=== block 1 ===
Figure 1. Met1 routing (block 1).
Bar = 50 um.
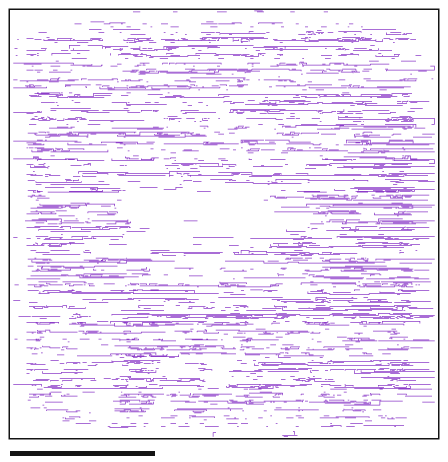
Figure 2. Metal 2 (block 1).
Bar = 50 um. Cells faint in the background.
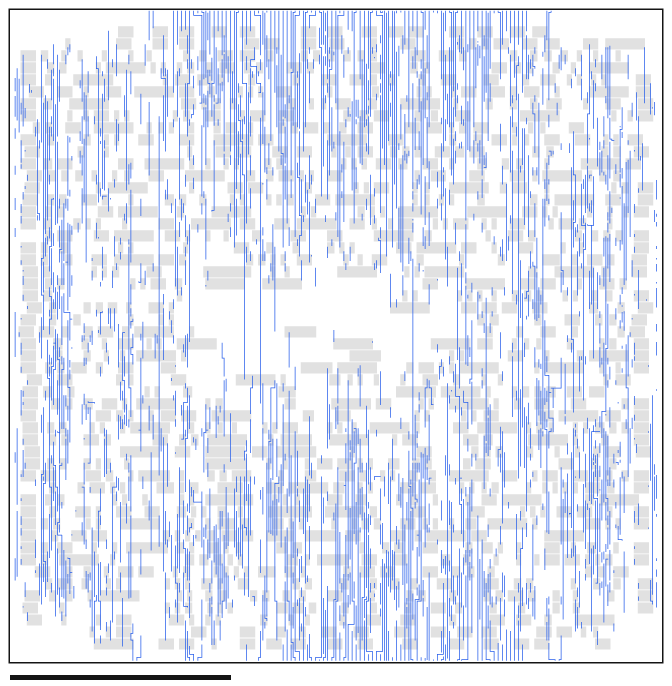
--- src/rtl/rr_mux_nbit_if.sv ---
// Channel-side and output-side bus of the round-robin N-bit multiplexer.
// in_last exists only when RR_MUX_LOCK_EN is defined (packet lock build).
interface rr_mux_nbit_if #(
  parameter int N  = 64,
  parameter int M  = 4,
  parameter int SW = $clog2(M)
) ();

  logic [M-1:0]   in_valid;
  logic [M*N-1:0] in_data;
  logic [M-1:0]   in_ready;
  logic           out_valid;
  logic [N-1:0]   out_data;
  logic [SW-1:0]  out_sel;
  logic           out_ready;
`ifdef RR_MUX_LOCK_EN
  logic [M-1:0]   in_last;

  modport master (
    output in_valid, in_data, in_last, out_ready,
    input  in_ready, out_valid, out_data, out_sel
  );

  modport slave (
    input  in_valid, in_data, in_last, out_ready,
    output in_ready, out_valid, out_data, out_sel
  );
`else
  modport master (
    output in_valid, in_data, out_ready,
    input  in_ready, out_valid, out_data, out_sel
  );

  modport slave (
    input  in_valid, in_data, out_ready,
    output in_ready, out_valid, out_data, out_sel
  );
`endif

endinterface

--- src/rtl/rr_mux_nbit.sv ---
// Round-robin M-channel to one N-bit multiplexer with a single-entry output register.
// Define RR_MUX_LOCK_EN to add per-channel in_last and hold the grant until a packet ends.
module rr_mux_nbit #(
  parameter int N  = 64,
  parameter int M  = 4,
  parameter int SW = $clog2(M)
) (
  input  logic           clk,
  input  logic           rst_n,
  rr_mux_nbit_if.slave   bus
);

  logic [SW-1:0] ptr_r;
  logic          out_valid_r;
  logic [N-1:0]  out_data_r;
  logic [SW-1:0] out_sel_r;

  logic          load_en_s;
  logic          grant_found_s;
  logic [SW-1:0] grant_idx_s;
  logic          accept_s;
  logic [M-1:0]  req_s;
  logic [M-1:0]  in_ready_s;
  logic [N-1:0]  sel_data_s;

  // First requester after 'last', wrapping modulo M; MSB of the result flags a hit.
  function automatic logic [SW:0] rr_pick(input logic [M-1:0] req, input logic [SW-1:0] last);
    logic          found;
    logic          hit;
    logic [SW-1:0] idx;
    int            c;
    found = 1'b0;
    idx   = '0;
    for (int i = 1; i <= M; i++) begin
      c     = (int'(last) + i) % M;
      hit   = !found && req[c];
      idx   = hit ? SW'(c) : idx;
      found = found | hit;
    end
    return {found, idx};
  endfunction

`ifdef RR_MUX_LOCK_EN
  logic          lock_r;
  logic [SW-1:0] lock_ch_r;

  // While locked, only the locked channel may request.
  always_comb begin
    req_s = '0;
    for (int k = 0; k < M; k++) begin
      req_s[k] = bus.in_valid[k] & (!lock_r | (lock_ch_r == SW'(k)));
    end
  end

  // Lock follows the in_last flag of every accepted beat.
  always_ff @(posedge clk or negedge rst_n) begin
    if (!rst_n) begin
      lock_r    <= 1'b0;
      lock_ch_r <= '0;
    end else if (accept_s) begin
      lock_r    <= !bus.in_last[grant_idx_s];
      lock_ch_r <= grant_idx_s;
    end
  end
`else
  // Per-beat arbitration: every valid channel competes.
  always_comb begin
    req_s = bus.in_valid;
  end
`endif

  // Grant, handshake and data selection; in_ready is held low while reset is asserted.
  always_comb begin
    load_en_s                    = !out_valid_r || bus.out_ready;
    {grant_found_s, grant_idx_s} = rr_pick(req_s, ptr_r);
    accept_s                     = rst_n && load_en_s && grant_found_s;
    in_ready_s                   = '0;
    sel_data_s                   = '0;
    for (int k = 0; k < M; k++) begin
      in_ready_s[k] = accept_s && (grant_idx_s == SW'(k));
      sel_data_s    = sel_data_s | ({N{grant_idx_s == SW'(k)}} & bus.in_data[k*N +: N]);
    end
  end

  // Output register and round-robin pointer; a stalled beat keeps everything frozen.
  always_ff @(posedge clk or negedge rst_n) begin
    if (!rst_n) begin
      out_valid_r <= 1'b0;
      out_data_r  <= '0;
      out_sel_r   <= '0;
      ptr_r       <= SW'(M - 1);
    end else if (accept_s) begin
      out_valid_r <= 1'b1;
      out_data_r  <= sel_data_s;
      out_sel_r   <= grant_idx_s;
      ptr_r       <= grant_idx_s;
    end else if (bus.out_ready) begin
      out_valid_r <= 1'b0;
    end
  end

  assign bus.in_ready  = in_ready_s;
  assign bus.out_valid = out_valid_r;
  assign bus.out_data  = out_data_r;
  assign bus.out_sel   = out_sel_r;

endmodule
--- src/flat_wrapper.sv ---
// flat-port wrapper written by rule: the top's interface ports become plain ports
module rr_mux_nbit_flat 
#(
  parameter int N  = 64,
  parameter int M  = 4,
  parameter int SW = $clog2(M)
)
  (clk, rst_n, bus_in_valid, bus_in_data, bus_out_ready, bus_in_ready, bus_out_valid, bus_out_data, bus_out_sel);
  rr_mux_nbit_if #(.N(N), .M(M), .SW(SW)) bus_i ();
  input  logic clk;
  input  logic rst_n;
  input wire logic [$bits(bus_i.in_valid)-1:0] bus_in_valid;
  input wire logic [$bits(bus_i.in_data)-1:0] bus_in_data;
  input wire logic [$bits(bus_i.out_ready)-1:0] bus_out_ready;
  output wire logic [$bits(bus_i.in_ready)-1:0] bus_in_ready;
  output wire logic [$bits(bus_i.out_valid)-1:0] bus_out_valid;
  output wire logic [$bits(bus_i.out_data)-1:0] bus_out_data;
  output wire logic [$bits(bus_i.out_sel)-1:0] bus_out_sel;
  assign bus_i.in_valid = bus_in_valid;
  assign bus_i.in_data = bus_in_data;
  assign bus_i.out_ready = bus_out_ready;
  assign bus_in_ready = bus_i.in_ready;
  assign bus_out_valid = bus_i.out_valid;
  assign bus_out_data = bus_i.out_data;
  assign bus_out_sel = bus_i.out_sel;
  rr_mux_nbit #(.N(N), .M(M), .SW(SW)) u_core (.clk(clk), .rst_n(rst_n), .bus(bus_i));
endmodule
--- config.mk ---
export PLATFORM = sky130hd
export DESIGN_NAME = rr_mux_nbit_flat
export DESIGN_NICKNAME = d
export VERILOG_FILES = /design/src/rtl/rr_mux_nbit_if.sv /design/src/rtl/rr_mux_nbit.sv /design/src/flat_wrapper.sv
export SDC_FILE = /design/constraint.sdc
export NUM_CORES = 1
export LEC_CHECK = 0
export ABC_AREA = 1
export CAP_MARGIN = 20
export CELL_PAD_IN_SITES_DETAIL_PLACEMENT = 1
export CELL_PAD_IN_SITES_GLOBAL_PLACEMENT = 1
export CORE_UTILIZATION = 24
export DETAILED_ROUTE_END_ITERATION = 8
export PLACE_DENSITY_LB_ADDON = 0.08
export SYNTH_ARGS = -nofsm -noshare
export SYNTH_HDL_FRONTEND = slang
export SYNTH_SLANG_ARGS = --single-unit
--- constraint.sdc ---
create_clock -name clk -period 2.95 [get_ports clk]
set_clock_uncertainty 0.15 [all_clocks]
set_input_delay 0.295 -clock clk [delete_from_list [all_inputs] [get_ports clk]]
set_output_delay 0.295 -clock clk [all_outputs]
set_load 0.02 [all_outputs]
==> out/metrics.sh <==
STATUS='completed'
DP_SLACK_NS=0.0623
XOR_SHARE=0
INITIAL_UTILIZATION=0.249
FA_HA_MAJ_CELLS_AREA_FRACTION=0
SYNTH_LARGEST_TYPE_AREA_FRACTION=0.329
TIMING.CRITICAL_PATH.MAX_DELAY_FAMILY='simple AND/OR/NAND/NOR gates'
SEQUENTIAL_ELEMENT_SHARE_OF_THE_SYNTHESIZED_AREA=0.339
YOSYS.STAT.CHIPAREA_MM2=0.00510
FINAL_HOLD_VIOL_COUNT=0
LAYOUT_SETUP_WS_NS=0.209
SETUP_VIOLATIONS=0
LAY_TOP_COUNT='sky130_fd_sc_hd__clkdlybuf4s50_1'
HOLDCRITPATHCLASS='in2async'
P_CLK_FRAC=0.096
CRITICAL_PATH.ENDPOINT_TYPE='flip-flop'
POSTPLACECELLAREA_MM2=0.00868
ANTENNA-DIODE-COUNT=0
GRT.MET2_USAGE=0.390
FINAL_LAYOUT_SIZE_SUFFIX_GT1_FRAC=0.0590
VIAS=6679
WL_PER_CELL_UM=17.6
LAYOUT.AREA.COMB_MM2=0.00296
GRT_USE_TOTAL=0.221
DETAILEDPLACEMENTHPWL_MM=17.6
POSTCTSSETUPREPAIRBUFS=0
GRT.BUSIEST_LAYER='met2'
VIA_CELL_RATIO=4.87
WORSTMARGINPINSLEW_NS=0.972
ANTENNA_FOUND_INITIAL=0
YS_TOP_CELLS_BY_COUNT='sky130_fd_sc_hd__nand3_1 (261), sky130_fd_sc_hd__nor2_1 (197), sky130_fd_sc_hd__nand2_1 (130), sky130_fd_sc_hd__dfrtp_1 (67), sky130_fd_sc_hd__nand4_1 (40)'
EDF_COUNT=0
REGTOREGSTARTPOINT='u_core.ptr_r[0]'
WORST_R2R_ENDPOINT='u_core.bus.out_data[6]'
WL_MM=24.2
TOPCOMBFAMILYBYAREA='simple AND/OR/NAND/NOR gates'
CRITPATHLAUNCHTYPE='flip-flop'
CTS.REPAIR.RESIZED=4
Notes on Figure 1 above:
share of all routed wire: 42%
wire length on this layer: 10100 um

Notes on Figure 2 above:
longest straight run: 87.0 um
nets with wire on the layer: 1074
main direction: vertical
wire length on this layer: 11900 um

==> area by class of cell <==
cell class / count / area share
clock inverter: 5 / 0.00834
clock buffer: 11 / 0.0259
inverter: 12 / 0.00584
timing repair buffer: 358 / 0.401
tap: 270 / 0.0375
multi-input combinational: 647 / 0.329
sequential: 69 / 0.192
==> worst max path at each step <==
stage | startpoint | endpoint | cells after the start
after global routing | u_core.ptr_r[0] | u_core.bus.out_data[49] | 16
after CTS | u_core.ptr_r[0] | bus_in_ready[1] | 11
final | u_core.ptr_r[0] | u_core.bus.out_data[6] | 16
after global placement | bus_in_valid[3] | bus_in_ready[0] | 10
after floorplan | u_core.ptr_r[0] | bus_in_ready[0] | 11
after detailed placement | bus_in_valid[3] | bus_in_ready[1] | 11
==> per-stage QoR <==
stage / hold slack, ns / total power, mW
2_1_floorplan: -0.151 / 7.68
3_3_place_gp: 0.314 / 10.9
3_5_place_dp: 0.314 / 11.0
4_1_cts: 0.124 / 12.2
5_1_grt: 0.160 / 13.1
6_report: 0.0880 / 12.1
==> registers in the layout, indices dropped and copies added (netlist names) <==
name,count
u_core.bus.out_data,64
u_core.bus.out_valid,1
u_core.ptr_r,2
u_core.bus.out_sel,2

=== block 2 ===
===== config.mk =====
export PLATFORM = sky130hd
export DESIGN_NAME = apb_master_slave_link
export DESIGN_NICKNAME = d
export VERILOG_FILES = /design/src/rtl/apb_master_slave_link.sv
export SDC_FILE = /design/constraint.sdc
export NUM_CORES = 1
export LEC_CHECK = 0
export ABC_AREA = 1
export CORE_MARGIN = 10
export CORE_UTILIZATION = 60
export CTS_CLUSTER_SIZE = 28
export DETAILED_ROUTE_END_ITERATION = 8
export PLACE_DENSITY = 0.79
export SKIP_LAST_GASP = 1
export SLEW_MARGIN = 20
export SYNTH_ARGS = -nofsm -noshare
export SYNTH_HDL_FRONTEND = slang
export SYNTH_SLANG_ARGS = --single-unit
export TNS_END_PERCENT = 50

===== constraint.sdc =====
create_clock -name PCLK -period 58.3 [get_ports PCLK]
set_input_delay 8.745 -clock PCLK [delete_from_list [all_inputs] [get_ports PCLK]]
set_output_delay 8.745 -clock PCLK [all_outputs]
set_load 0.03 [all_outputs]

===== src/rtl/apb_master_slave_link.sv =====
// APB requester FSM wired to a word-addressed register-file completer on one clock.
// The internal bus (PENABLE, PRWADDR, PRWDATA, PRDATA1, PREADY) is exported for debug.
module apb_master_slave_link #(
    parameter int DATA_W      = 32,
    parameter int ADDR_W      = 32,
    parameter int MEM_DEPTH   = 16,
    parameter int WAIT_STATES = 0
) (
    input  logic              PCLK,
    input  logic              PRESET,
    input  logic              PSEL,
    input  logic              transfer,
    input  logic              PWRITE,
    input  logic [ADDR_W-1:0] PADDR,
    input  logic [DATA_W-1:0] PDATA,
    output logic              PENABLE,
    output logic [ADDR_W-1:0] PRWADDR,
    output logic [DATA_W-1:0] PRWDATA,
    output logic [DATA_W-1:0] PRDATA1,
    output logic              PREADY
);

    localparam int                IDX_W      = $clog2(MEM_DEPTH);
    localparam logic [3:0]        WAIT_CNT   = 4'(WAIT_STATES);
    localparam logic [ADDR_W-1:0] ADDR_LIMIT = ADDR_W'(4 * MEM_DEPTH);

    localparam logic [1:0] ST_IDLE   = 2'd0;
    localparam logic [1:0] ST_SETUP  = 2'd1;
    localparam logic [1:0] ST_ACCESS = 2'd2;

    logic [1:0]       state;
    logic [1:0]       state_next;
    logic             start;
    logic             capture;
    logic             access;
    logic             in_range;
    logic [IDX_W-1:0] idx;
    logic [3:0]       wait_cnt;
    logic [DATA_W-1:0] mem [MEM_DEPTH];

    assign start = PSEL & transfer;

    // ------------------------------------------------------------------
    // Master FSM
    // ------------------------------------------------------------------
    // NOTE: every output of a combinational block gets a default first, so no path leaves it unassigned and no latch is inferred.
    always_comb begin
        state_next = state;
        capture    = 1'b0;
        case (state)
            ST_IDLE: begin
                if (start) begin
                    state_next = ST_SETUP;
                    capture    = 1'b1;
                end
            end
            ST_SETUP: state_next = ST_ACCESS;
            ST_ACCESS: begin
                if (PREADY) begin
                    state_next = start ? ST_SETUP : ST_IDLE;
                    capture    = start;
                end
            end
            default: state_next = ST_IDLE;
        endcase
    end

    // NOTE: sequential state uses non-blocking assignments so every register samples pre-edge values, independent of statement order.
    always_ff @(posedge PCLK or posedge PRESET) begin
        if (PRESET) begin
            state   <= ST_IDLE;
            PENABLE <= 1'b0;
            PRWADDR <= '0;
            PRWDATA <= '0;
        end else begin
            state   <= state_next;
            PENABLE <= (state_next == ST_ACCESS);
            if (capture) begin
                PRWADDR <= PADDR;
                PRWDATA <= PDATA;
            end
        end
    end

    // ------------------------------------------------------------------
    // Completer: wait-state counter, register file, read mux
    // ------------------------------------------------------------------
    assign access   = PSEL & PENABLE;
    assign PREADY   = access & (wait_cnt == WAIT_CNT);
    assign in_range = (PRWADDR < ADDR_LIMIT);
    assign idx      = PRWADDR[2 +: IDX_W];

    always_ff @(posedge PCLK or posedge PRESET) begin
        if (PRESET) begin
            wait_cnt <= '0;
        end else if (!access || PREADY) begin
            wait_cnt <= '0;
        end else begin
            wait_cnt <= wait_cnt + 4'd1;
        end
    end

    // NOTE: the register file is architecturally cleared by reset, so it is built from resettable flops rather than a RAM macro.
    always_ff @(posedge PCLK or posedge PRESET) begin
        if (PRESET) begin
            for (int i = 0; i < MEM_DEPTH; i++) begin
                mem[i] <= '0;
            end
        end else if (access && PREADY && PWRITE && in_range) begin
            mem[idx] <= PRWDATA;
        end
    end

    always_comb begin
        PRDATA1 = '0;
        if (access && !PWRITE && in_range) begin
            PRDATA1 = mem[idx];
        end
    end

endmodule


==> out/metrics.sh <==
HOLD_START='mem[60]'
MAX_CAP_VIOLATIONS=0
POST_SYNTH_ARST_SHARE=1.00
YOSYS_WARNINGS=0
FINAL.CLKBUF_COUNT=96
LAYOUT.CELLS.LARGEST_CLASS='registers'
CLK_PIN_SLEW_WORST_PATHS_NS=0.06
POSTPLACECELLAREA_MM2=0.0328
PLACEABLECOREAREA_MM2=0.0514
WL_MM=102
GRT_UTIL_MET1=0.436
PWR-SHARE-SEQ=0.332
GRT_MAX_DEGREE=184
STATUS='completed'
TIMING.FINAL.CRIT_PERIOD_NS=19.54
[critical path: stages]
cell and delay (ns):
sky130_fd_sc_hd__clkdlybuf4s50_1 0.51, sky130_fd_sc_hd__nand2_1 0.12, sky130_fd_sc_hd__inv_2 0.09, sky130_fd_sc_hd__nand3_1 0.07, sky130_fd_sc_hd__buf_4 0.31, sky130_fd_sc_hd__nor2_1 0.20
sky130_fd_sc_hd__clkdlybuf4s50_1 0.70
[kinds of logic (layout without fill, tap and decap cells)]
kind of cell | count (synthesis) | in the layout | share of synthesized area
compound gates | 97 | 97 | 0.0157
flops | 583 | 583 | 0.467
buf+inv | 842 | 784 | 0.107
fa+ha+maj | 2 | 2 | 0.000801
xor+xnor | 2 | 2 | 0.000561
simple gates | 3042 | 3042 | 0.409
[state kept, by name, indices dropped and copies added, names as in the netlist]
name and count:
PENABLE 1, wait_cnt 4, PRWADDR 32, PRWDATA 32, state 2, mem 512
[placed cells by master, fill, tap and decap left out, drive strengths merged]
cell type and instances:
dfrtp 583, clkinv 14, clkdlybuf4s50 166, clkbuf 96
xor2 1, inv 451, xnor2 1, nand4 516
nand3 30, buf 56, bufinv 1, nand2 2265
o21ai 95, ha 2, nor2 231, a21boi 2
Figure 3. Met1 routing (block 2).
Bar = 50 um.
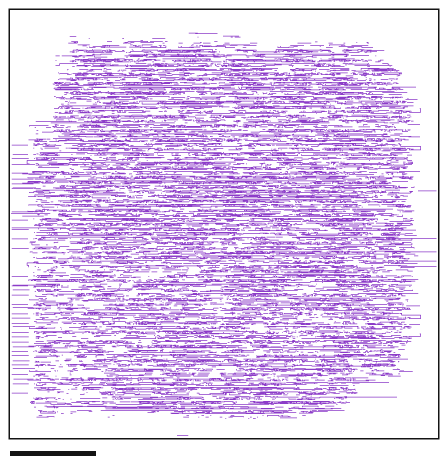
main direction: horizontal
share of all routed wire: 40%
nets with wire on the layer: 4128
longest straight run: 56.1 um
wire length on this layer: 40.2 mm

Figure 4. Metal 2 (block 2).
Bar = 50 um. Cells faint in the background.
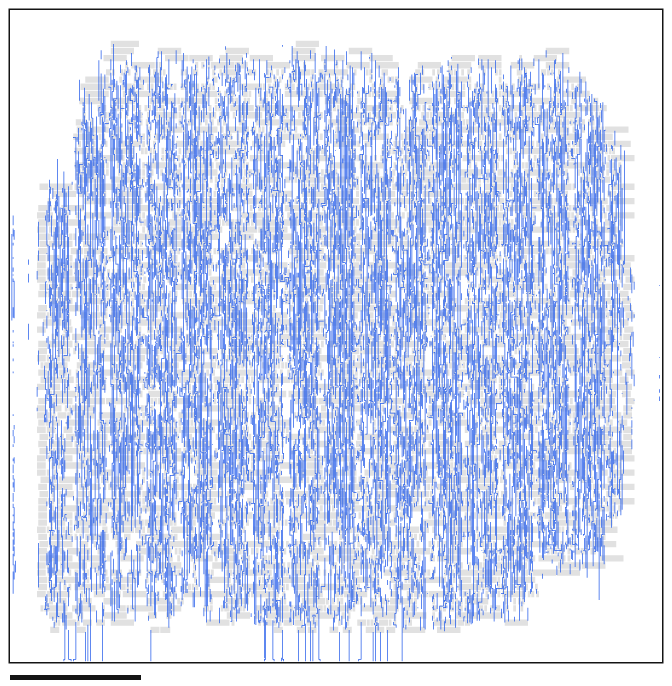
longest straight run: 79.0 um
main direction: vertical
share of all routed wire: 44%


=== block 3 ===
--- src/rtl/ddr_frame_reader.sv ---
// ddr_frame_reader: walks a framebuffer in DDR one 32-bit word per request,
// buffers returned words in a small FIFO and streams them out as 16-bit pixels.
//
// state      | meaning
// -----------+--------------------------------------------------------------
// ST_IDLE    | no request outstanding; issue one when FIFO space and frame remain
// ST_REQ     | read held high with a stable address, waiting for the ack
// ST_RELEASE | read dropped, waiting for the controller to lower its ack
module ddr_frame_reader #(
  parameter logic [23:0] BASE_ADDR   = 24'h000000,
  parameter int unsigned FRAME_WORDS = 153600,
  parameter int unsigned DEPTH       = 16
) (
  input  logic        clk,
  input  logic        rst_n,
  input  logic        frameStart,
  output logic        read,
  output logic [23:0] readAddress,
  input  logic        readAcknowledge,
  input  logic [31:0] readData,
  input  logic        pixelRead,
  output logic [15:0] pixel,
  output logic        pixelValid,
  output logic        underflow
);

  localparam int PTR_W = $clog2(DEPTH);
  localparam int CNT_W = $clog2(DEPTH + 1);
  localparam int IDX_W = $clog2(FRAME_WORDS + 1);

  typedef enum logic [1:0] {ST_IDLE, ST_REQ, ST_RELEASE} state_t;

  state_t           state;
  state_t           state_nxt;
  logic [IDX_W-1:0] word_index;
  logic [CNT_W-1:0] count;
  logic [PTR_W-1:0] wr_ptr;
  logic [PTR_W-1:0] rd_ptr;
  logic [31:0]      mem [DEPTH];
  logic [31:0]      head;
  logic             half_sel;
  logic             discard;
  logic             in_flight;
  logic             can_issue;
  logic             ack_take;
  logic             push;
  logic             pop;
  logic             pix_take;

  // A request reserves one FIFO slot, so a returning word always has room.
  assign in_flight = (state == ST_REQ) && !discard;
  assign can_issue = (word_index < IDX_W'(FRAME_WORDS)) &&
                     (({1'b0, count} + {{CNT_W{1'b0}}, in_flight}) < (CNT_W + 1)'(DEPTH));

  // Next-state decode and per-cycle handshake/FIFO strobes.
  always_comb begin
    state_nxt = state;
    ack_take  = 1'b0;
    push      = 1'b0;
    pix_take  = 1'b0;
    pop       = 1'b0;
    unique case (state)
      ST_IDLE:    if (!frameStart && can_issue) state_nxt = ST_REQ;
      ST_REQ:     if (readAcknowledge) state_nxt = ST_RELEASE;
      ST_RELEASE: if (!readAcknowledge) state_nxt = ST_IDLE;
      default:    state_nxt = ST_IDLE;
    endcase
    ack_take = (state == ST_REQ) && readAcknowledge;
    push     = ack_take && !discard && !frameStart;
    pix_take = pixelRead && pixelValid;
    pop      = pix_take && half_sel;
  end

  // State register plus registered read request and address.
  always_ff @(posedge clk) begin
    if (!rst_n) begin
      state       <= ST_IDLE;
      read        <= 1'b0;
      readAddress <= '0;
    end else begin
      state <= state_nxt;
      if (state == ST_IDLE && state_nxt == ST_REQ) begin
        read        <= 1'b1;
        readAddress <= BASE_ADDR + 24'(word_index);
      end else if (ack_take) begin
        read <= 1'b0;
      end
    end
  end

  // Frame position; a restart mid-request marks the in-flight word as stale.
  always_ff @(posedge clk) begin
    if (!rst_n) begin
      word_index <= '0;
      discard    <= 1'b0;
    end else if (frameStart) begin
      word_index <= '0;
      discard    <= (state == ST_REQ) && !readAcknowledge;
    end else if (ack_take) begin
      if (discard) discard <= 1'b0;
      else         word_index <= word_index + IDX_W'(1);
    end
  end

  // FIFO pointers, occupancy and pixel half select.
  always_ff @(posedge clk) begin
    if (!rst_n || frameStart) begin
      wr_ptr   <= '0;
      rd_ptr   <= '0;
      count    <= '0;
      half_sel <= 1'b0;
    end else begin
      if (push)     wr_ptr   <= wr_ptr + PTR_W'(1);
      if (pop)      rd_ptr   <= rd_ptr + PTR_W'(1);
      if (pix_take) half_sel <= ~half_sel;
      if (push && !pop)      count <= count + CNT_W'(1);
      else if (pop && !push) count <= count - CNT_W'(1);
    end
  end

  // FIFO storage; contents need no reset since occupancy gates visibility.
  always_ff @(posedge clk) begin
    if (rst_n && push) mem[wr_ptr] <= readData;
  end

  // Sticky underflow, cleared only by a frame restart or reset.
  always_ff @(posedge clk) begin
    if (!rst_n || frameStart)           underflow <= 1'b0;
    else if (pixelRead && !pixelValid)  underflow <= 1'b1;
  end

  assign head       = mem[rd_ptr];
  assign pixelValid = (count != '0);
  assign pixel      = pixelValid ? (half_sel ? head[31:16] : head[15:0]) : 16'h0000;

endmodule

--- config.mk ---
export PLATFORM = sky130hd
export DESIGN_NAME = ddr_frame_reader
export DESIGN_NICKNAME = d
export VERILOG_FILES = /design/src/rtl/ddr_frame_reader.sv
export SDC_FILE = /design/constraint.sdc
export NUM_CORES = 1
export LEC_CHECK = 0
export ABC_AREA = 1
export ABC_CLOCK_PERIOD_IN_PS = 6460
export CORE_ASPECT_RATIO = 2
export CORE_UTILIZATION = 64
export CTS_BUF_LIST = sky130_fd_sc_hd__clkbuf_8
export CTS_CLUSTER_SIZE = 24
export DETAILED_ROUTE_END_ITERATION = 8
export PLACE_DENSITY = 0.83
export RECOVER_POWER = 100
export SLEW_MARGIN = 20
export SYNTH_ARGS = -nofsm -noshare
export SYNTH_HDL_FRONTEND = slang
export SYNTH_SLANG_ARGS = --single-unit
--- constraint.sdc ---
create_clock -name clk -period 6.46 [get_ports clk]
set_input_delay 0.646 -clock clk [delete_from_list [all_inputs] [get_ports clk]]
set_output_delay 0.646 -clock clk [all_outputs]
set_load 0.03 [all_outputs]
Figure 5. Met1 routing (block 3).
Bar = 50 um.
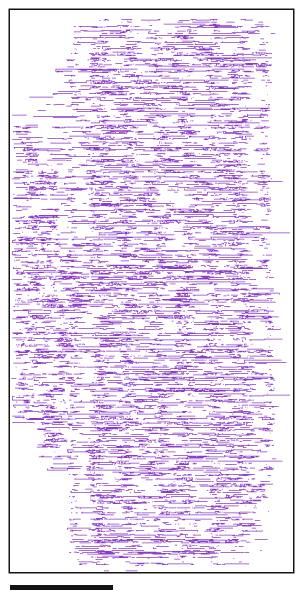
main direction: horizontal
wire length on this layer: 19100 um
via count: 16800
Detailed Route WL: 59.1 mm
met1 GRT Util: 0.359

Figure 6. Metal 2 (block 3).
Bar = 50 um. Cells faint in the background.
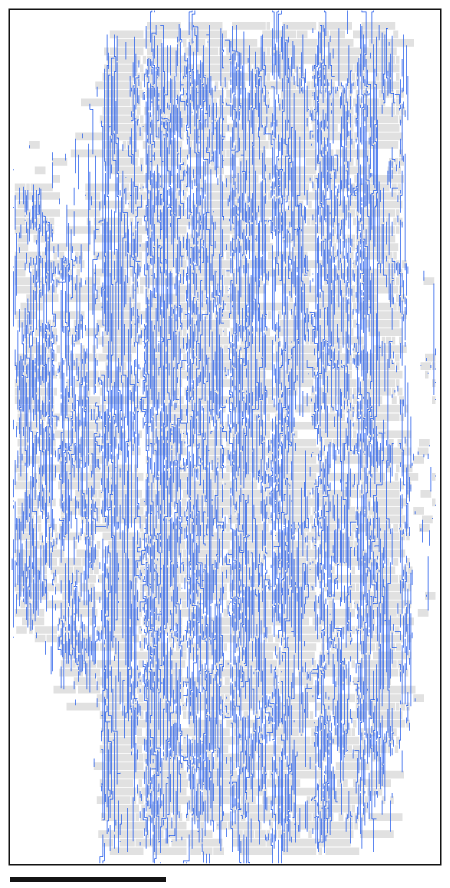
main direction: vertical
nets with wire on the layer: 1787
wire length on this layer: 30.9 mm
longest straight run: 78.9 um
share of all routed wire: 52%

==> out/metrics.sh <==
STATUS='finished with violations'
FAILING_CHECKS='max-capacitance violations, max-slew violations'
CRIT_TYPE='in2reg'
ORDERED_LIST_OF_CELLS_ON_THE_WORST_PATH='dlygate4sd3_1 > inv_1 > nor2_1 > clkbuf_1 > inv_1 > nor2_1 > nand2_1 > nor2_1 > clkbuf_1'
WORSTMARGINPINSLEW_NS=2.25
IRDROPWORSTVDD_V=0.000292
PATH_DEPTH=9
GRT_MAX_DEGREE=199
YOSYS-MUX-AREA-FRACTION=0
CRITICAL_PATH.MAX_FANOUT=23
DESIGN.DIE.AREA_MM2=0.0375
DIE.SIZE.X_UM=137
FINAL_CORE_UTIL=0.719
FA_HA_MAJ_CELLS_AREA_FRACTION=0.00618
CELLPOWERDENSITY_mW_PER_MM2=261
PLACEABLECOREAREA_MM2=0.0359
INITIAL_UTILIZATION=0.654
SYNTH_LARGEST_TYPE_AREA_FRACTION=0.654
POST_SYNTH_AND_OR_NAND_NOR_AREA_FRACTION=0.223
CLOCKROOTBUFFER='sky130_fd_sc_hd__clkbuf_8'
FINALWEIGHTEDCONGESTION=0.895
FINAL_MAX_SLEW_VIOLS=306
IO_PINS=80
MAX_CAP_VIOLATIONS=17
XOR_SHARE=0.00224
NUMPORTBUFFERS=73
POSTPLACECELLAREA_MM2=0.0245
SEQUENTIAL_ELEMENT_SHARE_OF_THE_SYNTHESIZED_AREA=0.705
ANTENNA_FOUND_INITIAL=1
CTS_NUM_SINKS=571
CTS_INSERTED_BUFFERS=73
GRT_USE_TOTAL=0.321
DRC=0
SYN_AREA_PER_CELL_UM2=11.0
CTSLONGESTPATHBUFFERS=3
CP_NUM_BUF_INV=5
CRITPATHREQUIREDTIME_NS=6.70
HOLD-WORST-SLACK_NS=0.464
Figure 7. The metal 3 layer (block 3).
Bar = 50 um. Cells faint in the background.
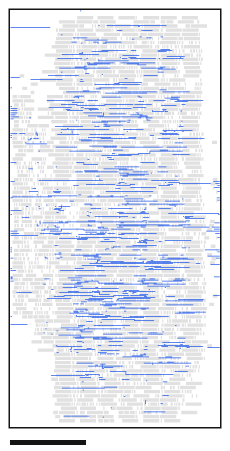
main direction: horizontal
share of all routed wire: 8.5%
nets with wire on the layer: 297
wire length on this layer: 5020 um
longest straight run: 54.3 um

[state kept, by name (all words and copies together), names as in the netlist, named ones only]
signal and flops:
underflow 1, wr_ptr 4, readAddress 18, read 1, discard 1, count 5, state 2, half_sel 1
word_index 18, mem 512, rd_ptr 4
[where the power goes]
part	leakage (nW)	switching [mW]	internal (mW)
Combinational	3.55	0.114	0.0355
Clock	0.796	1.31	1.26
Sequential	5.08	0.00358	4.02
[final timing paths]
check	start	end	slack, ns
min	state[1]	state[1]	0.46
max	rst_n	mem[7][31]	0.93
min reg2reg	state[1]	state[1]	0.46
max reg2reg	half_sel	count[4]	1.80
[metal layers]
metal,wire (um),part of all wire,vias to the layer above,global-route usage
met4,4070,0.069,0,0.213
li1,-,-,7437,-
met2,30900,0.52,1088,0.554
met1,19100,0.32,8012,0.359
met3,5020,0.085,253,0.0536
met5,0,0,-,0
[cell type report]
type / instances / area [um^2]
flip-flops and latches: 571 / 16600
fillers: 2252 / 10100
multi-input cells: 1388 / 6000
repair buffers: 104 / 1090
clock buffers: 78 / 1070
well taps: 450 / 563
clock inverters: 55 / 338
inverters: 48 / 188
diodes: 3 / 7.51

=== block 4 ===
$ cat config.mk
export PLATFORM = sky130hd
export DESIGN_NAME = game_level_ctrl
export DESIGN_NICKNAME = d
export VERILOG_FILES = /design/src/rtl/game_level_ctrl.sv
export SDC_FILE = /design/constraint.sdc
export NUM_CORES = 1
export LEC_CHECK = 0
export ABC_AREA = 1
export CAP_MARGIN = 20
export CORE_MARGIN = 2
export CORE_UTILIZATION = 50
export CTS_CLUSTER_DIAMETER = 100
export CTS_CLUSTER_SIZE = 30
export DETAILED_ROUTE_END_ITERATION = 12
export MAX_ROUTING_LAYER = met4
export PLACE_DENSITY_LB_ADDON = 0.1
export SYNTH_ARGS = -nofsm -noshare
export SYNTH_HDL_FRONTEND = slang
export SYNTH_SLANG_ARGS = --single-unit
$ cat constraint.sdc
create_clock -name i_clk -period 3.71 [get_ports i_clk]
set_input_delay 0.742 -clock i_clk [delete_from_list [all_inputs] [get_ports i_clk]]
set_output_delay 0.742 -clock i_clk [all_outputs]
set_load 0.02 [all_outputs]
$ cat src/rtl/game_level_ctrl.sv
// Level/round/miss controller for a number-guessing game: PLAY, WIN and LOSE states, all outputs registered.
// Optional feature macro RETRY_LEVEL_EN: confirm in LOSE retries the current level instead of restarting at level 0.
module game_level_ctrl #(
  parameter int NUM_LEVELS       = 3,
  parameter int ROUNDS_PER_LEVEL = 3,
  parameter int BASE_MISSES      = 3,
  parameter int MISS_W           = 3,
  parameter int LVL_W            = 2,
  parameter int RND_W            = 4
) (
  input  logic              i_clk,
  input  logic              i_restart,
  input  logic              i_round_done,
  input  logic              i_miss,
  input  logic              i_timer_zero,
  input  logic              i_confirm,
  output logic [LVL_W-1:0]  o_level,
  output logic [LVL_W-1:0]  o_max_digit,
  output logic [1:0]        o_status,
  output logic [MISS_W-1:0] o_guesses_left,
  output logic [RND_W-1:0]  o_round_count,
  output logic              o_level_up
);

  // State codes double as the status output encoding.
  typedef enum logic [1:0] {S_PLAY = 2'b11, S_LOSE = 2'b00, S_WIN = 2'b01} state_t;

  state_t             r_state, w_nxt_state;
  logic [LVL_W-1:0]   r_level, w_nxt_level;
  logic [RND_W-1:0]   r_rnd, w_nxt_rnd;
  logic [MISS_W-1:0]  r_miss, w_nxt_miss;
  logic               r_level_up, w_nxt_lu;
  logic [LVL_W-1:0]   r_max_digit;
  logic [MISS_W-1:0]  r_gleft, w_nxt_gleft;
  logic [MISS_W-1:0]  w_limit, w_nxt_limit;

  assign w_limit     = MISS_W'(BASE_MISSES) + MISS_W'(r_level);
  assign w_nxt_limit = MISS_W'(BASE_MISSES) + MISS_W'(w_nxt_level);

  always_comb begin
    w_nxt_state = r_state;
    w_nxt_level = r_level;
    w_nxt_rnd   = r_rnd;
    w_nxt_miss  = r_miss;
    w_nxt_lu    = 1'b0;
    case (r_state)
      S_PLAY: begin
        // round_done wins over timer_zero, which wins over miss
        if (i_round_done) begin
          if (r_rnd == RND_W'(ROUNDS_PER_LEVEL - 1)) begin
            w_nxt_rnd  = '0;
            w_nxt_miss = '0;
            if (r_level == LVL_W'(NUM_LEVELS - 1)) begin
              w_nxt_state = S_WIN;
            end else begin
              w_nxt_level = r_level + LVL_W'(1);
              w_nxt_lu    = 1'b1;
            end
          end else begin
            w_nxt_rnd = r_rnd + RND_W'(1);
          end
        end else if (i_timer_zero) begin
          w_nxt_state = S_LOSE;
        end else if (i_miss) begin
          if (r_miss < w_limit) w_nxt_miss  = r_miss + MISS_W'(1);
          else                  w_nxt_state = S_LOSE;
        end
      end
      S_WIN: begin
        if (i_confirm) begin
          w_nxt_state = S_PLAY;
          w_nxt_level = '0;
          w_nxt_rnd   = '0;
          w_nxt_miss  = '0;
        end
      end
      S_LOSE: begin
        if (i_confirm) begin
          w_nxt_state = S_PLAY;
`ifdef RETRY_LEVEL_EN
          w_nxt_level = r_level;
`else
          w_nxt_level = '0;
`endif
          w_nxt_rnd   = '0;
          w_nxt_miss  = '0;
        end
      end
      default: w_nxt_state = S_PLAY;
    endcase
    w_nxt_gleft = (w_nxt_state == S_PLAY) ? (w_nxt_limit - w_nxt_miss) : '0;
  end

  always_ff @(posedge i_clk) begin
    if (!i_restart) begin
      r_state     <= S_PLAY;
      r_level     <= '0;
      r_rnd       <= '0;
      r_miss      <= '0;
      r_level_up  <= 1'b0;
      r_max_digit <= LVL_W'(1);
      r_gleft     <= MISS_W'(BASE_MISSES);
    end else begin
      r_state     <= w_nxt_state;
      r_level     <= w_nxt_level;
      r_rnd       <= w_nxt_rnd;
      r_miss      <= w_nxt_miss;
      r_level_up  <= w_nxt_lu;
      r_max_digit <= w_nxt_level + LVL_W'(1);
      r_gleft     <= w_nxt_gleft;
    end
  end

  assign o_level        = r_level;
  assign o_max_digit    = r_max_digit;
  assign o_status       = r_state;
  assign o_guesses_left = r_gleft;
  assign o_round_count  = r_rnd;
  assign o_level_up     = r_level_up;

endmodule

Figure 8. Met1 routing (block 4).
Bar = 10 um.
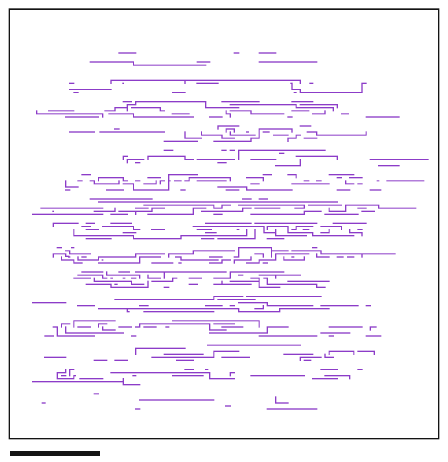
share of all routed wire: 47%
main direction: horizontal
via count: 880
Detailed Route WL: 2.15 mm

Figure 9. Metal 2 (block 4).
Bar = 10 um. Cells faint in the background.
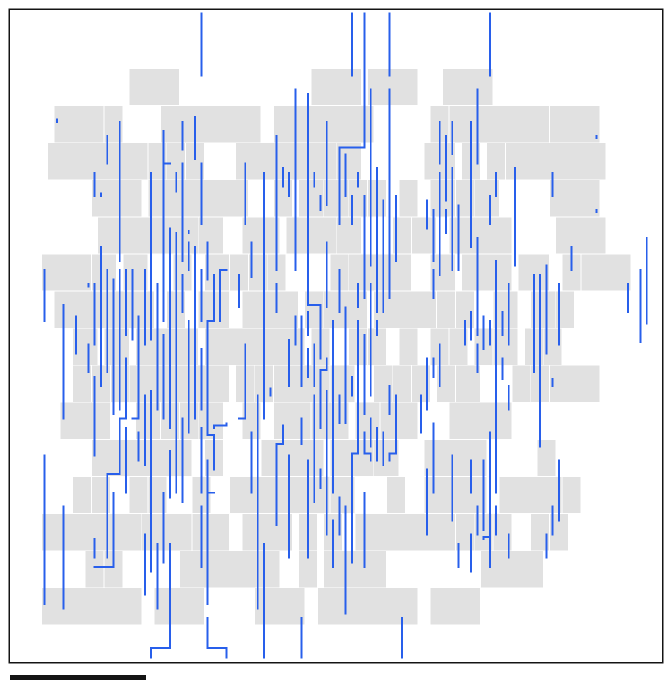
main direction: vertical
nets with wire on the layer: 141
wire length on this layer: 993 um
share of all routed wire: 46%
longest straight run: 19.0 um

state kept, by name, indices dropped and copies added (netlist names):
| signal | flops |
|---|---|
| o_round_count | 4 |
| o_guesses_left | 3 |
| r_miss | 3 |
| o_level | 2 |
| o_max_digit | 2 |
| o_status | 2 |
| o_level_up | 1 |
report_power, final:
group / total [mW] / internal [mW] / switching, mW
logic: 0.103 / 0.0420 / 0.0610
clock network: 0.0977 / 0.0418 / 0.0560
registers: 0.202 / 0.193 / 0.00843
layer usage:
| metal | track usage | part of all wire | wire length [um] | vias to the layer above |
|---|---|---|---|---|
| li1 | - | - | - | 458 |
| met4 | 0.124 | 0.020 | 44 | 0 |
| met3 | 0.0415 | 0.043 | 93 | 6 |
| met5 | - | 0 | 0 | - |
| met2 | 0.373 | 0.46 | 992 | 16 |
| met1 | 0.272 | 0.47 | 1020 | 400 |
worst max-delay path by stage:
stage                                   end  cells past startpoint
after CTS                 o_guesses_left[2]                     16
after global placement    o_guesses_left[2]                     13
after floorplan           o_guesses_left[2]                     16
final                     o_guesses_left[2]                     16
after detailed placement  o_guesses_left[2]                     13
after global routing      o_guesses_left[2]                     16
==> out/metrics.sh <==
SYNTH_LARGEST_TYPE_AREA_FRACTION=0.355
CLOCK_NETWORK_AREA_FRACTION=0.0220
LAYOUT_SETUP_WS_NS=0.890
HOLD-WORST-SLACK_NS=0.535
NONCLKBUFAREAFRAC=0.159
MAX-SLEW-MARGIN-REL=0.756
WORSTSETUPSTARTPOINT='o_level[0]'
CRIT_TYPE='reg2reg'
CELLPOWERDENSITY_mW_PER_MM2=337
STATUS='completed'
CP.ARRIVAL_NS=3.05
CLK_PIN_SLEW_WORST_PATHS_NS=0.10
POSTCTSSETUPREPAIRBUFS=0
TOPCOMBFAMILYBYAREA='simple AND/OR/NAND/NOR gates'
SETUP-TNS-FINAL_NS=0
SYN_AREA_PER_CELL_UM2=7.44
WARNING_COUNT=29

=== block 5 ===
Figure 10. The metal 4 layer (block 5).
Bar = 50 um.
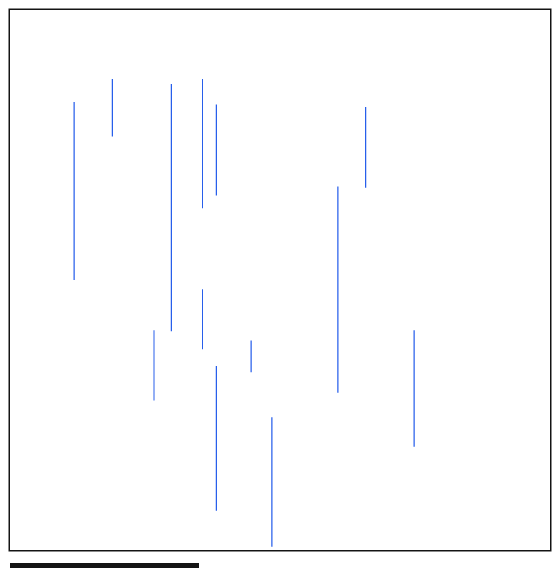
**src/rtl/cla_add_sequencer_pkg.sv**
```systemverilog
// Shared constants and FSM encoding for the chunked carry-lookahead add sequencer.
// The optional subtract path is enabled by defining CLA_SEQ_SUB_EN.
package cla_add_sequencer_pkg;

  localparam int ADDER_WIDTH      = 16;
  localparam int N_CHUNKS_DEFAULT = 4;

  typedef enum logic [1:0] {
    SEQ_IDLE = 2'd0,
    SEQ_RUN  = 2'd1,
    SEQ_DONE = 2'd2
  } seq_state_e;

  // Chunk index width; never narrower than one bit so N_CHUNKS=1 still has a counter.
  function automatic int idx_width(input int n);
    return (n > 1) ? $clog2(n) : 1;
  endfunction

endpackage

```
**src/rtl/cla_add_sequencer_cla_adder.sv**
```systemverilog
// WIDTH-bit carry-lookahead adder built on a parallel-prefix (Kogge-Stone) carry tree.
// Shared by cla_add_sequencer, which feeds it one operand chunk per cycle.
module cla_adder #(
  parameter int WIDTH = 16
) (
  input  logic [WIDTH-1:0] a,
  input  logic [WIDTH-1:0] b,
  input  logic             cin,
  output logic [WIDTH-1:0] sum,
  output logic             cout
);

  logic [WIDTH-1:0] gen;
  logic [WIDTH-1:0] prop;
  logic [WIDTH-1:0] gen_n;
  logic [WIDTH-1:0] prop_n;
  logic [WIDTH:0]   carry;

  always_comb begin
    gen    = a & b;
    prop   = a ^ b;
    gen_n  = gen;
    prop_n = prop;
    carry  = '0;
    // After the prefix tree, gen[i]/prop[i] cover the whole span of bits 0..i.
    for (int d = 1; d < WIDTH; d = d * 2) begin
      gen_n  = gen;
      prop_n = prop;
      for (int i = d; i < WIDTH; i++) begin
        gen_n[i]  = gen[i] | (prop[i] & gen[i-d]);
        prop_n[i] = prop[i] & prop[i-d];
      end
      gen  = gen_n;
      prop = prop_n;
    end
    carry[0] = cin;
    for (int i = 0; i < WIDTH; i++) begin
      carry[i+1] = gen[i] | (prop[i] & cin);
    end
    sum  = (a ^ b) ^ carry[WIDTH-1:0];
    cout = carry[WIDTH];
  end

endmodule

```
**src/rtl/cla_add_sequencer.sv**
```systemverilog
// Multi-cycle wide adder: one shared ADDER_WIDTH-bit CLA processes N_CHUNKS chunks, LSB first.
// Define CLA_SEQ_SUB_EN to add the req_sub port and the A-B path (invert B, carry-in forced to 1).
module cla_add_sequencer
  import cla_add_sequencer_pkg::*;
#(
  parameter int  N_CHUNKS = N_CHUNKS_DEFAULT,
  localparam int OP_WIDTH = N_CHUNKS * ADDER_WIDTH
) (
  input  logic                clk,
  input  logic                rst_n,
  input  logic                req_valid,
  output logic                req_ready,
  input  logic [OP_WIDTH-1:0] req_a,
  input  logic [OP_WIDTH-1:0] req_b,
  input  logic                req_cin,
`ifdef CLA_SEQ_SUB_EN
  input  logic                req_sub,
`endif
  output logic                rsp_valid,
  input  logic                rsp_ready,
  output logic [OP_WIDTH-1:0] rsp_sum,
  output logic                rsp_cout
);

  localparam int               IDX_W    = idx_width(N_CHUNKS);
  localparam logic [IDX_W-1:0] IDX_LAST = IDX_W'(N_CHUNKS - 1);

  seq_state_e             state;
  seq_state_e             state_nxt;
  logic [IDX_W-1:0]       idx;
  logic                   carry;
  logic [OP_WIDTH-1:0]    a_q;
  logic [OP_WIDTH-1:0]    b_q;
  logic                   cout_q;
  logic [ADDER_WIDTH-1:0] a_ch   [N_CHUNKS];
  logic [ADDER_WIDTH-1:0] b_ch   [N_CHUNKS];
  logic [ADDER_WIDTH-1:0] sum_ch [N_CHUNKS];
  logic [ADDER_WIDTH-1:0] add_in1;
  logic [ADDER_WIDTH-1:0] add_in2;
  logic [ADDER_WIDTH-1:0] add_sum;
  logic                   add_cout;
  logic                   accept;
  logic                   last_chunk;
  logic                   init_carry;
`ifdef CLA_SEQ_SUB_EN
  logic                   sub_q;
`endif

  for (genvar gi = 0; gi < N_CHUNKS; gi++) begin : g_chunk
    assign a_ch[gi]                                = a_q[gi*ADDER_WIDTH +: ADDER_WIDTH];
    assign b_ch[gi]                                = b_q[gi*ADDER_WIDTH +: ADDER_WIDTH];
    assign rsp_sum[gi*ADDER_WIDTH +: ADDER_WIDTH]  = sum_ch[gi];
  end

  assign add_in1 = a_ch[idx];
`ifdef CLA_SEQ_SUB_EN
  assign add_in2    = sub_q ? ~b_ch[idx] : b_ch[idx];
  assign init_carry = req_sub ? 1'b1 : req_cin;
`else
  assign add_in2    = b_ch[idx];
  assign init_carry = req_cin;
`endif

  cla_adder #(
    .WIDTH (ADDER_WIDTH)
  ) u_cla_adder (
    .a    (add_in1),
    .b    (add_in2),
    .cin  (carry),
    .sum  (add_sum),
    .cout (add_cout)
  );

  assign req_ready  = (state == SEQ_IDLE);
  assign rsp_valid  = (state == SEQ_DONE);
  assign rsp_cout   = cout_q;
  assign accept     = req_valid && req_ready;
  assign last_chunk = (idx == IDX_LAST);

  always_comb begin
    state_nxt = state;
    unique case (state)
      SEQ_IDLE: if (accept)     state_nxt = SEQ_RUN;
      SEQ_RUN:  if (last_chunk) state_nxt = SEQ_DONE;
      SEQ_DONE: if (rsp_ready)  state_nxt = SEQ_IDLE;
      default:                  state_nxt = SEQ_IDLE;
    endcase
  end

  always_ff @(posedge clk or negedge rst_n) begin
    if (!rst_n) begin
      state <= SEQ_IDLE;
    end else begin
      state <= state_nxt;
    end
  end

  // Operand capture on accept, then one chunk per RUN cycle with the carry chained through a flop.
  always_ff @(posedge clk or negedge rst_n) begin
    if (!rst_n) begin
      idx    <= '0;
      carry  <= 1'b0;
      a_q    <= '0;
      b_q    <= '0;
      cout_q <= 1'b0;
      for (int i = 0; i < N_CHUNKS; i++) begin
        sum_ch[i] <= '0;
      end
`ifdef CLA_SEQ_SUB_EN
      sub_q  <= 1'b0;
`endif
    end else begin
      unique case (state)
        SEQ_IDLE: begin
          if (accept) begin
            a_q   <= req_a;
            b_q   <= req_b;
            idx   <= '0;
            carry <= init_carry;
`ifdef CLA_SEQ_SUB_EN
            sub_q <= req_sub;
`endif
          end
        end
        SEQ_RUN: begin
          sum_ch[idx] <= add_sum;
          carry       <= add_cout;
          if (last_chunk) begin
            cout_q <= add_cout;
            idx    <= '0;
          end else begin
            idx <= idx + IDX_W'(1);
          end
        end
        default: begin
        end
      endcase
    end
  end

endmodule

```
**config.mk**
```make
export PLATFORM = sky130hd
export DESIGN_NAME = cla_add_sequencer
export DESIGN_NICKNAME = d
export VERILOG_FILES = /design/src/rtl/cla_add_sequencer_pkg.sv /design/src/rtl/cla_add_sequencer_cla_adder.sv /design/src/rtl/cla_add_sequencer.sv
export SDC_FILE = /design/constraint.sdc
export NUM_CORES = 1
export LEC_CHECK = 0
export ABC_CLOCK_PERIOD_IN_PS = 6400
export CAP_MARGIN = 15
export CORE_MARGIN = 8
export CORE_UTILIZATION = 55
export CTS_CLUSTER_SIZE = 8
export DETAILED_ROUTE_END_ITERATION = 7
export PLACE_DENSITY = 0.95
export SLEW_MARGIN = 15
export SYNTH_ARGS = -nofsm -noshare
export SYNTH_HDL_FRONTEND = slang
export SYNTH_SLANG_ARGS = --single-unit
export TNS_END_PERCENT = 5
```
**constraint.sdc**
```tcl
create_clock -name clk -period 6.4 [get_ports clk]
set_clock_uncertainty 0.2 [all_clocks]
set_input_delay 1.6 -clock clk [delete_from_list [all_inputs] [get_ports clk]]
set_output_delay 1.6 -clock clk [all_outputs]
set_load 0.01 [all_outputs]
```
==> out/metrics.sh <==
POST_SYNTHESIS_CELL_TYPE_COUNT=48
MAPPEDNETLISTNETS=822
NONCLKBUFAREAFRAC=0.175
TIMING.CRITICAL_PATH.MAX_DELAY_FAMILY='flip-flops'
SYNTH.LARGEST_AREA_CELL='sky130_fd_sc_hd__dfrtp_1'
ROUTE.ANTENNA.REMAINING_NETS=0
ANTENNA-DIODE-COUNT=1
ANTENNA_FOUND_INITIAL=0
FINALWEIGHTEDCONGESTION=0.844
FINAL_CORE_UTIL=0.738
WARNING_COUNT=32
STATUS='completed'
MIN_TO='rsp_sum[51]'
FINAL_MAX_SLEW_VIOLS=0
ACHIEVABLE-FREQUENCY_GHz=0.252
DIE_SPAN_IN_Y_UM=143
GRT.MET2_USAGE=0.362
FINAL.CLKBUF_COUNT=18
CRITICAL_PATH.MAX_FANOUT=29
SYNTH_COMPOUND_GATE_AREA_SHARE=0.0846
FINISH.CELL_COUNT_WITHOUT_FILLERS=1082
NETLIST_INSTANCES=668
GLOBAL_ROUTE.OVERFLOW_TOTAL=0
LAYOUT_SETUP_WS_NS=2.43
PATH_DEPTH=8
CRITPATHREQUIREDTIME_NS=6.45
MULTI_INPUT_COMB_CELLS=422
POWER_mW=7.80
CP.ARRIVAL_NS=4.02
CRIT_TYPE='reg2reg'
## Picture notes: Figure 10
main direction: vertical
wire length on this layer: 405 um
via count: 6039
Detailed Route WL: 21.7 mm

-- registers in the layout (all words and copies together), names as in the netlist --
| signal | cells |
|---|---|
| carry | 1 |
| a_q | 64 |
| rsp_sum | 64 |
| rsp_cout | 1 |
| idx | 2 |
| state | 2 |
| b_q | 64 |
-- where the power goes --
| group | internal, mW | switching (mW) | total [mW] |
|---|---|---|---|
| Combinational | 2.01 | 2.35 | 4.36 |
| Clock | 0.669 | 0.471 | 1.14 |
| Sequential | 1.90 | 0.404 | 2.30 |
| Total | 4.58 | 3.22 | 7.80 |
-- worst max path at each step --
| stage | startpoint | to | slack, ns |
|---|---|---|---|
| 2_1_floorplan | idx[0] | rsp_sum[29] | 3.06 |
| 3_3_place_gp | req_valid | b_q[1] | 2.44 |
| 3_5_place_dp | req_valid | b_q[4] | 2.42 |
| 4_1_cts | idx[0] | rsp_sum[27] | 2.41 |
| 5_1_grt | idx[0] | rsp_sum[28] | 2.23 |
| 6_report | idx[0] | rsp_sum[27] | 2.43 |
-- layer usage --
metal	routed length (um)	vias up
met5	0	-
met4	405	0
met3	1770	35
met2	10700	198
met1	8810	3036
li1	-	2770

=== block 6 ===
Figure 11. Met1 routing (block 6).
Bar = 50 um.
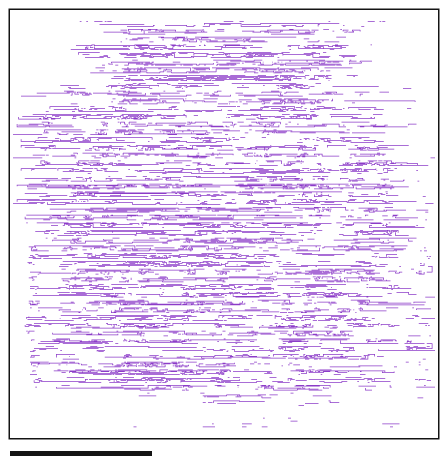
Figure 12. Metal 2 (block 6).
Bar = 50 um. Cells faint in the background.
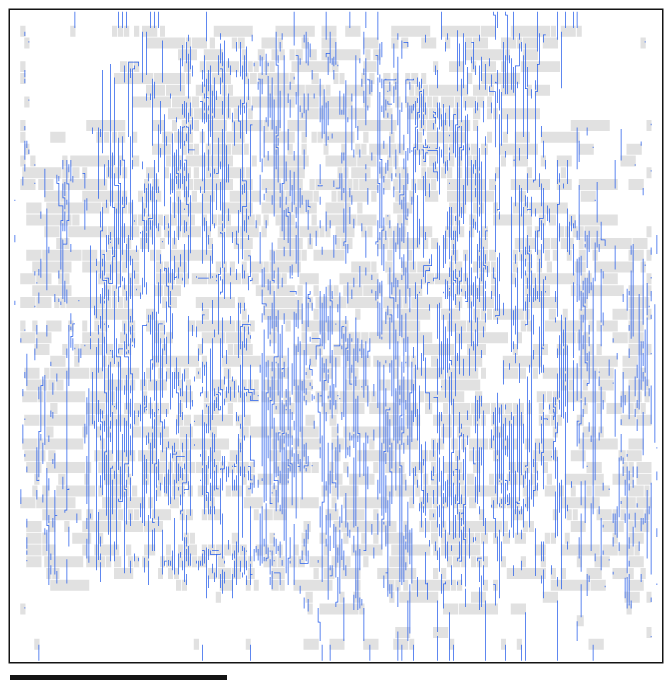
Figure 13. The metal 3 layer (block 6).
Bar = 50 um. Cells faint in the background.
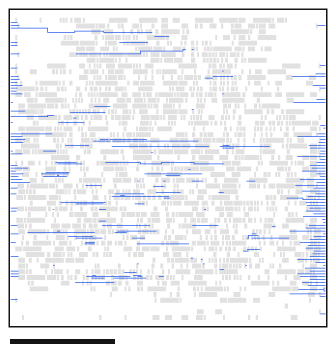
File: src/rtl/rgb2hsv_div_seq_pkg.sv
// Shared types and constants for the rgb2hsv sequencer: FSM states, hue sectors,
// scaling constants and the sector-to-degrees helper.
package rgb2hsv_pkg;

  typedef enum logic [2:0] {
    StIdle,
    StCalc,
    StSReq,
    StSWait,
    StHReq,
    StHWait,
    StOut
  } state_e;

  typedef enum logic [1:0] {
    SecR = 2'd0,
    SecG = 2'd1,
    SecB = 2'd2
  } sector_e;

  localparam int unsigned HUE_60    = 60;
  localparam int unsigned HUE_120   = 120;
  localparam int unsigned HUE_240   = 240;
  localparam int unsigned HUE_360   = 360;
  localparam int unsigned SAT_SCALE = 255;

  // Sector base plus/minus the in-sector offset q (0..60), wrapped into 0..359.
  function automatic logic [8:0] hue_from(input sector_e sec, input logic neg,
                                          input logic [6:0] q);
    logic [8:0] base;
    logic [8:0] q9;
    q9 = {2'b00, q};
    case (sec)
      SecR:    base = 9'd0;
      SecG:    base = 9'(HUE_120);
      default: base = 9'(HUE_240);
    endcase
    if (!neg) begin
      hue_from = base + q9;
    end else if (sec == SecR) begin
      hue_from = (q == 7'd0) ? 9'd0 : 9'(HUE_360) - q9;
    end else begin
      hue_from = base - q9;
    end
  endfunction

endpackage

File: src/rtl/rgb2hsv_div_seq_if.sv
// Pixel input, divider request/response and HSV output bundle of the rgb2hsv sequencer.
// The slave modport is the sequencer's view; master is the surrounding system's view.
interface rgb2hsv_div_seq_if #(
  parameter int unsigned DATA_W = 8,
  parameter int unsigned DIV_W  = 32,
  parameter int unsigned H_W    = 9
) ();

  logic              pix_valid;
  logic              pix_ready;
  logic [DATA_W-1:0] r;
  logic [DATA_W-1:0] g;
  logic [DATA_W-1:0] b;

  logic              div_enable;
  logic [DIV_W-1:0]  div_a;
  logic [DIV_W-1:0]  div_b;
  logic [DIV_W-1:0]  div_yshang;
  logic [DIV_W-1:0]  div_yyushu;
  logic              div_done;

  logic              hsv_valid;
  logic              hsv_ready;
  logic [H_W-1:0]    h;
  logic [DATA_W-1:0] s;
  logic [DATA_W-1:0] v;

  modport slave (
    input  pix_valid, r, g, b,
    output pix_ready,
    output div_enable, div_a, div_b,
    input  div_yshang, div_yyushu, div_done,
    output hsv_valid, h, s, v,
    input  hsv_ready
  );

  modport master (
    output pix_valid, r, g, b,
    input  pix_ready,
    input  div_enable, div_a, div_b,
    output div_yshang, div_yyushu, div_done,
    input  hsv_valid, h, s, v,
    output hsv_ready
  );

endinterface

File: src/rtl/rgb2hsv_div_seq_maxmin.sv
// Combinational max/min/delta and hue-sector extraction for one RGB pixel.
// Ties resolve R over G over B when picking the sector.
module rgb_maxmin
  import rgb2hsv_pkg::*;
#(
  parameter int unsigned DATA_W = 8
) (
  input  logic [DATA_W-1:0] r,
  input  logic [DATA_W-1:0] g,
  input  logic [DATA_W-1:0] b,
  output logic [DATA_W-1:0] max_c,
  output logic [DATA_W-1:0] min_c,
  output logic [DATA_W-1:0] delta,
  output sector_e           sector,
  output logic              sign,
  output logic [DATA_W-1:0] mag
);

  always_comb begin
    max_c  = b;
    sector = SecB;
    sign   = 1'b0;
    mag    = '0;
    if (r >= g && r >= b) begin
      max_c  = r;
      sector = SecR;
      sign   = (g < b);
      mag    = sign ? (b - g) : (g - b);
    end else if (g >= b) begin
      max_c  = g;
      sector = SecG;
      sign   = (b < r);
      mag    = sign ? (r - b) : (b - r);
    end else begin
      max_c  = b;
      sector = SecB;
      sign   = (r < g);
      mag    = sign ? (g - r) : (r - g);
    end
    min_c = (r <= g && r <= b) ? r : ((g <= b) ? g : b);
    delta = max_c - min_c;
  end

endmodule

File: src/rtl/rgb2hsv_div_seq.sv
// rgb2hsv sequencer: captures a pixel, drives up to two divides (S then H) and presents HSV.
// Define RGB2HSV_ROUND_EN for round-to-nearest divides; default build truncates.
module rgb2hsv_div_seq
  import rgb2hsv_pkg::*;
#(
  parameter int unsigned DATA_W = 8,
  parameter int unsigned DIV_W  = 32,
  parameter int unsigned H_W    = 9
) (
  input logic          clk,
  input logic          rst,
  rgb2hsv_div_seq_if.slave bus
);

  state_e            state;
  logic [DATA_W-1:0] r_q, g_q, b_q;

  logic [DATA_W-1:0] max_c, min_c, delta, mag;
  sector_e           sector;
  logic              sign;

  rgb_maxmin #(
    .DATA_W(DATA_W)
  ) u_maxmin (
    .r     (r_q),
    .g     (g_q),
    .b     (b_q),
    .max_c (max_c),
    .min_c (min_c),
    .delta (delta),
    .sector(sector),
    .sign  (sign),
    .mag   (mag)
  );

  logic [DIV_W-1:0] div_q;

`ifdef RGB2HSV_ROUND_EN
  always_comb begin
    div_q = bus.div_yshang;
    if ({bus.div_yyushu, 1'b0} >= {1'b0, bus.div_b}) begin
      div_q = bus.div_yshang + DIV_W'(1);
    end
  end
`else
  logic unused_rem;
  assign div_q      = bus.div_yshang;
  assign unused_rem = ^bus.div_yyushu;
`endif

  // Clamps are no-ops under truncation but bound the rounded quotient.
  logic [DATA_W-1:0] s_next;
  logic [6:0]        q_hue;
  logic [8:0]        hue_next;

  always_comb begin
    s_next   = (div_q > DIV_W'(SAT_SCALE)) ? DATA_W'(SAT_SCALE) : div_q[DATA_W-1:0];
    q_hue    = (div_q > DIV_W'(HUE_60)) ? 7'(HUE_60) : div_q[6:0];
    hue_next = hue_from(sector, sign, q_hue);
  end

  always_ff @(posedge clk or posedge rst) begin
    if (rst) begin
      state          <= StIdle;
      r_q            <= '0;
      g_q            <= '0;
      b_q            <= '0;
      bus.pix_ready  <= 1'b1;
      bus.div_enable <= 1'b0;
      bus.div_a      <= '0;
      bus.div_b      <= '0;
      bus.hsv_valid  <= 1'b0;
      bus.h          <= '0;
      bus.s          <= '0;
      bus.v          <= '0;
    end else begin
      bus.div_enable <= 1'b0;
      unique case (state)
        StIdle: begin
          if (bus.pix_valid && bus.pix_ready) begin
            r_q           <= bus.r;
            g_q           <= bus.g;
            b_q           <= bus.b;
            bus.pix_ready <= 1'b0;
            state         <= StCalc;
          end
        end
        StCalc: begin
          bus.v <= max_c;
          if (max_c == '0 || delta == '0) begin
            bus.h         <= '0;
            bus.s         <= '0;
            bus.hsv_valid <= 1'b1;
            state         <= StOut;
          end else begin
            bus.div_enable <= 1'b1;
            bus.div_a      <= DIV_W'(delta) * DIV_W'(SAT_SCALE);
            bus.div_b      <= DIV_W'(max_c);
            state          <= StSReq;
          end
        end
        StSReq: state <= StSWait;
        StSWait: begin
          if (bus.div_done) begin
            bus.s          <= s_next;
            bus.div_enable <= 1'b1;
            bus.div_a      <= DIV_W'(mag) * DIV_W'(HUE_60);
            bus.div_b      <= DIV_W'(delta);
            state          <= StHReq;
          end
        end
        StHReq: state <= StHWait;
        StHWait: begin
          if (bus.div_done) begin
            bus.h         <= H_W'(hue_next);
            bus.hsv_valid <= 1'b1;
            state         <= StOut;
          end
        end
        StOut: begin
          if (bus.hsv_ready) begin
            bus.hsv_valid <= 1'b0;
            bus.pix_ready <= 1'b1;
            state         <= StIdle;
          end
        end
        default: state <= StIdle;
      endcase
    end
  end

endmodule

File: src/flat_wrapper.sv
// flat-port wrapper written by rule: the top's interface ports become plain ports
module rgb2hsv_div_seq_flat import rgb2hsv_pkg::*;
#(
  parameter int unsigned DATA_W = 8,
  parameter int unsigned DIV_W  = 32,
  parameter int unsigned H_W    = 9
)
  (clk, rst, bus_pix_valid, bus_r, bus_g, bus_b, bus_pix_ready, bus_div_enable, bus_div_a, bus_div_b, bus_div_yshang, bus_div_yyushu, bus_div_done, bus_hsv_valid, bus_h, bus_s, bus_v, bus_hsv_ready);
  rgb2hsv_div_seq_if #(.DATA_W(DATA_W), .DIV_W(DIV_W), .H_W(H_W)) bus_i ();
  input logic clk;
  input logic rst;
  input wire logic [$bits(bus_i.pix_valid)-1:0] bus_pix_valid;
  input wire logic [$bits(bus_i.r)-1:0] bus_r;
  input wire logic [$bits(bus_i.g)-1:0] bus_g;
  input wire logic [$bits(bus_i.b)-1:0] bus_b;
  output wire logic [$bits(bus_i.pix_ready)-1:0] bus_pix_ready;
  output wire logic [$bits(bus_i.div_enable)-1:0] bus_div_enable;
  output wire logic [$bits(bus_i.div_a)-1:0] bus_div_a;
  output wire logic [$bits(bus_i.div_b)-1:0] bus_div_b;
  input wire logic [$bits(bus_i.div_yshang)-1:0] bus_div_yshang;
  input wire logic [$bits(bus_i.div_yyushu)-1:0] bus_div_yyushu;
  input wire logic [$bits(bus_i.div_done)-1:0] bus_div_done;
  output wire logic [$bits(bus_i.hsv_valid)-1:0] bus_hsv_valid;
  output wire logic [$bits(bus_i.h)-1:0] bus_h;
  output wire logic [$bits(bus_i.s)-1:0] bus_s;
  output wire logic [$bits(bus_i.v)-1:0] bus_v;
  input wire logic [$bits(bus_i.hsv_ready)-1:0] bus_hsv_ready;
  assign bus_i.pix_valid = bus_pix_valid;
  assign bus_i.r = bus_r;
  assign bus_i.g = bus_g;
  assign bus_i.b = bus_b;
  assign bus_pix_ready = bus_i.pix_ready;
  assign bus_div_enable = bus_i.div_enable;
  assign bus_div_a = bus_i.div_a;
  assign bus_div_b = bus_i.div_b;
  assign bus_i.div_yshang = bus_div_yshang;
  assign bus_i.div_yyushu = bus_div_yyushu;
  assign bus_i.div_done = bus_div_done;
  assign bus_hsv_valid = bus_i.hsv_valid;
  assign bus_h = bus_i.h;
  assign bus_s = bus_i.s;
  assign bus_v = bus_i.v;
  assign bus_i.hsv_ready = bus_hsv_ready;
  rgb2hsv_div_seq #(.DATA_W(DATA_W), .DIV_W(DIV_W), .H_W(H_W)) u_core (.clk(clk), .rst(rst), .bus(bus_i));
endmodule
File: config.mk
export PLATFORM = sky130hd
export DESIGN_NAME = rgb2hsv_div_seq_flat
export DESIGN_NICKNAME = d
export VERILOG_FILES = /design/src/rtl/rgb2hsv_div_seq_pkg.sv /design/src/rtl/rgb2hsv_div_seq_if.sv /design/src/rtl/rgb2hsv_div_seq_maxmin.sv /design/src/rtl/rgb2hsv_div_seq.sv /design/src/flat_wrapper.sv
export SDC_FILE = /design/constraint.sdc
export NUM_CORES = 1
export LEC_CHECK = 0
export ABC_AREA = 1
export CORE_MARGIN = 2
export CORE_UTILIZATION = 45
export DETAILED_ROUTE_END_ITERATION = 10
export PLACE_DENSITY_LB_ADDON = 0.2
export SLEW_MARGIN = 0
export SYNTH_ARGS = -nofsm -noshare
export SYNTH_HDL_FRONTEND = slang
export SYNTH_SLANG_ARGS = --single-unit
File: constraint.sdc
create_clock -name clk -period 11.85 [get_ports clk]
set_input_delay 1.185 -clock clk [delete_from_list [all_inputs] [get_ports clk]]
set_output_delay 1.185 -clock clk [all_outputs]
set_load 0.005 [all_outputs]
==> out/metrics.sh <==
CLOCK_NETWORK_AREA_FRACTION=0.0277
SYNTH_LARGEST_TYPE_AREA_FRACTION=0.202
DP_CELL_COUNT=1704
WARNING_COUNT=90
DOMINANTREGCELLSYNTH='sky130_fd_sc_hd__dfrtp_1'
POSTCTSSETUPREPAIRBUFS=0
WL_MET1_MM=12.3
YOSYS_WARNINGS=0
ANTENNA_FOUND_INITIAL=0
GRT_SETUP_UNREPAIRED='false'
GRT_PASS1_VIAS=8410
GRT_PASS1_WL_MM=42.4
FINCLKSKEW_NS=0.0104
RRSETUPSLACK_NS=2.99
VIA_CELL_RATIO=5.12
CRITPATHLAUNCHTYPE='flip-flop'
FLOORPLAN.TAPCELLS=275
TIMING.FINAL.CRIT_PERIOD_NS=8.86
MET2_WIRELENGTH_MM=11.5
INV_COUNT=199
SYNTH.LARGEST_AREA_CELL='sky130_fd_sc_hd__dfrtp_1'
STATUS='completed'
## Picture notes: Figure 11
wire length on this layer: 12300 um
nets with wire on the layer: 1445
share of all routed wire: 47%

## Picture notes: Figure 12
longest straight run: 55.4 um
share of all routed wire: 45%
main direction: vertical
nets with wire on the layer: 1292
wire length on this layer: 11500 um
met2 track demand over resource: 0.375
via count: 8798
Detailed Route WL: 25.9 mm

## Picture notes: Figure 13
nets with wire on the layer: 176
longest straight run: 46.0 um
met3 track demand over resource: 0.0297

worst max path at each step:
| stage | from | end | slack, ns |
|---|---|---|---|
| after floorplan | u_core.g_q[0] | u_core.bus.div_a[14] | 4.64 |
| after global placement | u_core.r_q[0] | u_core.bus.div_a[14] | 3.07 |
| after detailed placement | u_core.r_q[0] | u_core.bus.div_a[14] | 3.02 |
| after CTS | u_core.r_q[0] | u_core.bus.div_a[14] | 2.97 |
| after global routing | u_core.r_q[0] | u_core.bus.div_a[14] | 2.14 |
| final | u_core.r_q[0] | u_core.bus.div_a[14] | 2.99 |
cell families (layout without fill, tap and decap cells):
group | Yosys count | in the layout | synth area share
other | 2 | 42 | 0.000778
adders and majority gates | 160 | 160 | 0.239
buffers and inverters | 268 | 329 | 0.125
muxes | 6 | 6 | 0.00623
xor gates and xnor gates | 28 | 28 | 0.0274
AOI/OAI and AO/OA | 249 | 249 | 0.150
and+or+nand+nor | 550 | 550 | 0.246
DFF | 79 | 79 | 0.205
registers in the layout, summed over array words and instances, names as in the netlist, 8 cells and up:
register          flops
u_core.b_q            8
u_core.bus.div_a     16
u_core.bus.div_b      8
u_core.bus.h          9
u_core.bus.s          8
u_core.bus.v          8
u_core.g_q            8
u_core.r_q            8

=== block 7 ===
Figure 14. Met1 routing (block 7).
Bar = 50 um.
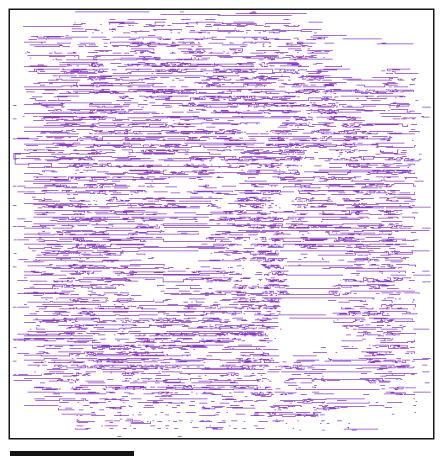
===== config.mk =====
export PLATFORM = sky130hd
export DESIGN_NAME = final_sum_54_flat
export DESIGN_NICKNAME = d
export VERILOG_FILES = /design/src/rtl/final_sum_54_if.sv /design/src/rtl/final_sum_54.sv /design/src/flat_wrapper.sv
export SDC_FILE = /design/constraint.sdc
export NUM_CORES = 1
export LEC_CHECK = 0
export CORE_AREA = 2 2 169 171
export CTS_BUF_LIST = sky130_fd_sc_hd__clkbuf_8
export CTS_CLUSTER_DIAMETER = 80
export CTS_CLUSTER_SIZE = 8
export DETAILED_ROUTE_END_ITERATION = 10
export DIE_AREA = 0 0 171 173
export PLACE_DENSITY = 0.87
export SLEW_MARGIN = 20
export SYNTH_ARGS = -nofsm -noshare
export SYNTH_HDL_FRONTEND = slang
export SYNTH_SLANG_ARGS = --single-unit

===== constraint.sdc =====
create_clock -name clk -period 5.9 [get_ports clk]
set_input_delay 0.885 -clock clk [delete_from_list [all_inputs] [get_ports clk]]
set_output_delay 0.885 -clock clk [all_outputs]
set_load 0.02 [all_outputs]

===== src/rtl/final_sum_54_if.sv =====
// Operand/result handshake bundle between the partial-product adders, the
// final-sum stage and the product consumer.
interface final_sum_54_if #(
    parameter int RADIX = 54
);
    localparam int W = 2 * RADIX;

    logic         in_valid;
    logic         in_ready;
    logic [W-1:0] res_0;
    logic [W-1:0] res_1;
    logic         out_valid;
    logic         out_ready;
    logic [W-1:0] sum;
    logic         carry_out;

    modport master (
        output in_valid, res_0, res_1, out_ready,
        input  in_ready, out_valid, sum, carry_out
    );

    modport slave (
        input  in_valid, res_0, res_1, out_ready,
        output in_ready, out_valid, sum, carry_out
    );
endinterface


===== src/rtl/final_sum_54.sv =====
// Multi-cycle final adder: sums two 2*RADIX-bit partial sums CHUNK bits per
// cycle through a registered carry, trading latency for a short carry chain.
//
// state  | meaning
// -------+------------------------------------------------------------
// IDLE   | ready for a new operand pair (in_ready=1)
// ADD    | adding chunk idx, carry held in carry_q between chunks
// DONE   | result held on sum/carry_out until out_ready (out_valid=1)
module final_sum_54 #(
    parameter int RADIX = 54,
    parameter int CHUNK = 27
) (
    input  logic            clk,
    input  logic            rst_n,
    final_sum_54_if.slave   bus
);
    localparam int W      = 2 * RADIX;
    localparam int NCHUNK = W / CHUNK;
    localparam int IDXW   = (NCHUNK > 1) ? $clog2(NCHUNK) : 1;

    localparam logic [1:0] S_IDLE = 2'd0;
    localparam logic [1:0] S_ADD  = 2'd1;
    localparam logic [1:0] S_DONE = 2'd2;

    generate
        if (W % CHUNK != 0) begin : g_chunk_check
            $error("final_sum_54: CHUNK must divide 2*RADIX");
        end
    endgenerate

    logic [1:0]      state_q, state_d;
    logic [W-1:0]    op0_q, op0_d;
    logic [W-1:0]    op1_q, op1_d;
    logic [W-1:0]    sum_q, sum_d;
    logic            carry_q, carry_d;
    logic            carry_out_q, carry_out_d;
    logic [IDXW-1:0] idx_q, idx_d;

    logic [CHUNK-1:0] a_w;
    logic [CHUNK-1:0] b_w;
    logic [CHUNK:0]   add_w;

    always_comb begin
        state_d     = state_q;
        op0_d       = op0_q;
        op1_d       = op1_q;
        sum_d       = sum_q;
        carry_d     = carry_q;
        carry_out_d = carry_out_q;
        idx_d       = idx_q;
        a_w         = '0;
        b_w         = '0;

        // Constant-offset mux keeps the chunk select free of variable part-selects.
        for (int i = 0; i < NCHUNK; i++) begin
            if (idx_q == IDXW'(i)) begin
                a_w = op0_q[i*CHUNK +: CHUNK];
                b_w = op1_q[i*CHUNK +: CHUNK];
            end
        end
        add_w = {1'b0, a_w} + {1'b0, b_w} + (CHUNK+1)'(carry_q);

        case (state_q)
            S_IDLE: begin
                if (bus.in_valid) begin
                    op0_d   = bus.res_0;
                    op1_d   = bus.res_1;
                    carry_d = 1'b0;
                    idx_d   = '0;
                    state_d = S_ADD;
                end
            end
            S_ADD: begin
                for (int i = 0; i < NCHUNK; i++) begin
                    if (idx_q == IDXW'(i)) begin
                        sum_d[i*CHUNK +: CHUNK] = add_w[CHUNK-1:0];
                    end
                end
                carry_d = add_w[CHUNK];
                if (idx_q == IDXW'(NCHUNK - 1)) begin
                    carry_out_d = add_w[CHUNK];
                    idx_d       = '0;
                    state_d     = S_DONE;
                end else begin
                    idx_d = idx_q + 1'b1;
                end
            end
            S_DONE: begin
                if (bus.out_ready) begin
                    state_d = S_IDLE;
                end
            end
            default: state_d = S_IDLE;
        endcase
    end

    always_ff @(posedge clk or negedge rst_n) begin
        if (!rst_n) begin
            state_q     <= S_IDLE;
            op0_q       <= '0;
            op1_q       <= '0;
            sum_q       <= '0;
            carry_q     <= 1'b0;
            carry_out_q <= 1'b0;
            idx_q       <= '0;
        end else begin
            state_q     <= state_d;
            op0_q       <= op0_d;
            op1_q       <= op1_d;
            sum_q       <= sum_d;
            carry_q     <= carry_d;
            carry_out_q <= carry_out_d;
            idx_q       <= idx_d;
        end
    end

    assign bus.in_ready  = (state_q == S_IDLE);
    assign bus.out_valid = (state_q == S_DONE);
    assign bus.sum       = sum_q;
    assign bus.carry_out = carry_out_q;
endmodule


===== src/flat_wrapper.sv =====
// flat-port wrapper written by rule: the top's interface ports become plain ports
module final_sum_54_flat 
#(
    parameter int RADIX = 54,
    parameter int CHUNK = 27
)
  (clk, rst_n, bus_in_valid, bus_res_0, bus_res_1, bus_out_ready, bus_in_ready, bus_out_valid, bus_sum, bus_carry_out);
  final_sum_54_if #(.RADIX(RADIX)) bus_i ();
  input  logic clk;
  input  logic rst_n;
  input wire logic [$bits(bus_i.in_valid)-1:0] bus_in_valid;
  input wire logic [$bits(bus_i.res_0)-1:0] bus_res_0;
  input wire logic [$bits(bus_i.res_1)-1:0] bus_res_1;
  input wire logic [$bits(bus_i.out_ready)-1:0] bus_out_ready;
  output wire logic [$bits(bus_i.in_ready)-1:0] bus_in_ready;
  output wire logic [$bits(bus_i.out_valid)-1:0] bus_out_valid;
  output wire logic [$bits(bus_i.sum)-1:0] bus_sum;
  output wire logic [$bits(bus_i.carry_out)-1:0] bus_carry_out;
  assign bus_i.in_valid = bus_in_valid;
  assign bus_i.res_0 = bus_res_0;
  assign bus_i.res_1 = bus_res_1;
  assign bus_i.out_ready = bus_out_ready;
  assign bus_in_ready = bus_i.in_ready;
  assign bus_out_valid = bus_i.out_valid;
  assign bus_sum = bus_i.sum;
  assign bus_carry_out = bus_i.carry_out;
  final_sum_54 #(.RADIX(RADIX), .CHUNK(CHUNK)) u_core (.clk(clk), .rst_n(rst_n), .bus(bus_i));
endmodule

==> out/metrics.sh <==
ANTENNA-DIODE-COUNT=2
CTS_HTREE_LEVELS=2
AREA_GROWTH_SYN_TO_LAYOUT_PCT=26.7
STATUS='completed'
REGTOREGSTARTPOINT='u_core.idx_q[1]'
FINAL_AREA_MM2=0.0198
FINAL_LAYOUT_SIZE_SUFFIX_GT1_FRAC=0.164
DP_CELL_COUNT=2134
POWER_mW=13.4
TOTAL_LEAKAGE_POWER_nW=8.37
TRITONCTS='yes'
COMB_POWER_SHARE=0.583
POSTCTSSETUPREPAIRBUFS=0
WORST_R2R_PATH_DEPTH=16
POWER-TOP-GROUP='combinational cells'
CLOCK_NETWORK_AREA_FRACTION=0.0340
TIMING.FINAL.CRIT_PERIOD_NS=4.57
TIMING.CRITICAL_PATH.MAX_DELAY_FAMILY='AND-OR/OR-AND gates'
LAYOUT.CELLS.LARGEST_CLASS='registers'
DRC=0
POST_SYNTHESIS_CELL_TYPE_COUNT=57
CLOCK_INSERTION_DELAY_WORST_SKEW_NS=0.58
WORST_R2R_ENDPOINT='u_core.bus.sum[78]'
CRITPATHREQUIREDTIME_NS=6.30
SYN_AREA_PER_CELL_UM2=10.3
DESIGN.DIE.AREA_MM2=0.0296
POWER_OF_THE_COMBINATIONAL_GROUP_mW=7.84
WORSTMARGINPINSLEW_NS=1.04
YOSYS.STAT.CHIPAREA_MM2=0.0156
ROUTE.ANTENNA.REMAINING_NETS=0
WORST_PATH_MOST_REPEATED_CELL='sky130_fd_sc_hd__a21oi_1'
SYNTH_COMPOUND_GATE_AREA_SHARE=0.131
YOSYS_WARNINGS=0
## Picture notes: Figure 14
nets with wire on the layer: 1828
main direction: horizontal
share of all routed wire: 43%

## cells in the final DEF (no fill, tap or decap), types with 11 or more instances in the layout
master and n:
sky130_fd_sc_hd__dfrtp_1 330, sky130_fd_sc_hd__clkdlybuf4s50_1 329, sky130_fd_sc_hd__nand2_1 237, sky130_fd_sc_hd__mux2_2 216, sky130_fd_sc_hd__a21oi_1 141, sky130_fd_sc_hd__nor2_1 133, sky130_fd_sc_hd__o21ai_0 121, sky130_fd_sc_hd__clkbuf_8 47
sky130_fd_sc_hd__o21ai_1 35, sky130_fd_sc_hd__ha_1 26, sky130_fd_sc_hd__nand3_1 23, sky130_fd_sc_hd__xnor2_1 12, sky130_fd_sc_hd__inv_1 11
## registers in the layout, indices dropped and copies added, names as in the netlist
| name | count |
|---|---|
| u_core.bus.sum | 108 |
| u_core.op0_q | 108 |
| u_core.op1_q | 108 |
| u_core.idx_q | 2 |
| u_core.state_q | 2 |
| u_core.bus.carry_out | 1 |
| u_core.carry_q | 1 |
## routing by layer
layer,vias up,track usage,share of wire
met5,-,0,0
met4,0,0.0872,0.028
met3,92,0.0490,0.075
met2,565,0.468,0.47
met1,6239,0.426,0.43
li1,5844,-,-

=== block 8 ===
Figure 15. Met1 routing (block 8).
Bar = 20 um.
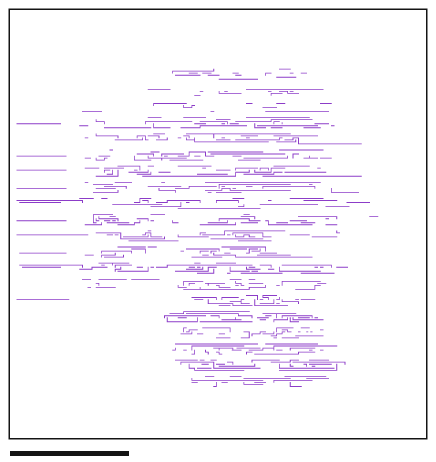
Figure 16. Metal 2 (block 8).
Bar = 20 um. Cells faint in the background.
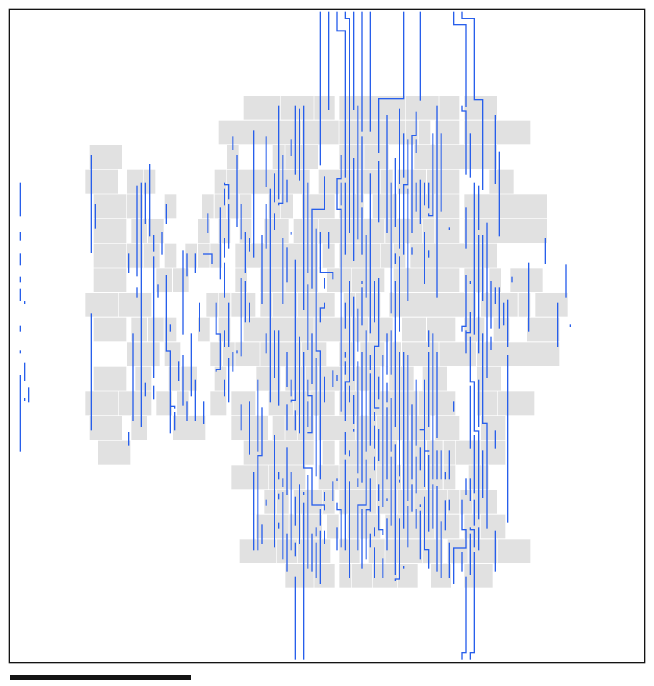
## src/rtl/hs_arbiter.sv

```systemverilog
// rtl/hs_arbiter.sv - four-requester round-robin arbiter feeding a one-entry output register
//
// Ports:
//   clk        clock, all state changes on its rising edge
//   rst_n      asynchronous active-low reset
//   in_valid   per-requester valid, bit i is requester i
//   in_data    per-requester data, requester i at [i*DW +: DW]
//   in_ready   per-requester ready, one-hot or zero
//   in_last    per-requester end-of-burst marker (HS_ARB_LOCK_EN builds only)
//   out_valid  output register holds a beat
//   out_data   output beat data
//   out_src    requester index that supplied out_data
//   out_ready  downstream ready
//
// Configuration macro: HS_ARB_LOCK_EN adds burst locking via in_last; once a
// requester is granted with in_last=0 it keeps the grant until its in_last=1 beat.
module hs_arbiter #(
    parameter int DW = 4
) (
    input  logic            clk,
    input  logic            rst_n,
    input  logic [3:0]      in_valid,
    input  logic [4*DW-1:0] in_data,
    output logic [3:0]      in_ready,
`ifdef HS_ARB_LOCK_EN
    input  logic [3:0]      in_last,
`endif
    output logic            out_valid,
    output logic [DW-1:0]   out_data,
    output logic [1:0]      out_src,
    input  logic            out_ready
);

`ifdef HS_ARB_LOCK_EN
    typedef enum logic {
        ARB    = 1'b0,
        LOCKED = 1'b1
    } arb_state_e;

    arb_state_e state_q, state_d;
    logic [1:0] lock_src_q, lock_src_d;
`endif

    logic [1:0]    ptr_q, ptr_d;
    logic          out_valid_q, out_valid_d;
    logic [DW-1:0] out_data_q, out_data_d;
    logic [1:0]    out_src_q, out_src_d;

    logic       gnt_found;
    logic [1:0] gnt_idx;
    logic [1:0] cand;
    logic       can_accept;
    logic       xfer;

    always_comb begin
        gnt_found = 1'b0;
        gnt_idx   = ptr_q;
        cand      = '0;
        // Search ptr, ptr+1, ... with 2-bit wraparound; first valid wins.
        for (int k = 0; k < 4; k++) begin
            cand = ptr_q + 2'(k);
            if (!gnt_found && in_valid[cand]) begin
                gnt_found = 1'b1;
                gnt_idx   = cand;
            end
        end
`ifdef HS_ARB_LOCK_EN
        // A burst in progress owns the output exclusively.
        if (state_q == LOCKED) begin
            gnt_found = in_valid[lock_src_q];
            gnt_idx   = lock_src_q;
        end
`endif

        // rst_n gating keeps in_ready low for the whole reset, not just after it.
        can_accept = rst_n && (!out_valid_q || out_ready);
        xfer       = can_accept && gnt_found;
        in_ready   = xfer ? (4'b0001 << gnt_idx) : 4'b0000;

        ptr_d       = ptr_q;
        out_valid_d = out_valid_q;
        out_data_d  = out_data_q;
        out_src_d   = out_src_q;
`ifdef HS_ARB_LOCK_EN
        state_d    = state_q;
        lock_src_d = lock_src_q;
`endif

        if (xfer) begin
            // Reload covers both the empty case and the drain-and-refill case.
            out_valid_d = 1'b1;
            out_data_d  = in_data[gnt_idx*DW +: DW];
            out_src_d   = gnt_idx;
`ifdef HS_ARB_LOCK_EN
            if (in_last[gnt_idx]) begin
                state_d = ARB;
                ptr_d   = gnt_idx + 2'd1;
            end else begin
                state_d    = LOCKED;
                lock_src_d = gnt_idx;
            end
`else
            ptr_d = gnt_idx + 2'd1;
`endif
        end else if (out_ready) begin
            out_valid_d = 1'b0;
        end
    end

    always_ff @(posedge clk or negedge rst_n) begin
        if (!rst_n) begin
            ptr_q       <= '0;
            out_valid_q <= 1'b0;
            out_data_q  <= '0;
            out_src_q   <= '0;
`ifdef HS_ARB_LOCK_EN
            state_q    <= ARB;
            lock_src_q <= '0;
`endif
        end else begin
            ptr_q       <= ptr_d;
            out_valid_q <= out_valid_d;
            out_data_q  <= out_data_d;
            out_src_q   <= out_src_d;
`ifdef HS_ARB_LOCK_EN
            state_q    <= state_d;
            lock_src_q <= lock_src_d;
`endif
        end
    end

    assign out_valid = out_valid_q;
    assign out_data  = out_data_q;
    assign out_src   = out_src_q;

endmodule

```

## config.mk

```make
export PLATFORM = sky130hd
export DESIGN_NAME = hs_arbiter
export DESIGN_NICKNAME = d
export VERILOG_FILES = /design/src/rtl/hs_arbiter.sv
export SDC_FILE = /design/constraint.sdc
export NUM_CORES = 1
export LEC_CHECK = 0
export ABC_AREA = 1
export CORE_AREA = 8 8 62 64
export CTS_BUF_LIST = sky130_fd_sc_hd__clkbuf_4
export DETAILED_ROUTE_END_ITERATION = 10
export DIE_AREA = 0 0 70 72
export HOLD_SLACK_MARGIN = 0.03
export PLACE_DENSITY = 0.74
export REMOVE_ABC_BUFFERS = 1
export SETUP_SLACK_MARGIN = 0.5
export SLEW_MARGIN = 30
export SYNTH_ARGS = -nofsm -noshare
export SYNTH_HDL_FRONTEND = slang
export SYNTH_SLANG_ARGS = --single-unit
```

## constraint.sdc

```tcl
create_clock -name clk -period 2.7 [get_ports clk]
set_input_delay 0.54 -clock clk [delete_from_list [all_inputs] [get_ports clk]]
set_output_delay 0.54 -clock clk [all_outputs]
set_load 0.05 [all_outputs]
```

==> out/metrics.sh <==
STATUS='completed'
INITIAL_UTILIZATION=0.338
FINAL_AREA_MM2=0.00187
GRT_UTIL_MET1=0.149
FA_HA_MAJ_CELLS_AREA_FRACTION=0
SETUP_VIOLATIONS=0
XOR_SHARE=0
GRT_UTIL_MET3=0.0259
CP_NUM_BUF_INV=3
FINAL_MAX_SLEW_VIOLS=0
INV_COUNT=12
WORST_HOLD_PATH_STAGE_COUNT=2
WORSTSETUPSTARTPOINT='ptr_q[1]'
WORST_R2R_ENDPOINT='out_data[0]'
POSTPLACECELLAREA_MM2=0.00149
TIMING.CRITICAL_PATH.TO='in_ready[3]'
SETUP-TNS-FINAL_NS=0
PLACEABLECOREAREA_MM2=0.00290
About Figure 15:
main direction: horizontal
wire length on this layer: 1570 um

About Figure 16:
nets with wire on the layer: 211
longest straight run: 26.9 um
share of all routed wire: 50%
main direction: vertical

## layout by cell type (no fill, tap or decap), types with 3 or more instances in the layout
cell and count:
sky130_fd_sc_hd__nand3_2 6, sky130_fd_sc_hd__nand2_4 14, sky130_fd_sc_hd__nand2_2 22, sky130_fd_sc_hd__nand3_1 26, sky130_fd_sc_hd__clkbuf_4 4, sky130_fd_sc_hd__dfrtp_1 7, sky130_fd_sc_hd__dlygate4sd2_1 4, sky130_fd_sc_hd__clkdlybuf4s50_1 25
sky130_fd_sc_hd__buf_4 34, sky130_fd_sc_hd__nor2_4 5, sky130_fd_sc_hd__inv_4 3, sky130_fd_sc_hd__inv_2 4, sky130_fd_sc_hd__inv_1 4, sky130_fd_sc_hd__buf_12 5, sky130_fd_sc_hd__nand2_1 56
## repair_timing
item	in CTS	in global routing
cloned	2	0
setup buffers	15	6
gates resized	27	33
pin swaps	9	20
endpoints found under the setup margin	4	5
## state kept, by name (all words and copies together), names as in the netlist
signal,cells
out_valid,1
out_src,2
out_data,4
ptr_q,2
## kinds of logic after synthesis
| logic type | count (synthesis) |
|---|---|
| flops | 9 |
| compound gates | 5 |
| buf+inv | 14 |
| simple gates | 133 |

=== block 9 ===
Figure 17. Met1 routing (block 9).
Bar = 20 um.
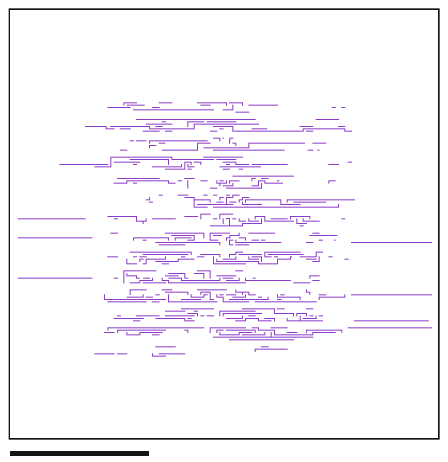
<file path="config.mk">
export PLATFORM = sky130hd
export DESIGN_NAME = regn_univ
export DESIGN_NICKNAME = d
export VERILOG_FILES = /design/src/rtl/regn_univ.sv
export SDC_FILE = /design/constraint.sdc
export NUM_CORES = 1
export LEC_CHECK = 0
export ABC_AREA = 1
export CAP_MARGIN = 10
export CORE_MARGIN = 10
export CORE_UTILIZATION = 42
export DETAILED_ROUTE_END_ITERATION = 6
export PLACE_DENSITY_LB_ADDON = 0.05
export REMOVE_ABC_BUFFERS = 1
export SLEW_MARGIN = 20
export SYNTH_ARGS = -nofsm -noshare
export SYNTH_HDL_FRONTEND = slang
export SYNTH_SLANG_ARGS = --single-unit
</file>
<file path="constraint.sdc">
create_clock -name clk_i -period 1.2 [get_ports clk_i]
set_input_delay 0.3 -clock clk_i [delete_from_list [all_inputs] [get_ports clk_i]]
set_output_delay 0.3 -clock clk_i [all_outputs]
set_load 0.005 [all_outputs]
</file>
<file path="src/rtl/regn_univ.sv">
// regn_univ: WIDTH-bit universal register (hold/load/shift/rotate/inc/dec) with carry, zero and serial-out flags.
// Define REGN_PARITY_EN to build the registered even-parity output par_o; otherwise par_o is tied to 0.
module regn_univ #(
    parameter int               WIDTH     = 4,
    parameter logic [WIDTH-1:0] RESET_VAL = '0
) (
    input  logic             clk_i,
    input  logic             clr_b_i,
    input  logic             en_i,
    input  logic [2:0]       mode_i,
    input  logic [WIDTH-1:0] d_i,
    input  logic             sin_r_i,
    input  logic             sin_l_i,
    output logic [WIDTH-1:0] q_o,
    output logic             sout_l_o,
    output logic             sout_r_o,
    output logic             carry_o,
    output logic             zero_o,
    output logic             par_o
);
    logic [WIDTH-1:0] q_q, q_d;
    logic             carry_q, carry_d;
    logic [WIDTH:0]   inc_w, dec_w;
    always_comb begin
        inc_w   = {1'b0, q_q} + {{WIDTH{1'b0}}, 1'b1};
        dec_w   = {1'b0, q_q} - {{WIDTH{1'b0}}, 1'b1};
        q_d     = q_q;
        carry_d = carry_q;
        case (mode_i)
            3'b001: begin q_d = d_i;                          carry_d = 1'b0;           end
            3'b010: begin q_d = {q_q[WIDTH-2:0], sin_r_i};    carry_d = q_q[WIDTH-1];   end
            3'b011: begin q_d = {sin_l_i, q_q[WIDTH-1:1]};    carry_d = q_q[0];         end
            3'b100: begin q_d = {q_q[WIDTH-2:0], q_q[WIDTH-1]}; carry_d = q_q[WIDTH-1]; end
            3'b101: begin q_d = {q_q[0], q_q[WIDTH-1:1]};     carry_d = q_q[0];         end
            3'b110: begin q_d = inc_w[WIDTH-1:0];             carry_d = inc_w[WIDTH];   end
            3'b111: begin q_d = dec_w[WIDTH-1:0];             carry_d = dec_w[WIDTH];   end
            default: ;
        endcase
    end
    always_ff @(posedge clk_i) begin
        if (!clr_b_i) begin
            q_q     <= RESET_VAL;
            carry_q <= 1'b0;
        end else if (en_i) begin
            q_q     <= q_d;
            carry_q <= carry_d;
        end
    end
`ifdef REGN_PARITY_EN
    logic par_q;
    // Parity tracks the value being written so it never lags Q.
    always_ff @(posedge clk_i) begin
        if (!clr_b_i) par_q <= ^RESET_VAL;
        else if (en_i) par_q <= ^q_d;
    end
    assign par_o = par_q;
`else
    assign par_o = 1'b0;
`endif
    assign q_o      = q_q;
    assign carry_o  = carry_q;
    assign sout_l_o = q_q[WIDTH-1];
    assign sout_r_o = q_q[0];
    assign zero_o   = ~|q_q;
endmodule

</file>
==> out/metrics.sh <==
ORDERED_LIST_OF_CELLS_ON_THE_WORST_PATH='buf_6 > buf_6 > buf_4 > buf_6'
IRDROPWORSTVDD_V=0.000515
NETLIST_INSTANCES=118
FINAL_MAX_SLEW_VIOLS=0
GRT.BUSIEST_LAYER='met2'
FLOORPLAN.TAPCELLS=16
LAYOUT_SETUP_WS_NS=-0.147
STATUS='finished with violations'
GRT_SETUP_UNREPAIRED='true'
FINAL_CELL_MIX='sky130_fd_sc_hd__nand2_1 (28), sky130_fd_sc_hd__buf_4 (19), sky130_fd_sc_hd__buf_6 (12)'
CTS_HTREE_LEVELS=1
CP.ARRIVAL_NS=1.05
DRC=0
LARGEST_REG_FLOPS=4
INTERNAL_POWER_mW=0.511
CELLPOWERDENSITY_mW_PER_MM2=672
SETUP_VIOLATIONS=7
EDF_COUNT=0
CTS.REPAIR.RESIZED=57
FAILING_CHECKS='negative setup slack'
SYNTH.LARGEST_AREA_CELL='sky130_fd_sc_hd__nand2_1'
GRT_UTIL_MET3=0.0350
WORSTSETUPSTARTPOINT='q_o[0]'
P_CLK_FRAC=0.271
CRITICAL_PATH.ENDPOINT_TYPE='primary output'
POST_SYNTHESIS_CELL_TYPE_COUNT=24
MIN_TO='carry_o'
CTS_INSERTED_BUFFERS=3
## Picture notes: Figure 17
main direction: horizontal
longest straight run: 17.9 um
nets with wire on the layer: 160
share of all routed wire: 38%

[power by group through the flow]
stage | sequential (mW) | combinational, mW | clock [mW]
4_1_cts | 0.184 | 0.378 | 0.217
3_3_place_gp | 0.185 | 0.318 | 0
5_1_grt | 0.186 | 0.447 | 0.231
3_5_place_dp | 0.185 | 0.320 | 0
6_report | 0.184 | 0.414 | 0.223
2_1_floorplan | 0.198 | 0.135 | 0
[cells by family after synthesis]
| family | Yosys count | synth area share |
|---|---|---|
| other | 1 | 0.00520 |
| AND/OR/NAND/NOR | 72 | 0.486 |
| flip-flops | 5 | 0.139 |
| AND-OR/OR-AND | 13 | 0.116 |
| adder cells (fa/ha/maj) | 3 | 0.0521 |
| buffers and inverters | 24 | 0.201 |
[per-stage QoR]
stage                     instance area (um^2)  setup WS, ns  total power, mW
after floorplan                            653        -0.186            0.333
after global placement                     983        -0.414            0.503
after detailed placement                   983        -0.420            0.505
after CTS                                 1180        -0.134            0.779
after global routing                      1220        -0.198            0.863
final                                     1220        -0.147            0.821
[critical path: cells and delay by family (launching register included)]
family | cells | cell delay, ns
buf+inv | 4 | 0.46
flops | 1 | 0.32

=== block 10 ===
### src/rtl/id_ex_stage.sv
// ID/EX pipeline register. It captures the regfile operands and the decoded
// fields, forwards a writeback that lands on the capture edge, refreshes held
// operands, detects load-use hazards and counts the stall cycles they cost.
module id_ex_stage #(
    parameter int DATA_WIDTH = 32,
    parameter int ADR_WIDTH  = 5,
    parameter int CNT_WIDTH  = 16
) (
    input  logic                  clk_i,
    input  logic                  rst_ni,
    input  logic                  flush_i,
    input  logic                  in_valid_i,
    output logic                  in_ready_o,
    input  logic [ADR_WIDTH-1:0]  rs1_adr_i,
    input  logic [ADR_WIDTH-1:0]  rs2_adr_i,
    input  logic                  rs1_used_i,
    input  logic                  rs2_used_i,
    input  logic [ADR_WIDTH-1:0]  rd_adr_i,
    input  logic [DATA_WIDTH-1:0] rd1_i,
    input  logic [DATA_WIDTH-1:0] rd2_i,
    input  logic [DATA_WIDTH-1:0] imm_i,
    input  logic [DATA_WIDTH-1:0] pc_i,
    input  logic                  reg_write_i,
    input  logic                  mem_write_i,
    input  logic                  alu_src_i,
    input  logic [3:0]            alu_ctrl_i,
    input  logic [1:0]            result_src_i,
    input  logic                  wb_we_i,
    input  logic [ADR_WIDTH-1:0]  wb_adr_i,
    input  logic [DATA_WIDTH-1:0] wb_data_i,
    output logic                  out_valid_o,
    input  logic                  out_ready_i,
    output logic [ADR_WIDTH-1:0]  ex_rs1_adr_o,
    output logic [ADR_WIDTH-1:0]  ex_rs2_adr_o,
    output logic [ADR_WIDTH-1:0]  ex_rd_adr_o,
    output logic [DATA_WIDTH-1:0] ex_rd1_o,
    output logic [DATA_WIDTH-1:0] ex_rd2_o,
    output logic [DATA_WIDTH-1:0] ex_imm_o,
    output logic [DATA_WIDTH-1:0] ex_pc_o,
    output logic                  ex_reg_write_o,
    output logic                  ex_mem_write_o,
    output logic                  ex_alu_src_o,
    output logic [3:0]            ex_alu_ctrl_o,
    output logic [1:0]            ex_result_src_o,
    output logic [CNT_WIDTH-1:0]  stall_cnt_o
);

    logic                  valid_q,      valid_d;
    logic [ADR_WIDTH-1:0]  rs1_adr_q,    rs1_adr_d;
    logic [ADR_WIDTH-1:0]  rs2_adr_q,    rs2_adr_d;
    logic [ADR_WIDTH-1:0]  rd_adr_q,     rd_adr_d;
    logic [DATA_WIDTH-1:0] rd1_q,        rd1_d;
    logic [DATA_WIDTH-1:0] rd2_q,        rd2_d;
    logic [DATA_WIDTH-1:0] imm_q,        imm_d;
    logic [DATA_WIDTH-1:0] pc_q,         pc_d;
    logic                  reg_write_q,  reg_write_d;
    logic                  mem_write_q,  mem_write_d;
    logic                  alu_src_q,    alu_src_d;
    logic [3:0]            alu_ctrl_q,   alu_ctrl_d;
    logic [1:0]            result_src_q, result_src_d;
    logic [CNT_WIDTH-1:0]  stall_cnt_q,  stall_cnt_d;

    logic load_in_stage;
    logic hazard;
    logic capture;
    logic wb_live;
    logic byp1, byp2;
    logic rfr1, rfr2;

    // A load still in execute cannot forward its data in time to a consumer.
    assign load_in_stage = valid_q & reg_write_q & (result_src_q == 2'b01) & (rd_adr_q != '0);
    assign hazard        = load_in_stage &
                           ((rs1_used_i & (rs1_adr_i == rd_adr_q)) |
                            (rs2_used_i & (rs2_adr_i == rd_adr_q)));

    // Flush always accepts so the squashed decode slot is consumed and dropped.
    assign in_ready_o = flush_i | ((~valid_q | out_ready_i) & ~hazard);
    assign capture    = in_valid_i & in_ready_o & ~flush_i;

    // The regfile write lands on the same edge, so forward it; x0 never forwards.
    assign wb_live = wb_we_i & (wb_adr_i != '0);
    assign byp1    = wb_live & (wb_adr_i == rs1_adr_i);
    assign byp2    = wb_live & (wb_adr_i == rs2_adr_i);
    assign rfr1    = wb_live & (wb_adr_i == rs1_adr_q);
    assign rfr2    = wb_live & (wb_adr_i == rs2_adr_q);

    // Next-state selection: flush, then capture, then drain, then hold with refresh.
    always_comb begin
        valid_d      = valid_q;
        rs1_adr_d    = rs1_adr_q;
        rs2_adr_d    = rs2_adr_q;
        rd_adr_d     = rd_adr_q;
        rd1_d        = rd1_q;
        rd2_d        = rd2_q;
        imm_d        = imm_q;
        pc_d         = pc_q;
        reg_write_d  = reg_write_q;
        mem_write_d  = mem_write_q;
        alu_src_d    = alu_src_q;
        alu_ctrl_d   = alu_ctrl_q;
        result_src_d = result_src_q;
        stall_cnt_d  = stall_cnt_q;

        if (in_valid_i & hazard & ~flush_i & (stall_cnt_q != '1)) begin
            stall_cnt_d = stall_cnt_q + CNT_WIDTH'(1);
        end

        if (flush_i) begin
            valid_d     = 1'b0;
            reg_write_d = 1'b0;
            mem_write_d = 1'b0;
        end else if (capture) begin
            valid_d      = 1'b1;
            rs1_adr_d    = rs1_adr_i;
            rs2_adr_d    = rs2_adr_i;
            rd_adr_d     = rd_adr_i;
            rd1_d        = byp1 ? wb_data_i : rd1_i;
            rd2_d        = byp2 ? wb_data_i : rd2_i;
            imm_d        = imm_i;
            pc_d         = pc_i;
            reg_write_d  = reg_write_i;
            mem_write_d  = mem_write_i;
            alu_src_d    = alu_src_i;
            alu_ctrl_d   = alu_ctrl_i;
            result_src_d = result_src_i;
        end else if (valid_q & out_ready_i) begin
            // Drained with nothing behind it: leave a bubble with no side effects.
            valid_d     = 1'b0;
            reg_write_d = 1'b0;
            mem_write_d = 1'b0;
        end else if (valid_q) begin
            // Held instruction must not miss writebacks that land while it waits.
            if (rfr1) rd1_d = wb_data_i;
            if (rfr2) rd2_d = wb_data_i;
        end
    end

    // Stage registers with asynchronous clear.
    always_ff @(posedge clk_i or negedge rst_ni) begin
        if (!rst_ni) begin
            valid_q      <= 1'b0;
            rs1_adr_q    <= '0;
            rs2_adr_q    <= '0;
            rd_adr_q     <= '0;
            rd1_q        <= '0;
            rd2_q        <= '0;
            imm_q        <= '0;
            pc_q         <= '0;
            reg_write_q  <= 1'b0;
            mem_write_q  <= 1'b0;
            alu_src_q    <= 1'b0;
            alu_ctrl_q   <= '0;
            result_src_q <= '0;
            stall_cnt_q  <= '0;
        end else begin
            valid_q      <= valid_d;
            rs1_adr_q    <= rs1_adr_d;
            rs2_adr_q    <= rs2_adr_d;
            rd_adr_q     <= rd_adr_d;
            rd1_q        <= rd1_d;
            rd2_q        <= rd2_d;
            imm_q        <= imm_d;
            pc_q         <= pc_d;
            reg_write_q  <= reg_write_d;
            mem_write_q  <= mem_write_d;
            alu_src_q    <= alu_src_d;
            alu_ctrl_q   <= alu_ctrl_d;
            result_src_q <= result_src_d;
            stall_cnt_q  <= stall_cnt_d;
        end
    end

    assign out_valid_o     = valid_q;
    assign ex_rs1_adr_o    = rs1_adr_q;
    assign ex_rs2_adr_o    = rs2_adr_q;
    assign ex_rd_adr_o     = rd_adr_q;
    assign ex_rd1_o        = rd1_q;
    assign ex_rd2_o        = rd2_q;
    assign ex_imm_o        = imm_q;
    assign ex_pc_o         = pc_q;
    assign ex_reg_write_o  = reg_write_q;
    assign ex_mem_write_o  = mem_write_q;
    assign ex_alu_src_o    = alu_src_q;
    assign ex_alu_ctrl_o   = alu_ctrl_q;
    assign ex_result_src_o = result_src_q;
    assign stall_cnt_o     = stall_cnt_q;

endmodule

### config.mk
export PLATFORM = sky130hd
export DESIGN_NAME = id_ex_stage
export DESIGN_NICKNAME = d
export VERILOG_FILES = /design/src/rtl/id_ex_stage.sv
export SDC_FILE = /design/constraint.sdc
export NUM_CORES = 1
export LEC_CHECK = 0
export ABC_AREA = 1
export ABC_CLOCK_PERIOD_IN_PS = 1900
export CAP_MARGIN = 20
export CORE_UTILIZATION = 44
export DETAILED_ROUTE_END_ITERATION = 16
export PLACE_DENSITY = 0.93
export SLEW_MARGIN = 10
export SYNTH_ARGS = -nofsm -noshare
export SYNTH_HDL_FRONTEND = slang
export SYNTH_SLANG_ARGS = --single-unit
### constraint.sdc
create_clock -name clk_i -period 1.9 [get_ports clk_i]
set_input_delay 0.57 -clock clk_i [delete_from_list [all_inputs] [get_ports clk_i]]
set_output_delay 0.57 -clock clk_i [all_outputs]
set_load 0.05 [all_outputs]
Figure 18. Met1 routing (block 10).
Bar = 50 um.
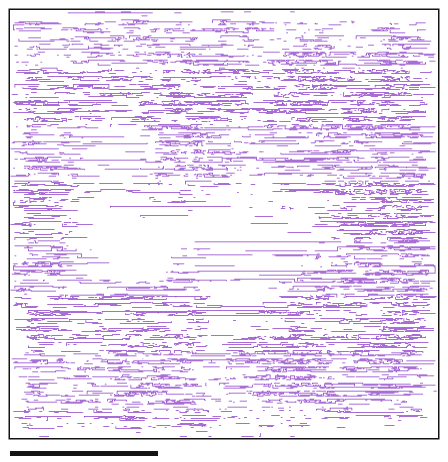
share of all routed wire: 33%
wire length on this layer: 12600 um
nets with wire on the layer: 1628
longest straight run: 49.2 um

==> out/metrics.sh <==
STATUS='finished with violations'
FAILING_CHECKS='negative setup slack'
GRT.BUSIEST_LAYER='met2'
GRT_USE_TOTAL=0.352
ACHIEVABLE-FREQUENCY_GHz=0.431
LAYOUT_SETUP_WS_NS=-0.421
FINAL_LAYOUT_SIZE_SUFFIX_GT1_FRAC=0.278
CTS_HTREE_LEVELS=4
FIRST_ITER_VIOLATIONS=1108
LAY_TOP_COUNT='sky130_fd_sc_hd__nand2_1'
SYNTH_LARGEST_TYPE_AREA_FRACTION=0.475
GRT.MET2_USAGE=0.606
DRC=0
WL_MM=37.7
EDF_COUNT=0
CLK_PIN_SLEW_WORST_PATHS_NS=0.08
DESIGN.DIE.AREA_MM2=0.0208
SETUP_VIOLATIONS=168
ORDERED_LIST_OF_CELLS_ON_THE_WORST_PATH='inv_2 > nor2_1 > nor2_1 > nand3_1 > nand2_4 > nand2_4 > nand2_4 > nand2_4 > buf_12'
DP_CELL_COUNT=1893
MAX_CAP_VIOLATIONS=0
FLOORPLAN.TAPCELLS=265
WARNING_COUNT=29
NETLIST_INSTANCES=1263
YOSYS-MUX-AREA-FRACTION=0
CRIT_TYPE='reg2out'
NONCLKBUFAREAFRAC=0.333
NONCLOCKBUFFERCOUNT=475
POWER_mW=13.4
FINAL_MAX_SLEW_VIOLS=0
SYNTHTOPCELLSBYAREA='sky130_fd_sc_hd__dfrtp_1 (48%), sky130_fd_sc_hd__nand2_1 (31%), sky130_fd_sc_hd__nand3_1 (8.0%), sky130_fd_sc_hd__buf_2 (2.7%), sky130_fd_sc_hd__xnor2_1 (1.8%)'
SYNTH.LARGEST_AREA_CELL='sky130_fd_sc_hd__dfrtp_1'
AREA_GROWTH_SYN_TO_LAYOUT_PCT=69.0
YS_TOP_CELLS_BY_COUNT='sky130_fd_sc_hd__nand2_1 (744), sky130_fd_sc_hd__dfrtp_1 (169), sky130_fd_sc_hd__nand3_1 (142), sky130_fd_sc_hd__buf_2 (48), sky130_fd_sc_hd__nor2_1 (27)'
GRT_UTIL_MET1=0.379
IO_PINS=367
LAYOUT_WORST_PATH_CYCLE_SHARE=1.22
MAPPEDNETLISTNETS=1461
CTS.REPAIR.RESIZED=186
REGTOREGSTARTPOINT='ex_rd_adr_o[2]'
ANTENNA_FOUND_INITIAL=4
## worst max-delay path: cells and delay by family (launching register included)
| family | cells | cell delay [ns] |
|---|---|---|
| and+or+nand+nor | 7 | 0.64 |
| DFF | 1 | 0.43 |
| buffers and inverters | 2 | 0.25 |
## layer usage
metal  up-vias  routed length [um]  share of wire
li1       4799                   -              -
met1      5042               12500           0.33
met2       805               18800           0.50
met3       218                4020           0.11
met4         0                2340          0.062
met5         -                   0              0
## metrics by stage
stage                     hold slack (ns)  worst slack [ns]
after detailed placement            0.466            -0.682
after global placement              0.462            -0.673
after floorplan                     0.274            0.0390
after CTS                          0.0846            -0.392
final                              0.0729            -0.421
after global routing                0.102            -0.469
## cells by family (layout without fill, tap and decap cells)
kind of cell,count (synthesis),in the layout
buffers and inverters,105,541
xor gates and xnor gates,31,31
and+or+nand+nor,940,941
other,0,5
adders and majority gates,1,1
AOI/OAI and AO/OA,17,17
DFF,169,169
## report_power, final
group,switching (mW),internal (mW)
Combinational,3.38,1.88
Clock,1.71,1.94
Sequential,0.409,4.12
Total,5.51,7.93

=== block 11 ===
$ cat src/rtl/conv_pkg.sv
// Shared constants for the conv frame sequencer: state encoding and default frame geometry.
package conv_pkg;

  localparam int unsigned DEF_WIDTH  = 256;
  localparam int unsigned DEF_HEIGHT = 256;
  localparam int unsigned DEF_BITW   = 8;
  localparam int unsigned FRAME_PIX  = DEF_WIDTH * DEF_HEIGHT;

  localparam logic [1:0] IDLE   = 2'd0;
  localparam logic [1:0] STREAM = 2'd1;
  localparam logic [1:0] DRAIN  = 2'd2;
  localparam logic [1:0] DONE   = 2'd3;

endpackage

$ cat src/rtl/conv_slot_pipe.sv
// Fixed-depth valid token delay line; a token entering now leaves DEPTH cycles later.
module conv_slot_pipe
  import conv_pkg::*;
#(
  parameter int DEPTH = 1
) (
  input  logic clk,
  input  logic rst,
  input  logic in_valid,
  output logic out_valid
);

  logic [DEPTH-1:0] pipe_q;
  logic [DEPTH-1:0] pipe_d;

  always_comb begin
    pipe_d    = pipe_q;
    pipe_d[0] = in_valid;
    for (int i = 1; i < DEPTH; i++) begin
      pipe_d[i] = pipe_q[i-1];
    end
  end

  always_ff @(posedge clk or posedge rst) begin
    if (rst) begin
      pipe_q <= '0;
    end else begin
      pipe_q <= pipe_d;
    end
  end

  assign out_valid = pipe_q[DEPTH-1];

endmodule

$ cat src/rtl/conv_frame_ctrl.sv
// Frame sequencer: streams one image frame through the 3x3 conv engine and
// writes one result slot per input pixel into the output RAM.
//   state  | meaning
//   IDLE   | waiting for start; read/write counters held at zero
//   STREAM | issuing image RAM reads, one per cycle without hold
//   DRAIN  | all reads issued; waiting for the remaining output slots
//   DONE   | one-cycle done pulse, then back to IDLE
module conv_frame_ctrl
  import conv_pkg::*;
#(
  parameter int unsigned WIDTH    = DEF_WIDTH,
  parameter int unsigned HEIGHT   = DEF_HEIGHT,
  parameter int unsigned BITW     = DEF_BITW,
  parameter int          PIPE_LAT = 1,
  parameter int unsigned ADDRW    = 16
) (
  input  logic             clk,
  input  logic             rst,
  input  logic             start,
  input  logic             hold,
  output logic             busy,
  output logic             done,
  output logic             err,
  output logic             rd_en,
  output logic [ADDRW-1:0] rd_addr,
  input  logic [BITW-1:0]  rd_data,
  output logic             conv_in_valid,
  output logic [BITW-1:0]  conv_in_pix,
  input  logic             conv_out_valid,
  input  logic [7:0]       conv_out_pix,
  output logic             wr_en,
  output logic [ADDRW-1:0] wr_addr,
  output logic [7:0]       wr_data
);

  localparam logic [ADDRW-1:0] LAST_ADDR = ADDRW'(WIDTH * HEIGHT - 1);

  logic [1:0]       state_q, state_d;
  logic [ADDRW-1:0] rd_addr_q, rd_addr_d;
  logic [ADDRW-1:0] wr_cnt_q, wr_cnt_d;
  logic             civ_q, civ_d;
  logic             err_q, err_d;
  logic             slot;
  logic             start_ok;

  always_comb begin
    state_d   = state_q;
    rd_addr_d = rd_addr_q;
    wr_cnt_d  = wr_cnt_q;
    err_d     = err_q;
    rd_en     = (state_q == STREAM) && !hold;
    start_ok  = (state_q == IDLE) && start;
    civ_d     = rd_en;

    if (rd_en) rd_addr_d = rd_addr_q + 1'b1;
    if (slot)  wr_cnt_d  = wr_cnt_q + 1'b1;

    // A fresh start wins over a stray engine output in the same cycle.
    if (start_ok) begin
      err_d = 1'b0;
    end else if (conv_out_valid && !slot) begin
      err_d = 1'b1;
    end

    case (state_q)
      IDLE: begin
        rd_addr_d = '0;
        wr_cnt_d  = '0;
        if (start) state_d = STREAM;
      end
      STREAM: begin
        if (rd_en && (rd_addr_q == LAST_ADDR)) state_d = DRAIN;
      end
      DRAIN: begin
        if (slot && (wr_cnt_q == LAST_ADDR)) state_d = DONE;
      end
      DONE: begin
        wr_cnt_d = '0;
        state_d  = IDLE;
      end
    endcase
  end

  always_ff @(posedge clk or posedge rst) begin
    if (rst) begin
      state_q   <= IDLE;
      rd_addr_q <= '0;
      wr_cnt_q  <= '0;
      civ_q     <= 1'b0;
      err_q     <= 1'b0;
    end else begin
      state_q   <= state_d;
      rd_addr_q <= rd_addr_d;
      wr_cnt_q  <= wr_cnt_d;
      civ_q     <= civ_d;
      err_q     <= err_d;
    end
  end

  conv_slot_pipe #(
    .DEPTH(PIPE_LAT)
  ) u_slot_pipe (
    .clk      (clk),
    .rst      (rst),
    .in_valid (civ_q),
    .out_valid(slot)
  );

  assign busy          = (state_q != IDLE);
  assign done          = (state_q == DONE);
  assign err           = err_q;
  assign rd_addr       = rd_addr_q;
  assign conv_in_valid = civ_q;
  assign conv_in_pix   = rd_data;
  assign wr_en         = slot;
  assign wr_addr       = wr_cnt_q;
  assign wr_data       = conv_out_valid ? conv_out_pix : 8'h00;

endmodule

$ cat config.mk
export PLATFORM = sky130hd
export DESIGN_NAME = conv_frame_ctrl
export DESIGN_NICKNAME = d
export VERILOG_FILES = /design/src/rtl/conv_pkg.sv /design/src/rtl/conv_slot_pipe.sv /design/src/rtl/conv_frame_ctrl.sv
export SDC_FILE = /design/constraint.sdc
export NUM_CORES = 1
export LEC_CHECK = 0
export CAP_MARGIN = 10
export CORE_ASPECT_RATIO = 0.9
export CORE_MARGIN = 2
export CORE_UTILIZATION = 40
export DETAILED_ROUTE_END_ITERATION = 7
export GPL_ROUTABILITY_DRIVEN = 0
export PLACE_DENSITY = 0.83
export SKIP_LAST_GASP = 1
export SLEW_MARGIN = 20
export SYNTH_ARGS = -nofsm -noshare
export SYNTH_HDL_FRONTEND = slang
export SYNTH_HIERARCHICAL = 1
export SYNTH_SLANG_ARGS = --single-unit
$ cat constraint.sdc
create_clock -name clk -period 1.8 [get_ports clk]
set_input_delay 0.27 -clock clk [delete_from_list [all_inputs] [get_ports clk]]
set_output_delay 0.27 -clock clk [all_outputs]
set_load 0.01 [all_outputs]
Figure 19. Met1 routing (block 11).
Bar = 20 um.
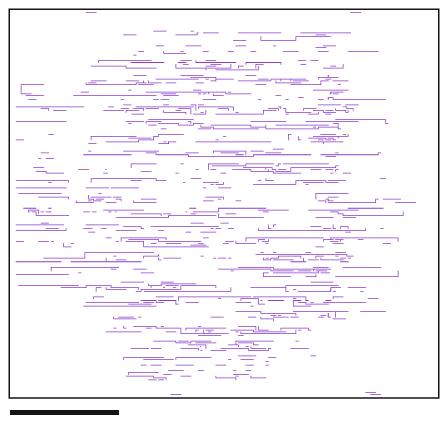
nets with wire on the layer: 263
longest straight run: 19.8 um
met1 GRT Util: 0.208
via count: 1677
Detailed Route WL: 4.49 mm

==> out/metrics.sh <==
SEQUENTIAL_ELEMENT_SHARE_OF_THE_SYNTHESIZED_AREA=0.459
ANTENNA-DIODE-COUNT=0
POSTPLACECELLAREA_MM2=0.00278
COMB_AREA_FRAC=0.339
SEQ_CELL_COUNT=37
STATUS='completed'
INV_COUNT=12
SEQUENTIAL_CELL_AREA_UM2=926
WORST_R2R_ENDPOINT='state_q[1]'
REGTOREGSTARTPOINT='rd_addr[8]'
LAYOUT_SETUP_WS_NS=0.0474
CTS_NUM_SINKS=37
CTS_HTREE_LEVELS=2
RRSETUPSLACK_NS=0.05
WORST_PATH_MOST_REPEATED_CELL='sky130_fd_sc_hd__nand3_2'
FINAL_MAX_SLEW_VIOLS=0
GRT_PASS1_VIAS=1692
TIMING.CRITICAL_PATH.TO='state_q[1]'
FINAL_AREA_MM2=0.00294
POWER-TOP-GROUP='sequential cells'
CRITICAL_PATH.ENDPOINT_TYPE='flip-flop'
CTS-HOLD-FIX-BUFFERS=0
IO_PINS=75
LAYOUT.AREA.COMB_UM2=996
LAYOUT.CELLS.LARGEST_CLASS='combinational gates'
NUMBER_OF_ITERATIONS_IN_THE_FIRST_DETAILED_ROUTING_PASS=4
SETUP_VIOLATIONS=0
WL_PER_CELL_UM=13.1
PLACEMENT_ROWS=24
CRITICAL_PATH.MAX_FANOUT=4
SW_FRAC_OF_TOTAL=0.293
IRDROPWORSTVDD_V=0.000572
WORSTMARGINPINSLEW_NS=0.463
GRT_UTIL_MET3=0.0378
HOLD-WORST-SLACK_NS=0.142
CRITPATHLAUNCHTYPE='flip-flop'
POST_SYNTH_AND_OR_NAND_NOR_AREA_FRACTION=0.238
CTS.REPAIR.RESIZED=4
POWER_OF_THE_COMBINATIONAL_GROUP_mW=0.947
GRT.BUSIEST_LAYER='met2'
TOPCOMBFAMILYBYAREA='simple AND/OR/NAND/NOR gates'
-- synthesized netlist by cell type (all sizes together) --
| cell type | number |
|---|---|
| dfrtp | 37 |
| and2 | 20 |
| nor2 | 15 |
| xnor2 | 15 |
| buf | 11 |
| inv | 11 |
| nand2 | 9 |
| nand3 | 9 |
| or3 | 9 |
| o21ai | 8 |
| ha | 7 |
| nand4 | 7 |
| xor2 | 7 |
| nor3 | 6 |
| a21boi | 5 |
| a21oi | 5 |
| and3 | 5 |
| clkbuf | 3 |
| nand2b | 3 |
| mux2i | 2 |
| nor2b | 2 |
| a32oi | 1 |
| and4 | 1 |
| clkinv | 1 |
| mux2 | 1 |
| o31ai | 1 |
| o41ai | 1 |
-- flip-flops by register name, indices dropped and copies added, names as in the netlist --
register	cells
wr_addr	16
u_slot_pipe/out_valid	1
state_q	2
err	1
conv_in_valid	1
rd_addr	16
-- metrics by stage --
stage                util  cells  total power [mW]  TNS, ns
finish              0.604    343              2.95        0
global route        0.604    343              3.12   -0.174
CTS                 0.600    343              2.97  -0.0111
detailed placement  0.571    334              2.10   -0.476
global placement    0.571    334              2.06   -0.176
floorplan               -    202              1.60   -0.227

=== block 12 ===
$ cat src/rtl/mux_arbiter_pkg.sv
// Shared constants for the two-requester mux arbiter family.
// State encodings stay plain 2-bit constants so older arbiters can share them.
package mux_arbiter_pkg;

  localparam logic [1:0] STATE_IDLE = 2'b00;
  localparam logic [1:0] STATE_OWN0 = 2'b01;
  localparam logic [1:0] STATE_OWN1 = 2'b10;

  localparam int MAX_HOLD_DEFAULT = 8;
  localparam int CNT_W_DEFAULT    = 8;

endpackage

$ cat src/rtl/mux_arbiter_tenure_counter.sv
// Saturating tenure counter: clears on request, otherwise counts up to limit and holds.
module tenure_counter #(
  parameter int W = 8
) (
  input  logic         clk,
  input  logic         reset_n,
  input  logic         clear,
  input  logic [W-1:0] limit,
  output logic         atLimit
);

  logic [W-1:0] r_count;

  always_ff @(posedge clk) begin
    if (!reset_n) begin
      r_count <= '0;
    end else if (clear) begin
      r_count <= '0;
    end else if (r_count != limit) begin
      r_count <= r_count + 1'b1;
    end
  end

  assign atLimit = (r_count == limit);

endmodule

$ cat src/rtl/mux_arbiter.sv
// Round-robin arbiter owning the select of the shared 2:1 mux; all outputs registered.
module mux_arbiter
  import mux_arbiter_pkg::*;
#(
  parameter int MAX_HOLD = MAX_HOLD_DEFAULT,
  parameter int CNT_W    = CNT_W_DEFAULT
) (
  input  logic       clk,
  input  logic       reset_n,
  input  logic [1:0] req,
  input  logic [1:0] done,
  output logic [1:0] grant,
  output logic       sel,
  output logic       busy,
  output logic       preempt
);

  localparam logic [CNT_W-1:0] LIMIT = CNT_W'(MAX_HOLD - 1);

  logic [1:0] r_state;
  logic       r_last;
  logic [1:0] r_grant;
  logic       r_sel;
  logic       r_busy;
  logic       r_preempt;

  logic [1:0] w_nextState;
  logic       w_nextLast;
  logic       w_preempt;
  logic       w_owner;
  logic       w_peer;
  logic       w_timeout;
  logic       w_release;
  logic       w_atLimit;
  logic       w_clear;

  // Counter restarts on every new tenure and is held at zero while idle.
  assign w_clear = (w_nextState != r_state) || (r_state == STATE_IDLE);

  tenure_counter #(
    .W(CNT_W)
  ) u_tenure (
    .clk    (clk),
    .reset_n(reset_n),
    .clear  (w_clear),
    .limit  (LIMIT),
    .atLimit(w_atLimit)
  );

  assign w_owner   = (r_state == STATE_OWN1);
  assign w_peer    = ~w_owner;
  assign w_timeout = w_atLimit && req[w_peer];
  assign w_release = done[w_owner] || !req[w_owner] || w_timeout;

  always_comb begin
    w_nextState = r_state;
    w_nextLast  = r_last;
    w_preempt   = 1'b0;
    case (r_state)
      STATE_IDLE: begin
        case (req)
          2'b01:   w_nextState = STATE_OWN0;
          2'b10:   w_nextState = STATE_OWN1;
          2'b11:   w_nextState = r_last ? STATE_OWN0 : STATE_OWN1;
          default: w_nextState = STATE_IDLE;
        endcase
      end
      STATE_OWN0, STATE_OWN1: begin
        if (w_release) begin
          w_nextLast = w_owner;
          // Hand straight to a waiting peer so the mux never sees an idle bubble.
          if (req[w_peer]) begin
            w_nextState = w_owner ? STATE_OWN0 : STATE_OWN1;
          end else begin
            w_nextState = STATE_IDLE;
          end
          w_preempt = w_timeout && !done[w_owner] && req[w_owner];
        end
      end
      default: w_nextState = STATE_IDLE;
    endcase
  end

  always_ff @(posedge clk) begin
    if (!reset_n) begin
      r_state   <= STATE_IDLE;
      r_last    <= 1'b1;
      r_grant   <= 2'b00;
      r_sel     <= 1'b0;
      r_busy    <= 1'b0;
      r_preempt <= 1'b0;
    end else begin
      r_state   <= w_nextState;
      r_last    <= w_nextLast;
      r_grant   <= {w_nextState == STATE_OWN1, w_nextState == STATE_OWN0};
      r_busy    <= (w_nextState != STATE_IDLE);
      r_preempt <= w_preempt;
      // Select only moves on a grant edge; it parks on the last owner when idle.
      if (w_nextState == STATE_OWN0) begin
        r_sel <= 1'b0;
      end else if (w_nextState == STATE_OWN1) begin
        r_sel <= 1'b1;
      end
    end
  end

  assign grant   = r_grant;
  assign sel     = r_sel;
  assign busy    = r_busy;
  assign preempt = r_preempt;

endmodule

$ cat config.mk
export PLATFORM = sky130hd
export DESIGN_NAME = mux_arbiter
export DESIGN_NICKNAME = d
export VERILOG_FILES = /design/src/rtl/mux_arbiter_pkg.sv /design/src/rtl/mux_arbiter_tenure_counter.sv /design/src/rtl/mux_arbiter.sv
export SDC_FILE = /design/constraint.sdc
export NUM_CORES = 1
export LEC_CHECK = 0
export ABC_AREA = 0
export ABC_CLOCK_PERIOD_IN_PS = 4100
export CORE_UTILIZATION = 35
export DETAILED_ROUTE_END_ITERATION = 10
export GPL_ROUTABILITY_DRIVEN = 0
export HOLD_SLACK_MARGIN = 0.03
export PLACE_DENSITY = 0.57
export SETUP_SLACK_MARGIN = 0.2
export SYNTH_ARGS = -nofsm -noshare
export SYNTH_HDL_FRONTEND = slang
export SYNTH_SLANG_ARGS = --single-unit
$ cat constraint.sdc
create_clock -name clk -period 4.1 [get_ports clk]
set_clock_uncertainty 0.2 [all_clocks]
set_input_delay 0.82 -clock clk [delete_from_list [all_inputs] [get_ports clk]]
set_output_delay 0.82 -clock clk [all_outputs]
set_load 0.02 [all_outputs]
Figure 20. Met1 routing (block 12).
Bar = 20 um.
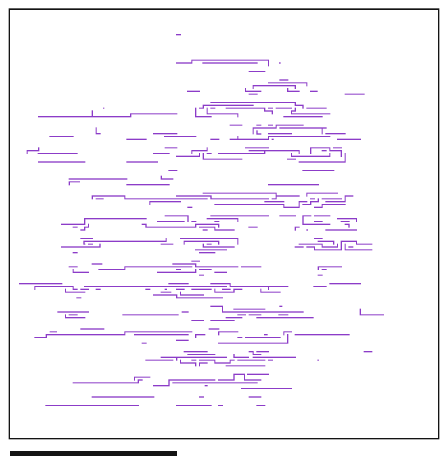
nets with wire on the layer: 110
wire length on this layer: 792 um

==> out/metrics.sh <==
POST_SYNTH_ARST_SHARE=0
CTS.REPAIR.RESIZED=0
CRITPATHREQUIREDTIME_NS=4.12
FINAL_LAYOUT_SIZE_SUFFIX_GT1_FRAC=0.0901
GRT_PASS1_WL_MM=2.86
DOMINANTREGCELLSYNTH='sky130_fd_sc_hd__dfxtp_1'
FINAL_HOLD_VIOL_COUNT=0
SETUP-TNS-FINAL_NS=0
CP.ARRIVAL_NS=2.90
DIE.SIZE.X_UM=51.4
MAPPEDNETLISTAREA_UM2=855
DP_CELL_COUNT=135
WORST_R2R_PATH_DEPTH=6
HOLD_START='r_last'
RRSETUPSLACK_NS=1.50
EDF_COUNT=0
VIA_CELL_RATIO=5.16
FINAL_MAX_SLEW_VIOLS=0
STATUS='completed'
Figure 21. Metal 2 (block 12).
Bar = 20 um. Cells faint in the background.
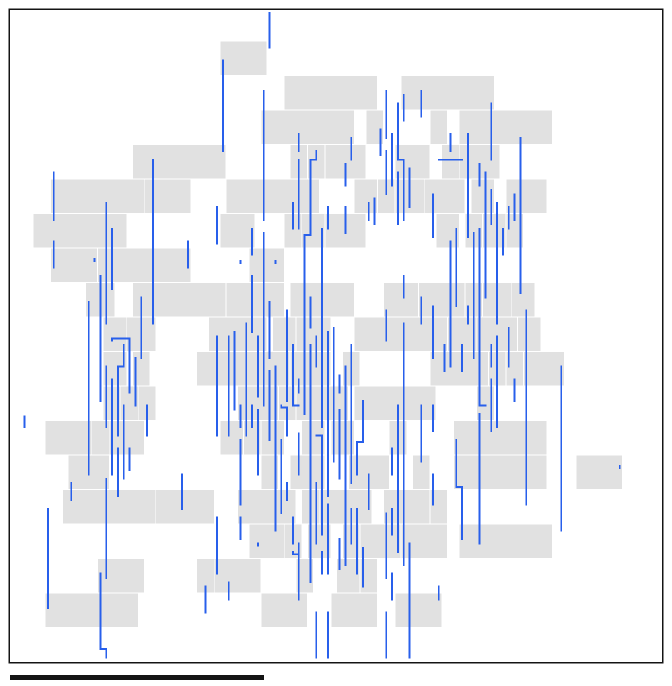
nets with wire on the layer: 98
share of all routed wire: 47%
wire length on this layer: 759 um
longest straight run: 19.0 um
main direction: vertical
met2 track demand over resource: 0.251
via count: 717
Detailed Route WL: 1.63 mm

[report_power, final]
part | switching [mW] | internal, mW | total (mW) | leakage [nW]
Sequential | 0.00874 | 0.167 | 0.175 | 0.130
Combinational | 0.0563 | 0.0451 | 0.101 | 0.265
Clock | 0.0516 | 0.0541 | 0.106 | 0.0210
[routing by layer]
metal,GRT usage,vias up,wire length (um)
met5,0,-,0
met1,0.177,334,791
met2,0.251,9,758
met3,0.0327,4,53
li1,-,370,-
met4,0.0541,0,25
[logic make-up (layout without fill, tap and decap cells)]
kind of cell             count (synthesis)  count (layout)  synth area share
AND-OR/OR-AND                           20              20             0.195
XOR/XNOR                                 7               7            0.0717
adder cells (fa/ha/maj)                  4               4            0.0586
buffers and inverters                    8              21            0.0439
flip-flops                              16              16             0.375
multiplexers                             3               3            0.0366
AND/OR/NAND/NOR                         40              40             0.220
[layout make-up]
type | count | area (um^2) | share of cell area
repair buffers | 10 | 100 | 0.0986
multi-input cells | 74 | 497 | 0.490
well taps | 28 | 35.0 | 0.0345
clock buffers | 4 | 36.3 | 0.0358
inverters | 7 | 26.3 | 0.0259
flip-flops and latches | 16 | 320 | 0.316


==> layout pictures side by side <==
Routing congestion map.
shot_01.png
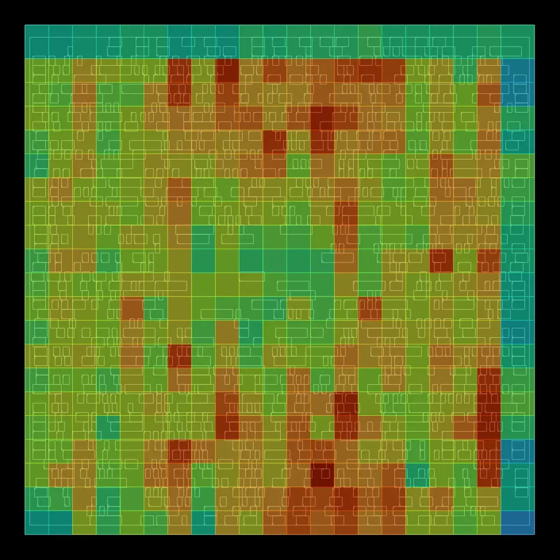
shot_02.png
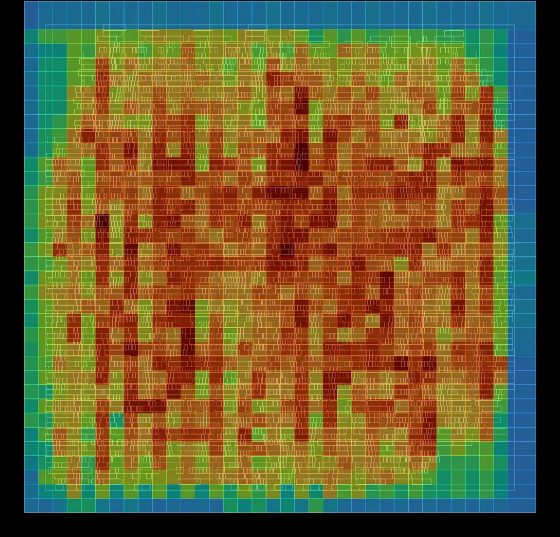
shot_03.png
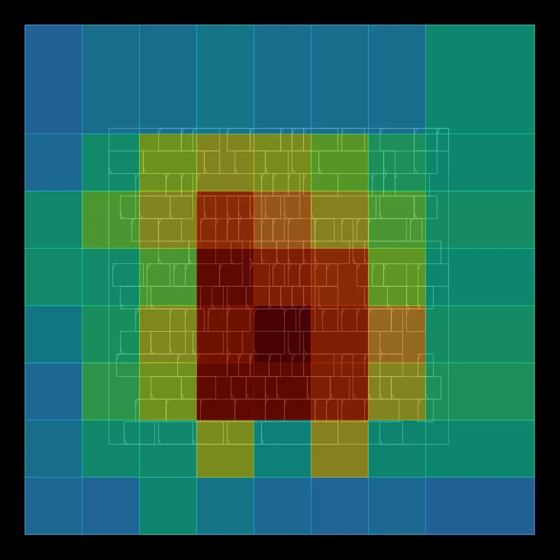
shot_04.png
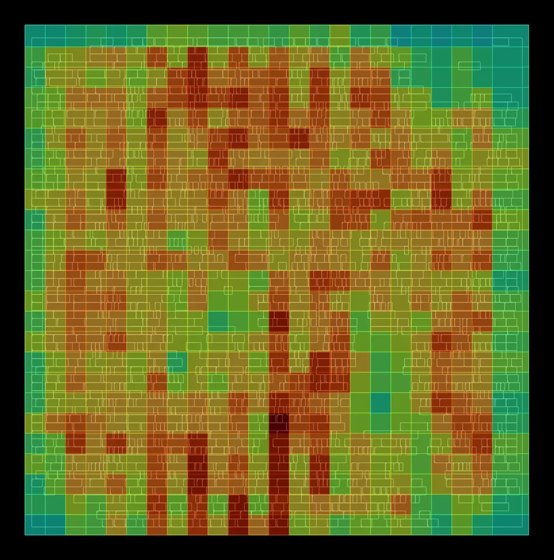
shot_05.png
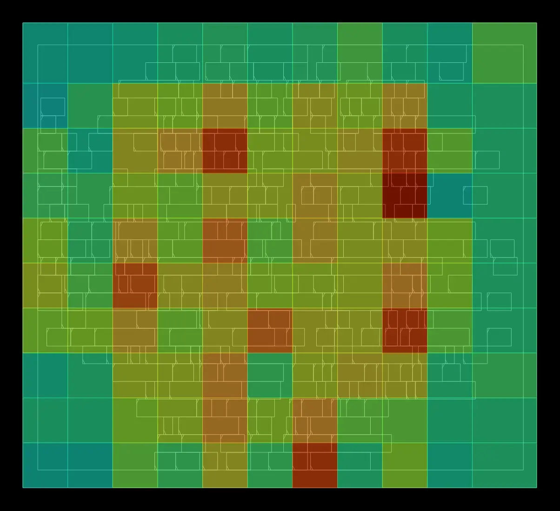
shot_06.png
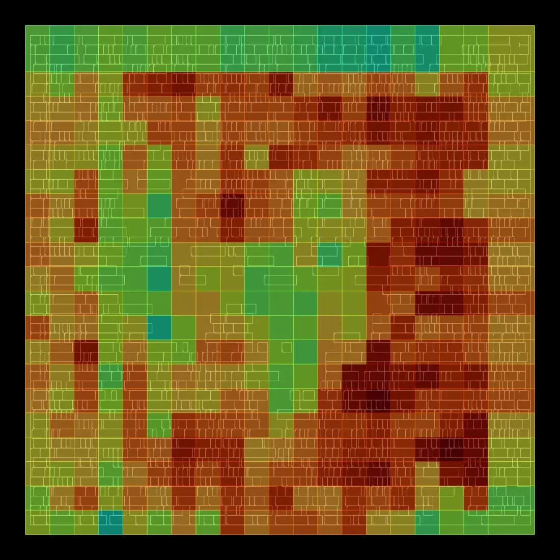
- lowest track usage: shot_03.png
- lowest utilization: shot_01.png
block 7 -> shot_04.png
block 1 -> shot_01.png
block 11 -> shot_05.png
block 2 -> shot_02.png
block 9 -> shot_03.png
block 10 -> shot_06.png


==> screenshots <==
Routing congestion map.
panel A
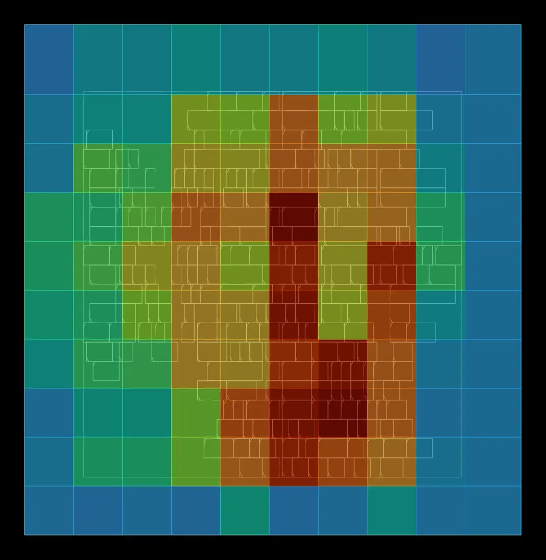
panel B
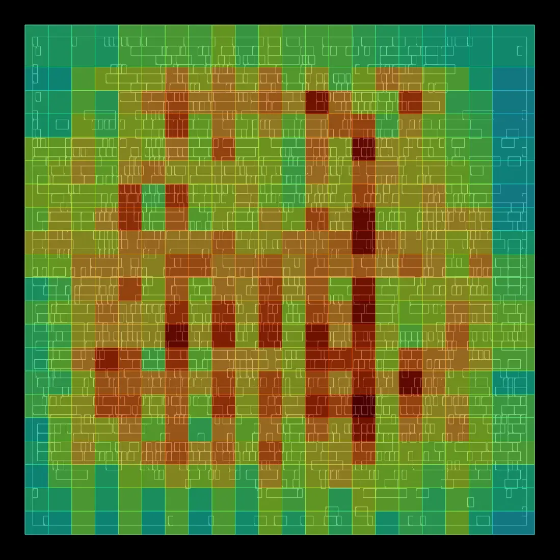
| picture | from |
|---|---|
| panel B | block 6 |
| panel A | block 8 |
The one with the highest track usage is panel B.

Power is estimated from default activity; no workload was simulated.
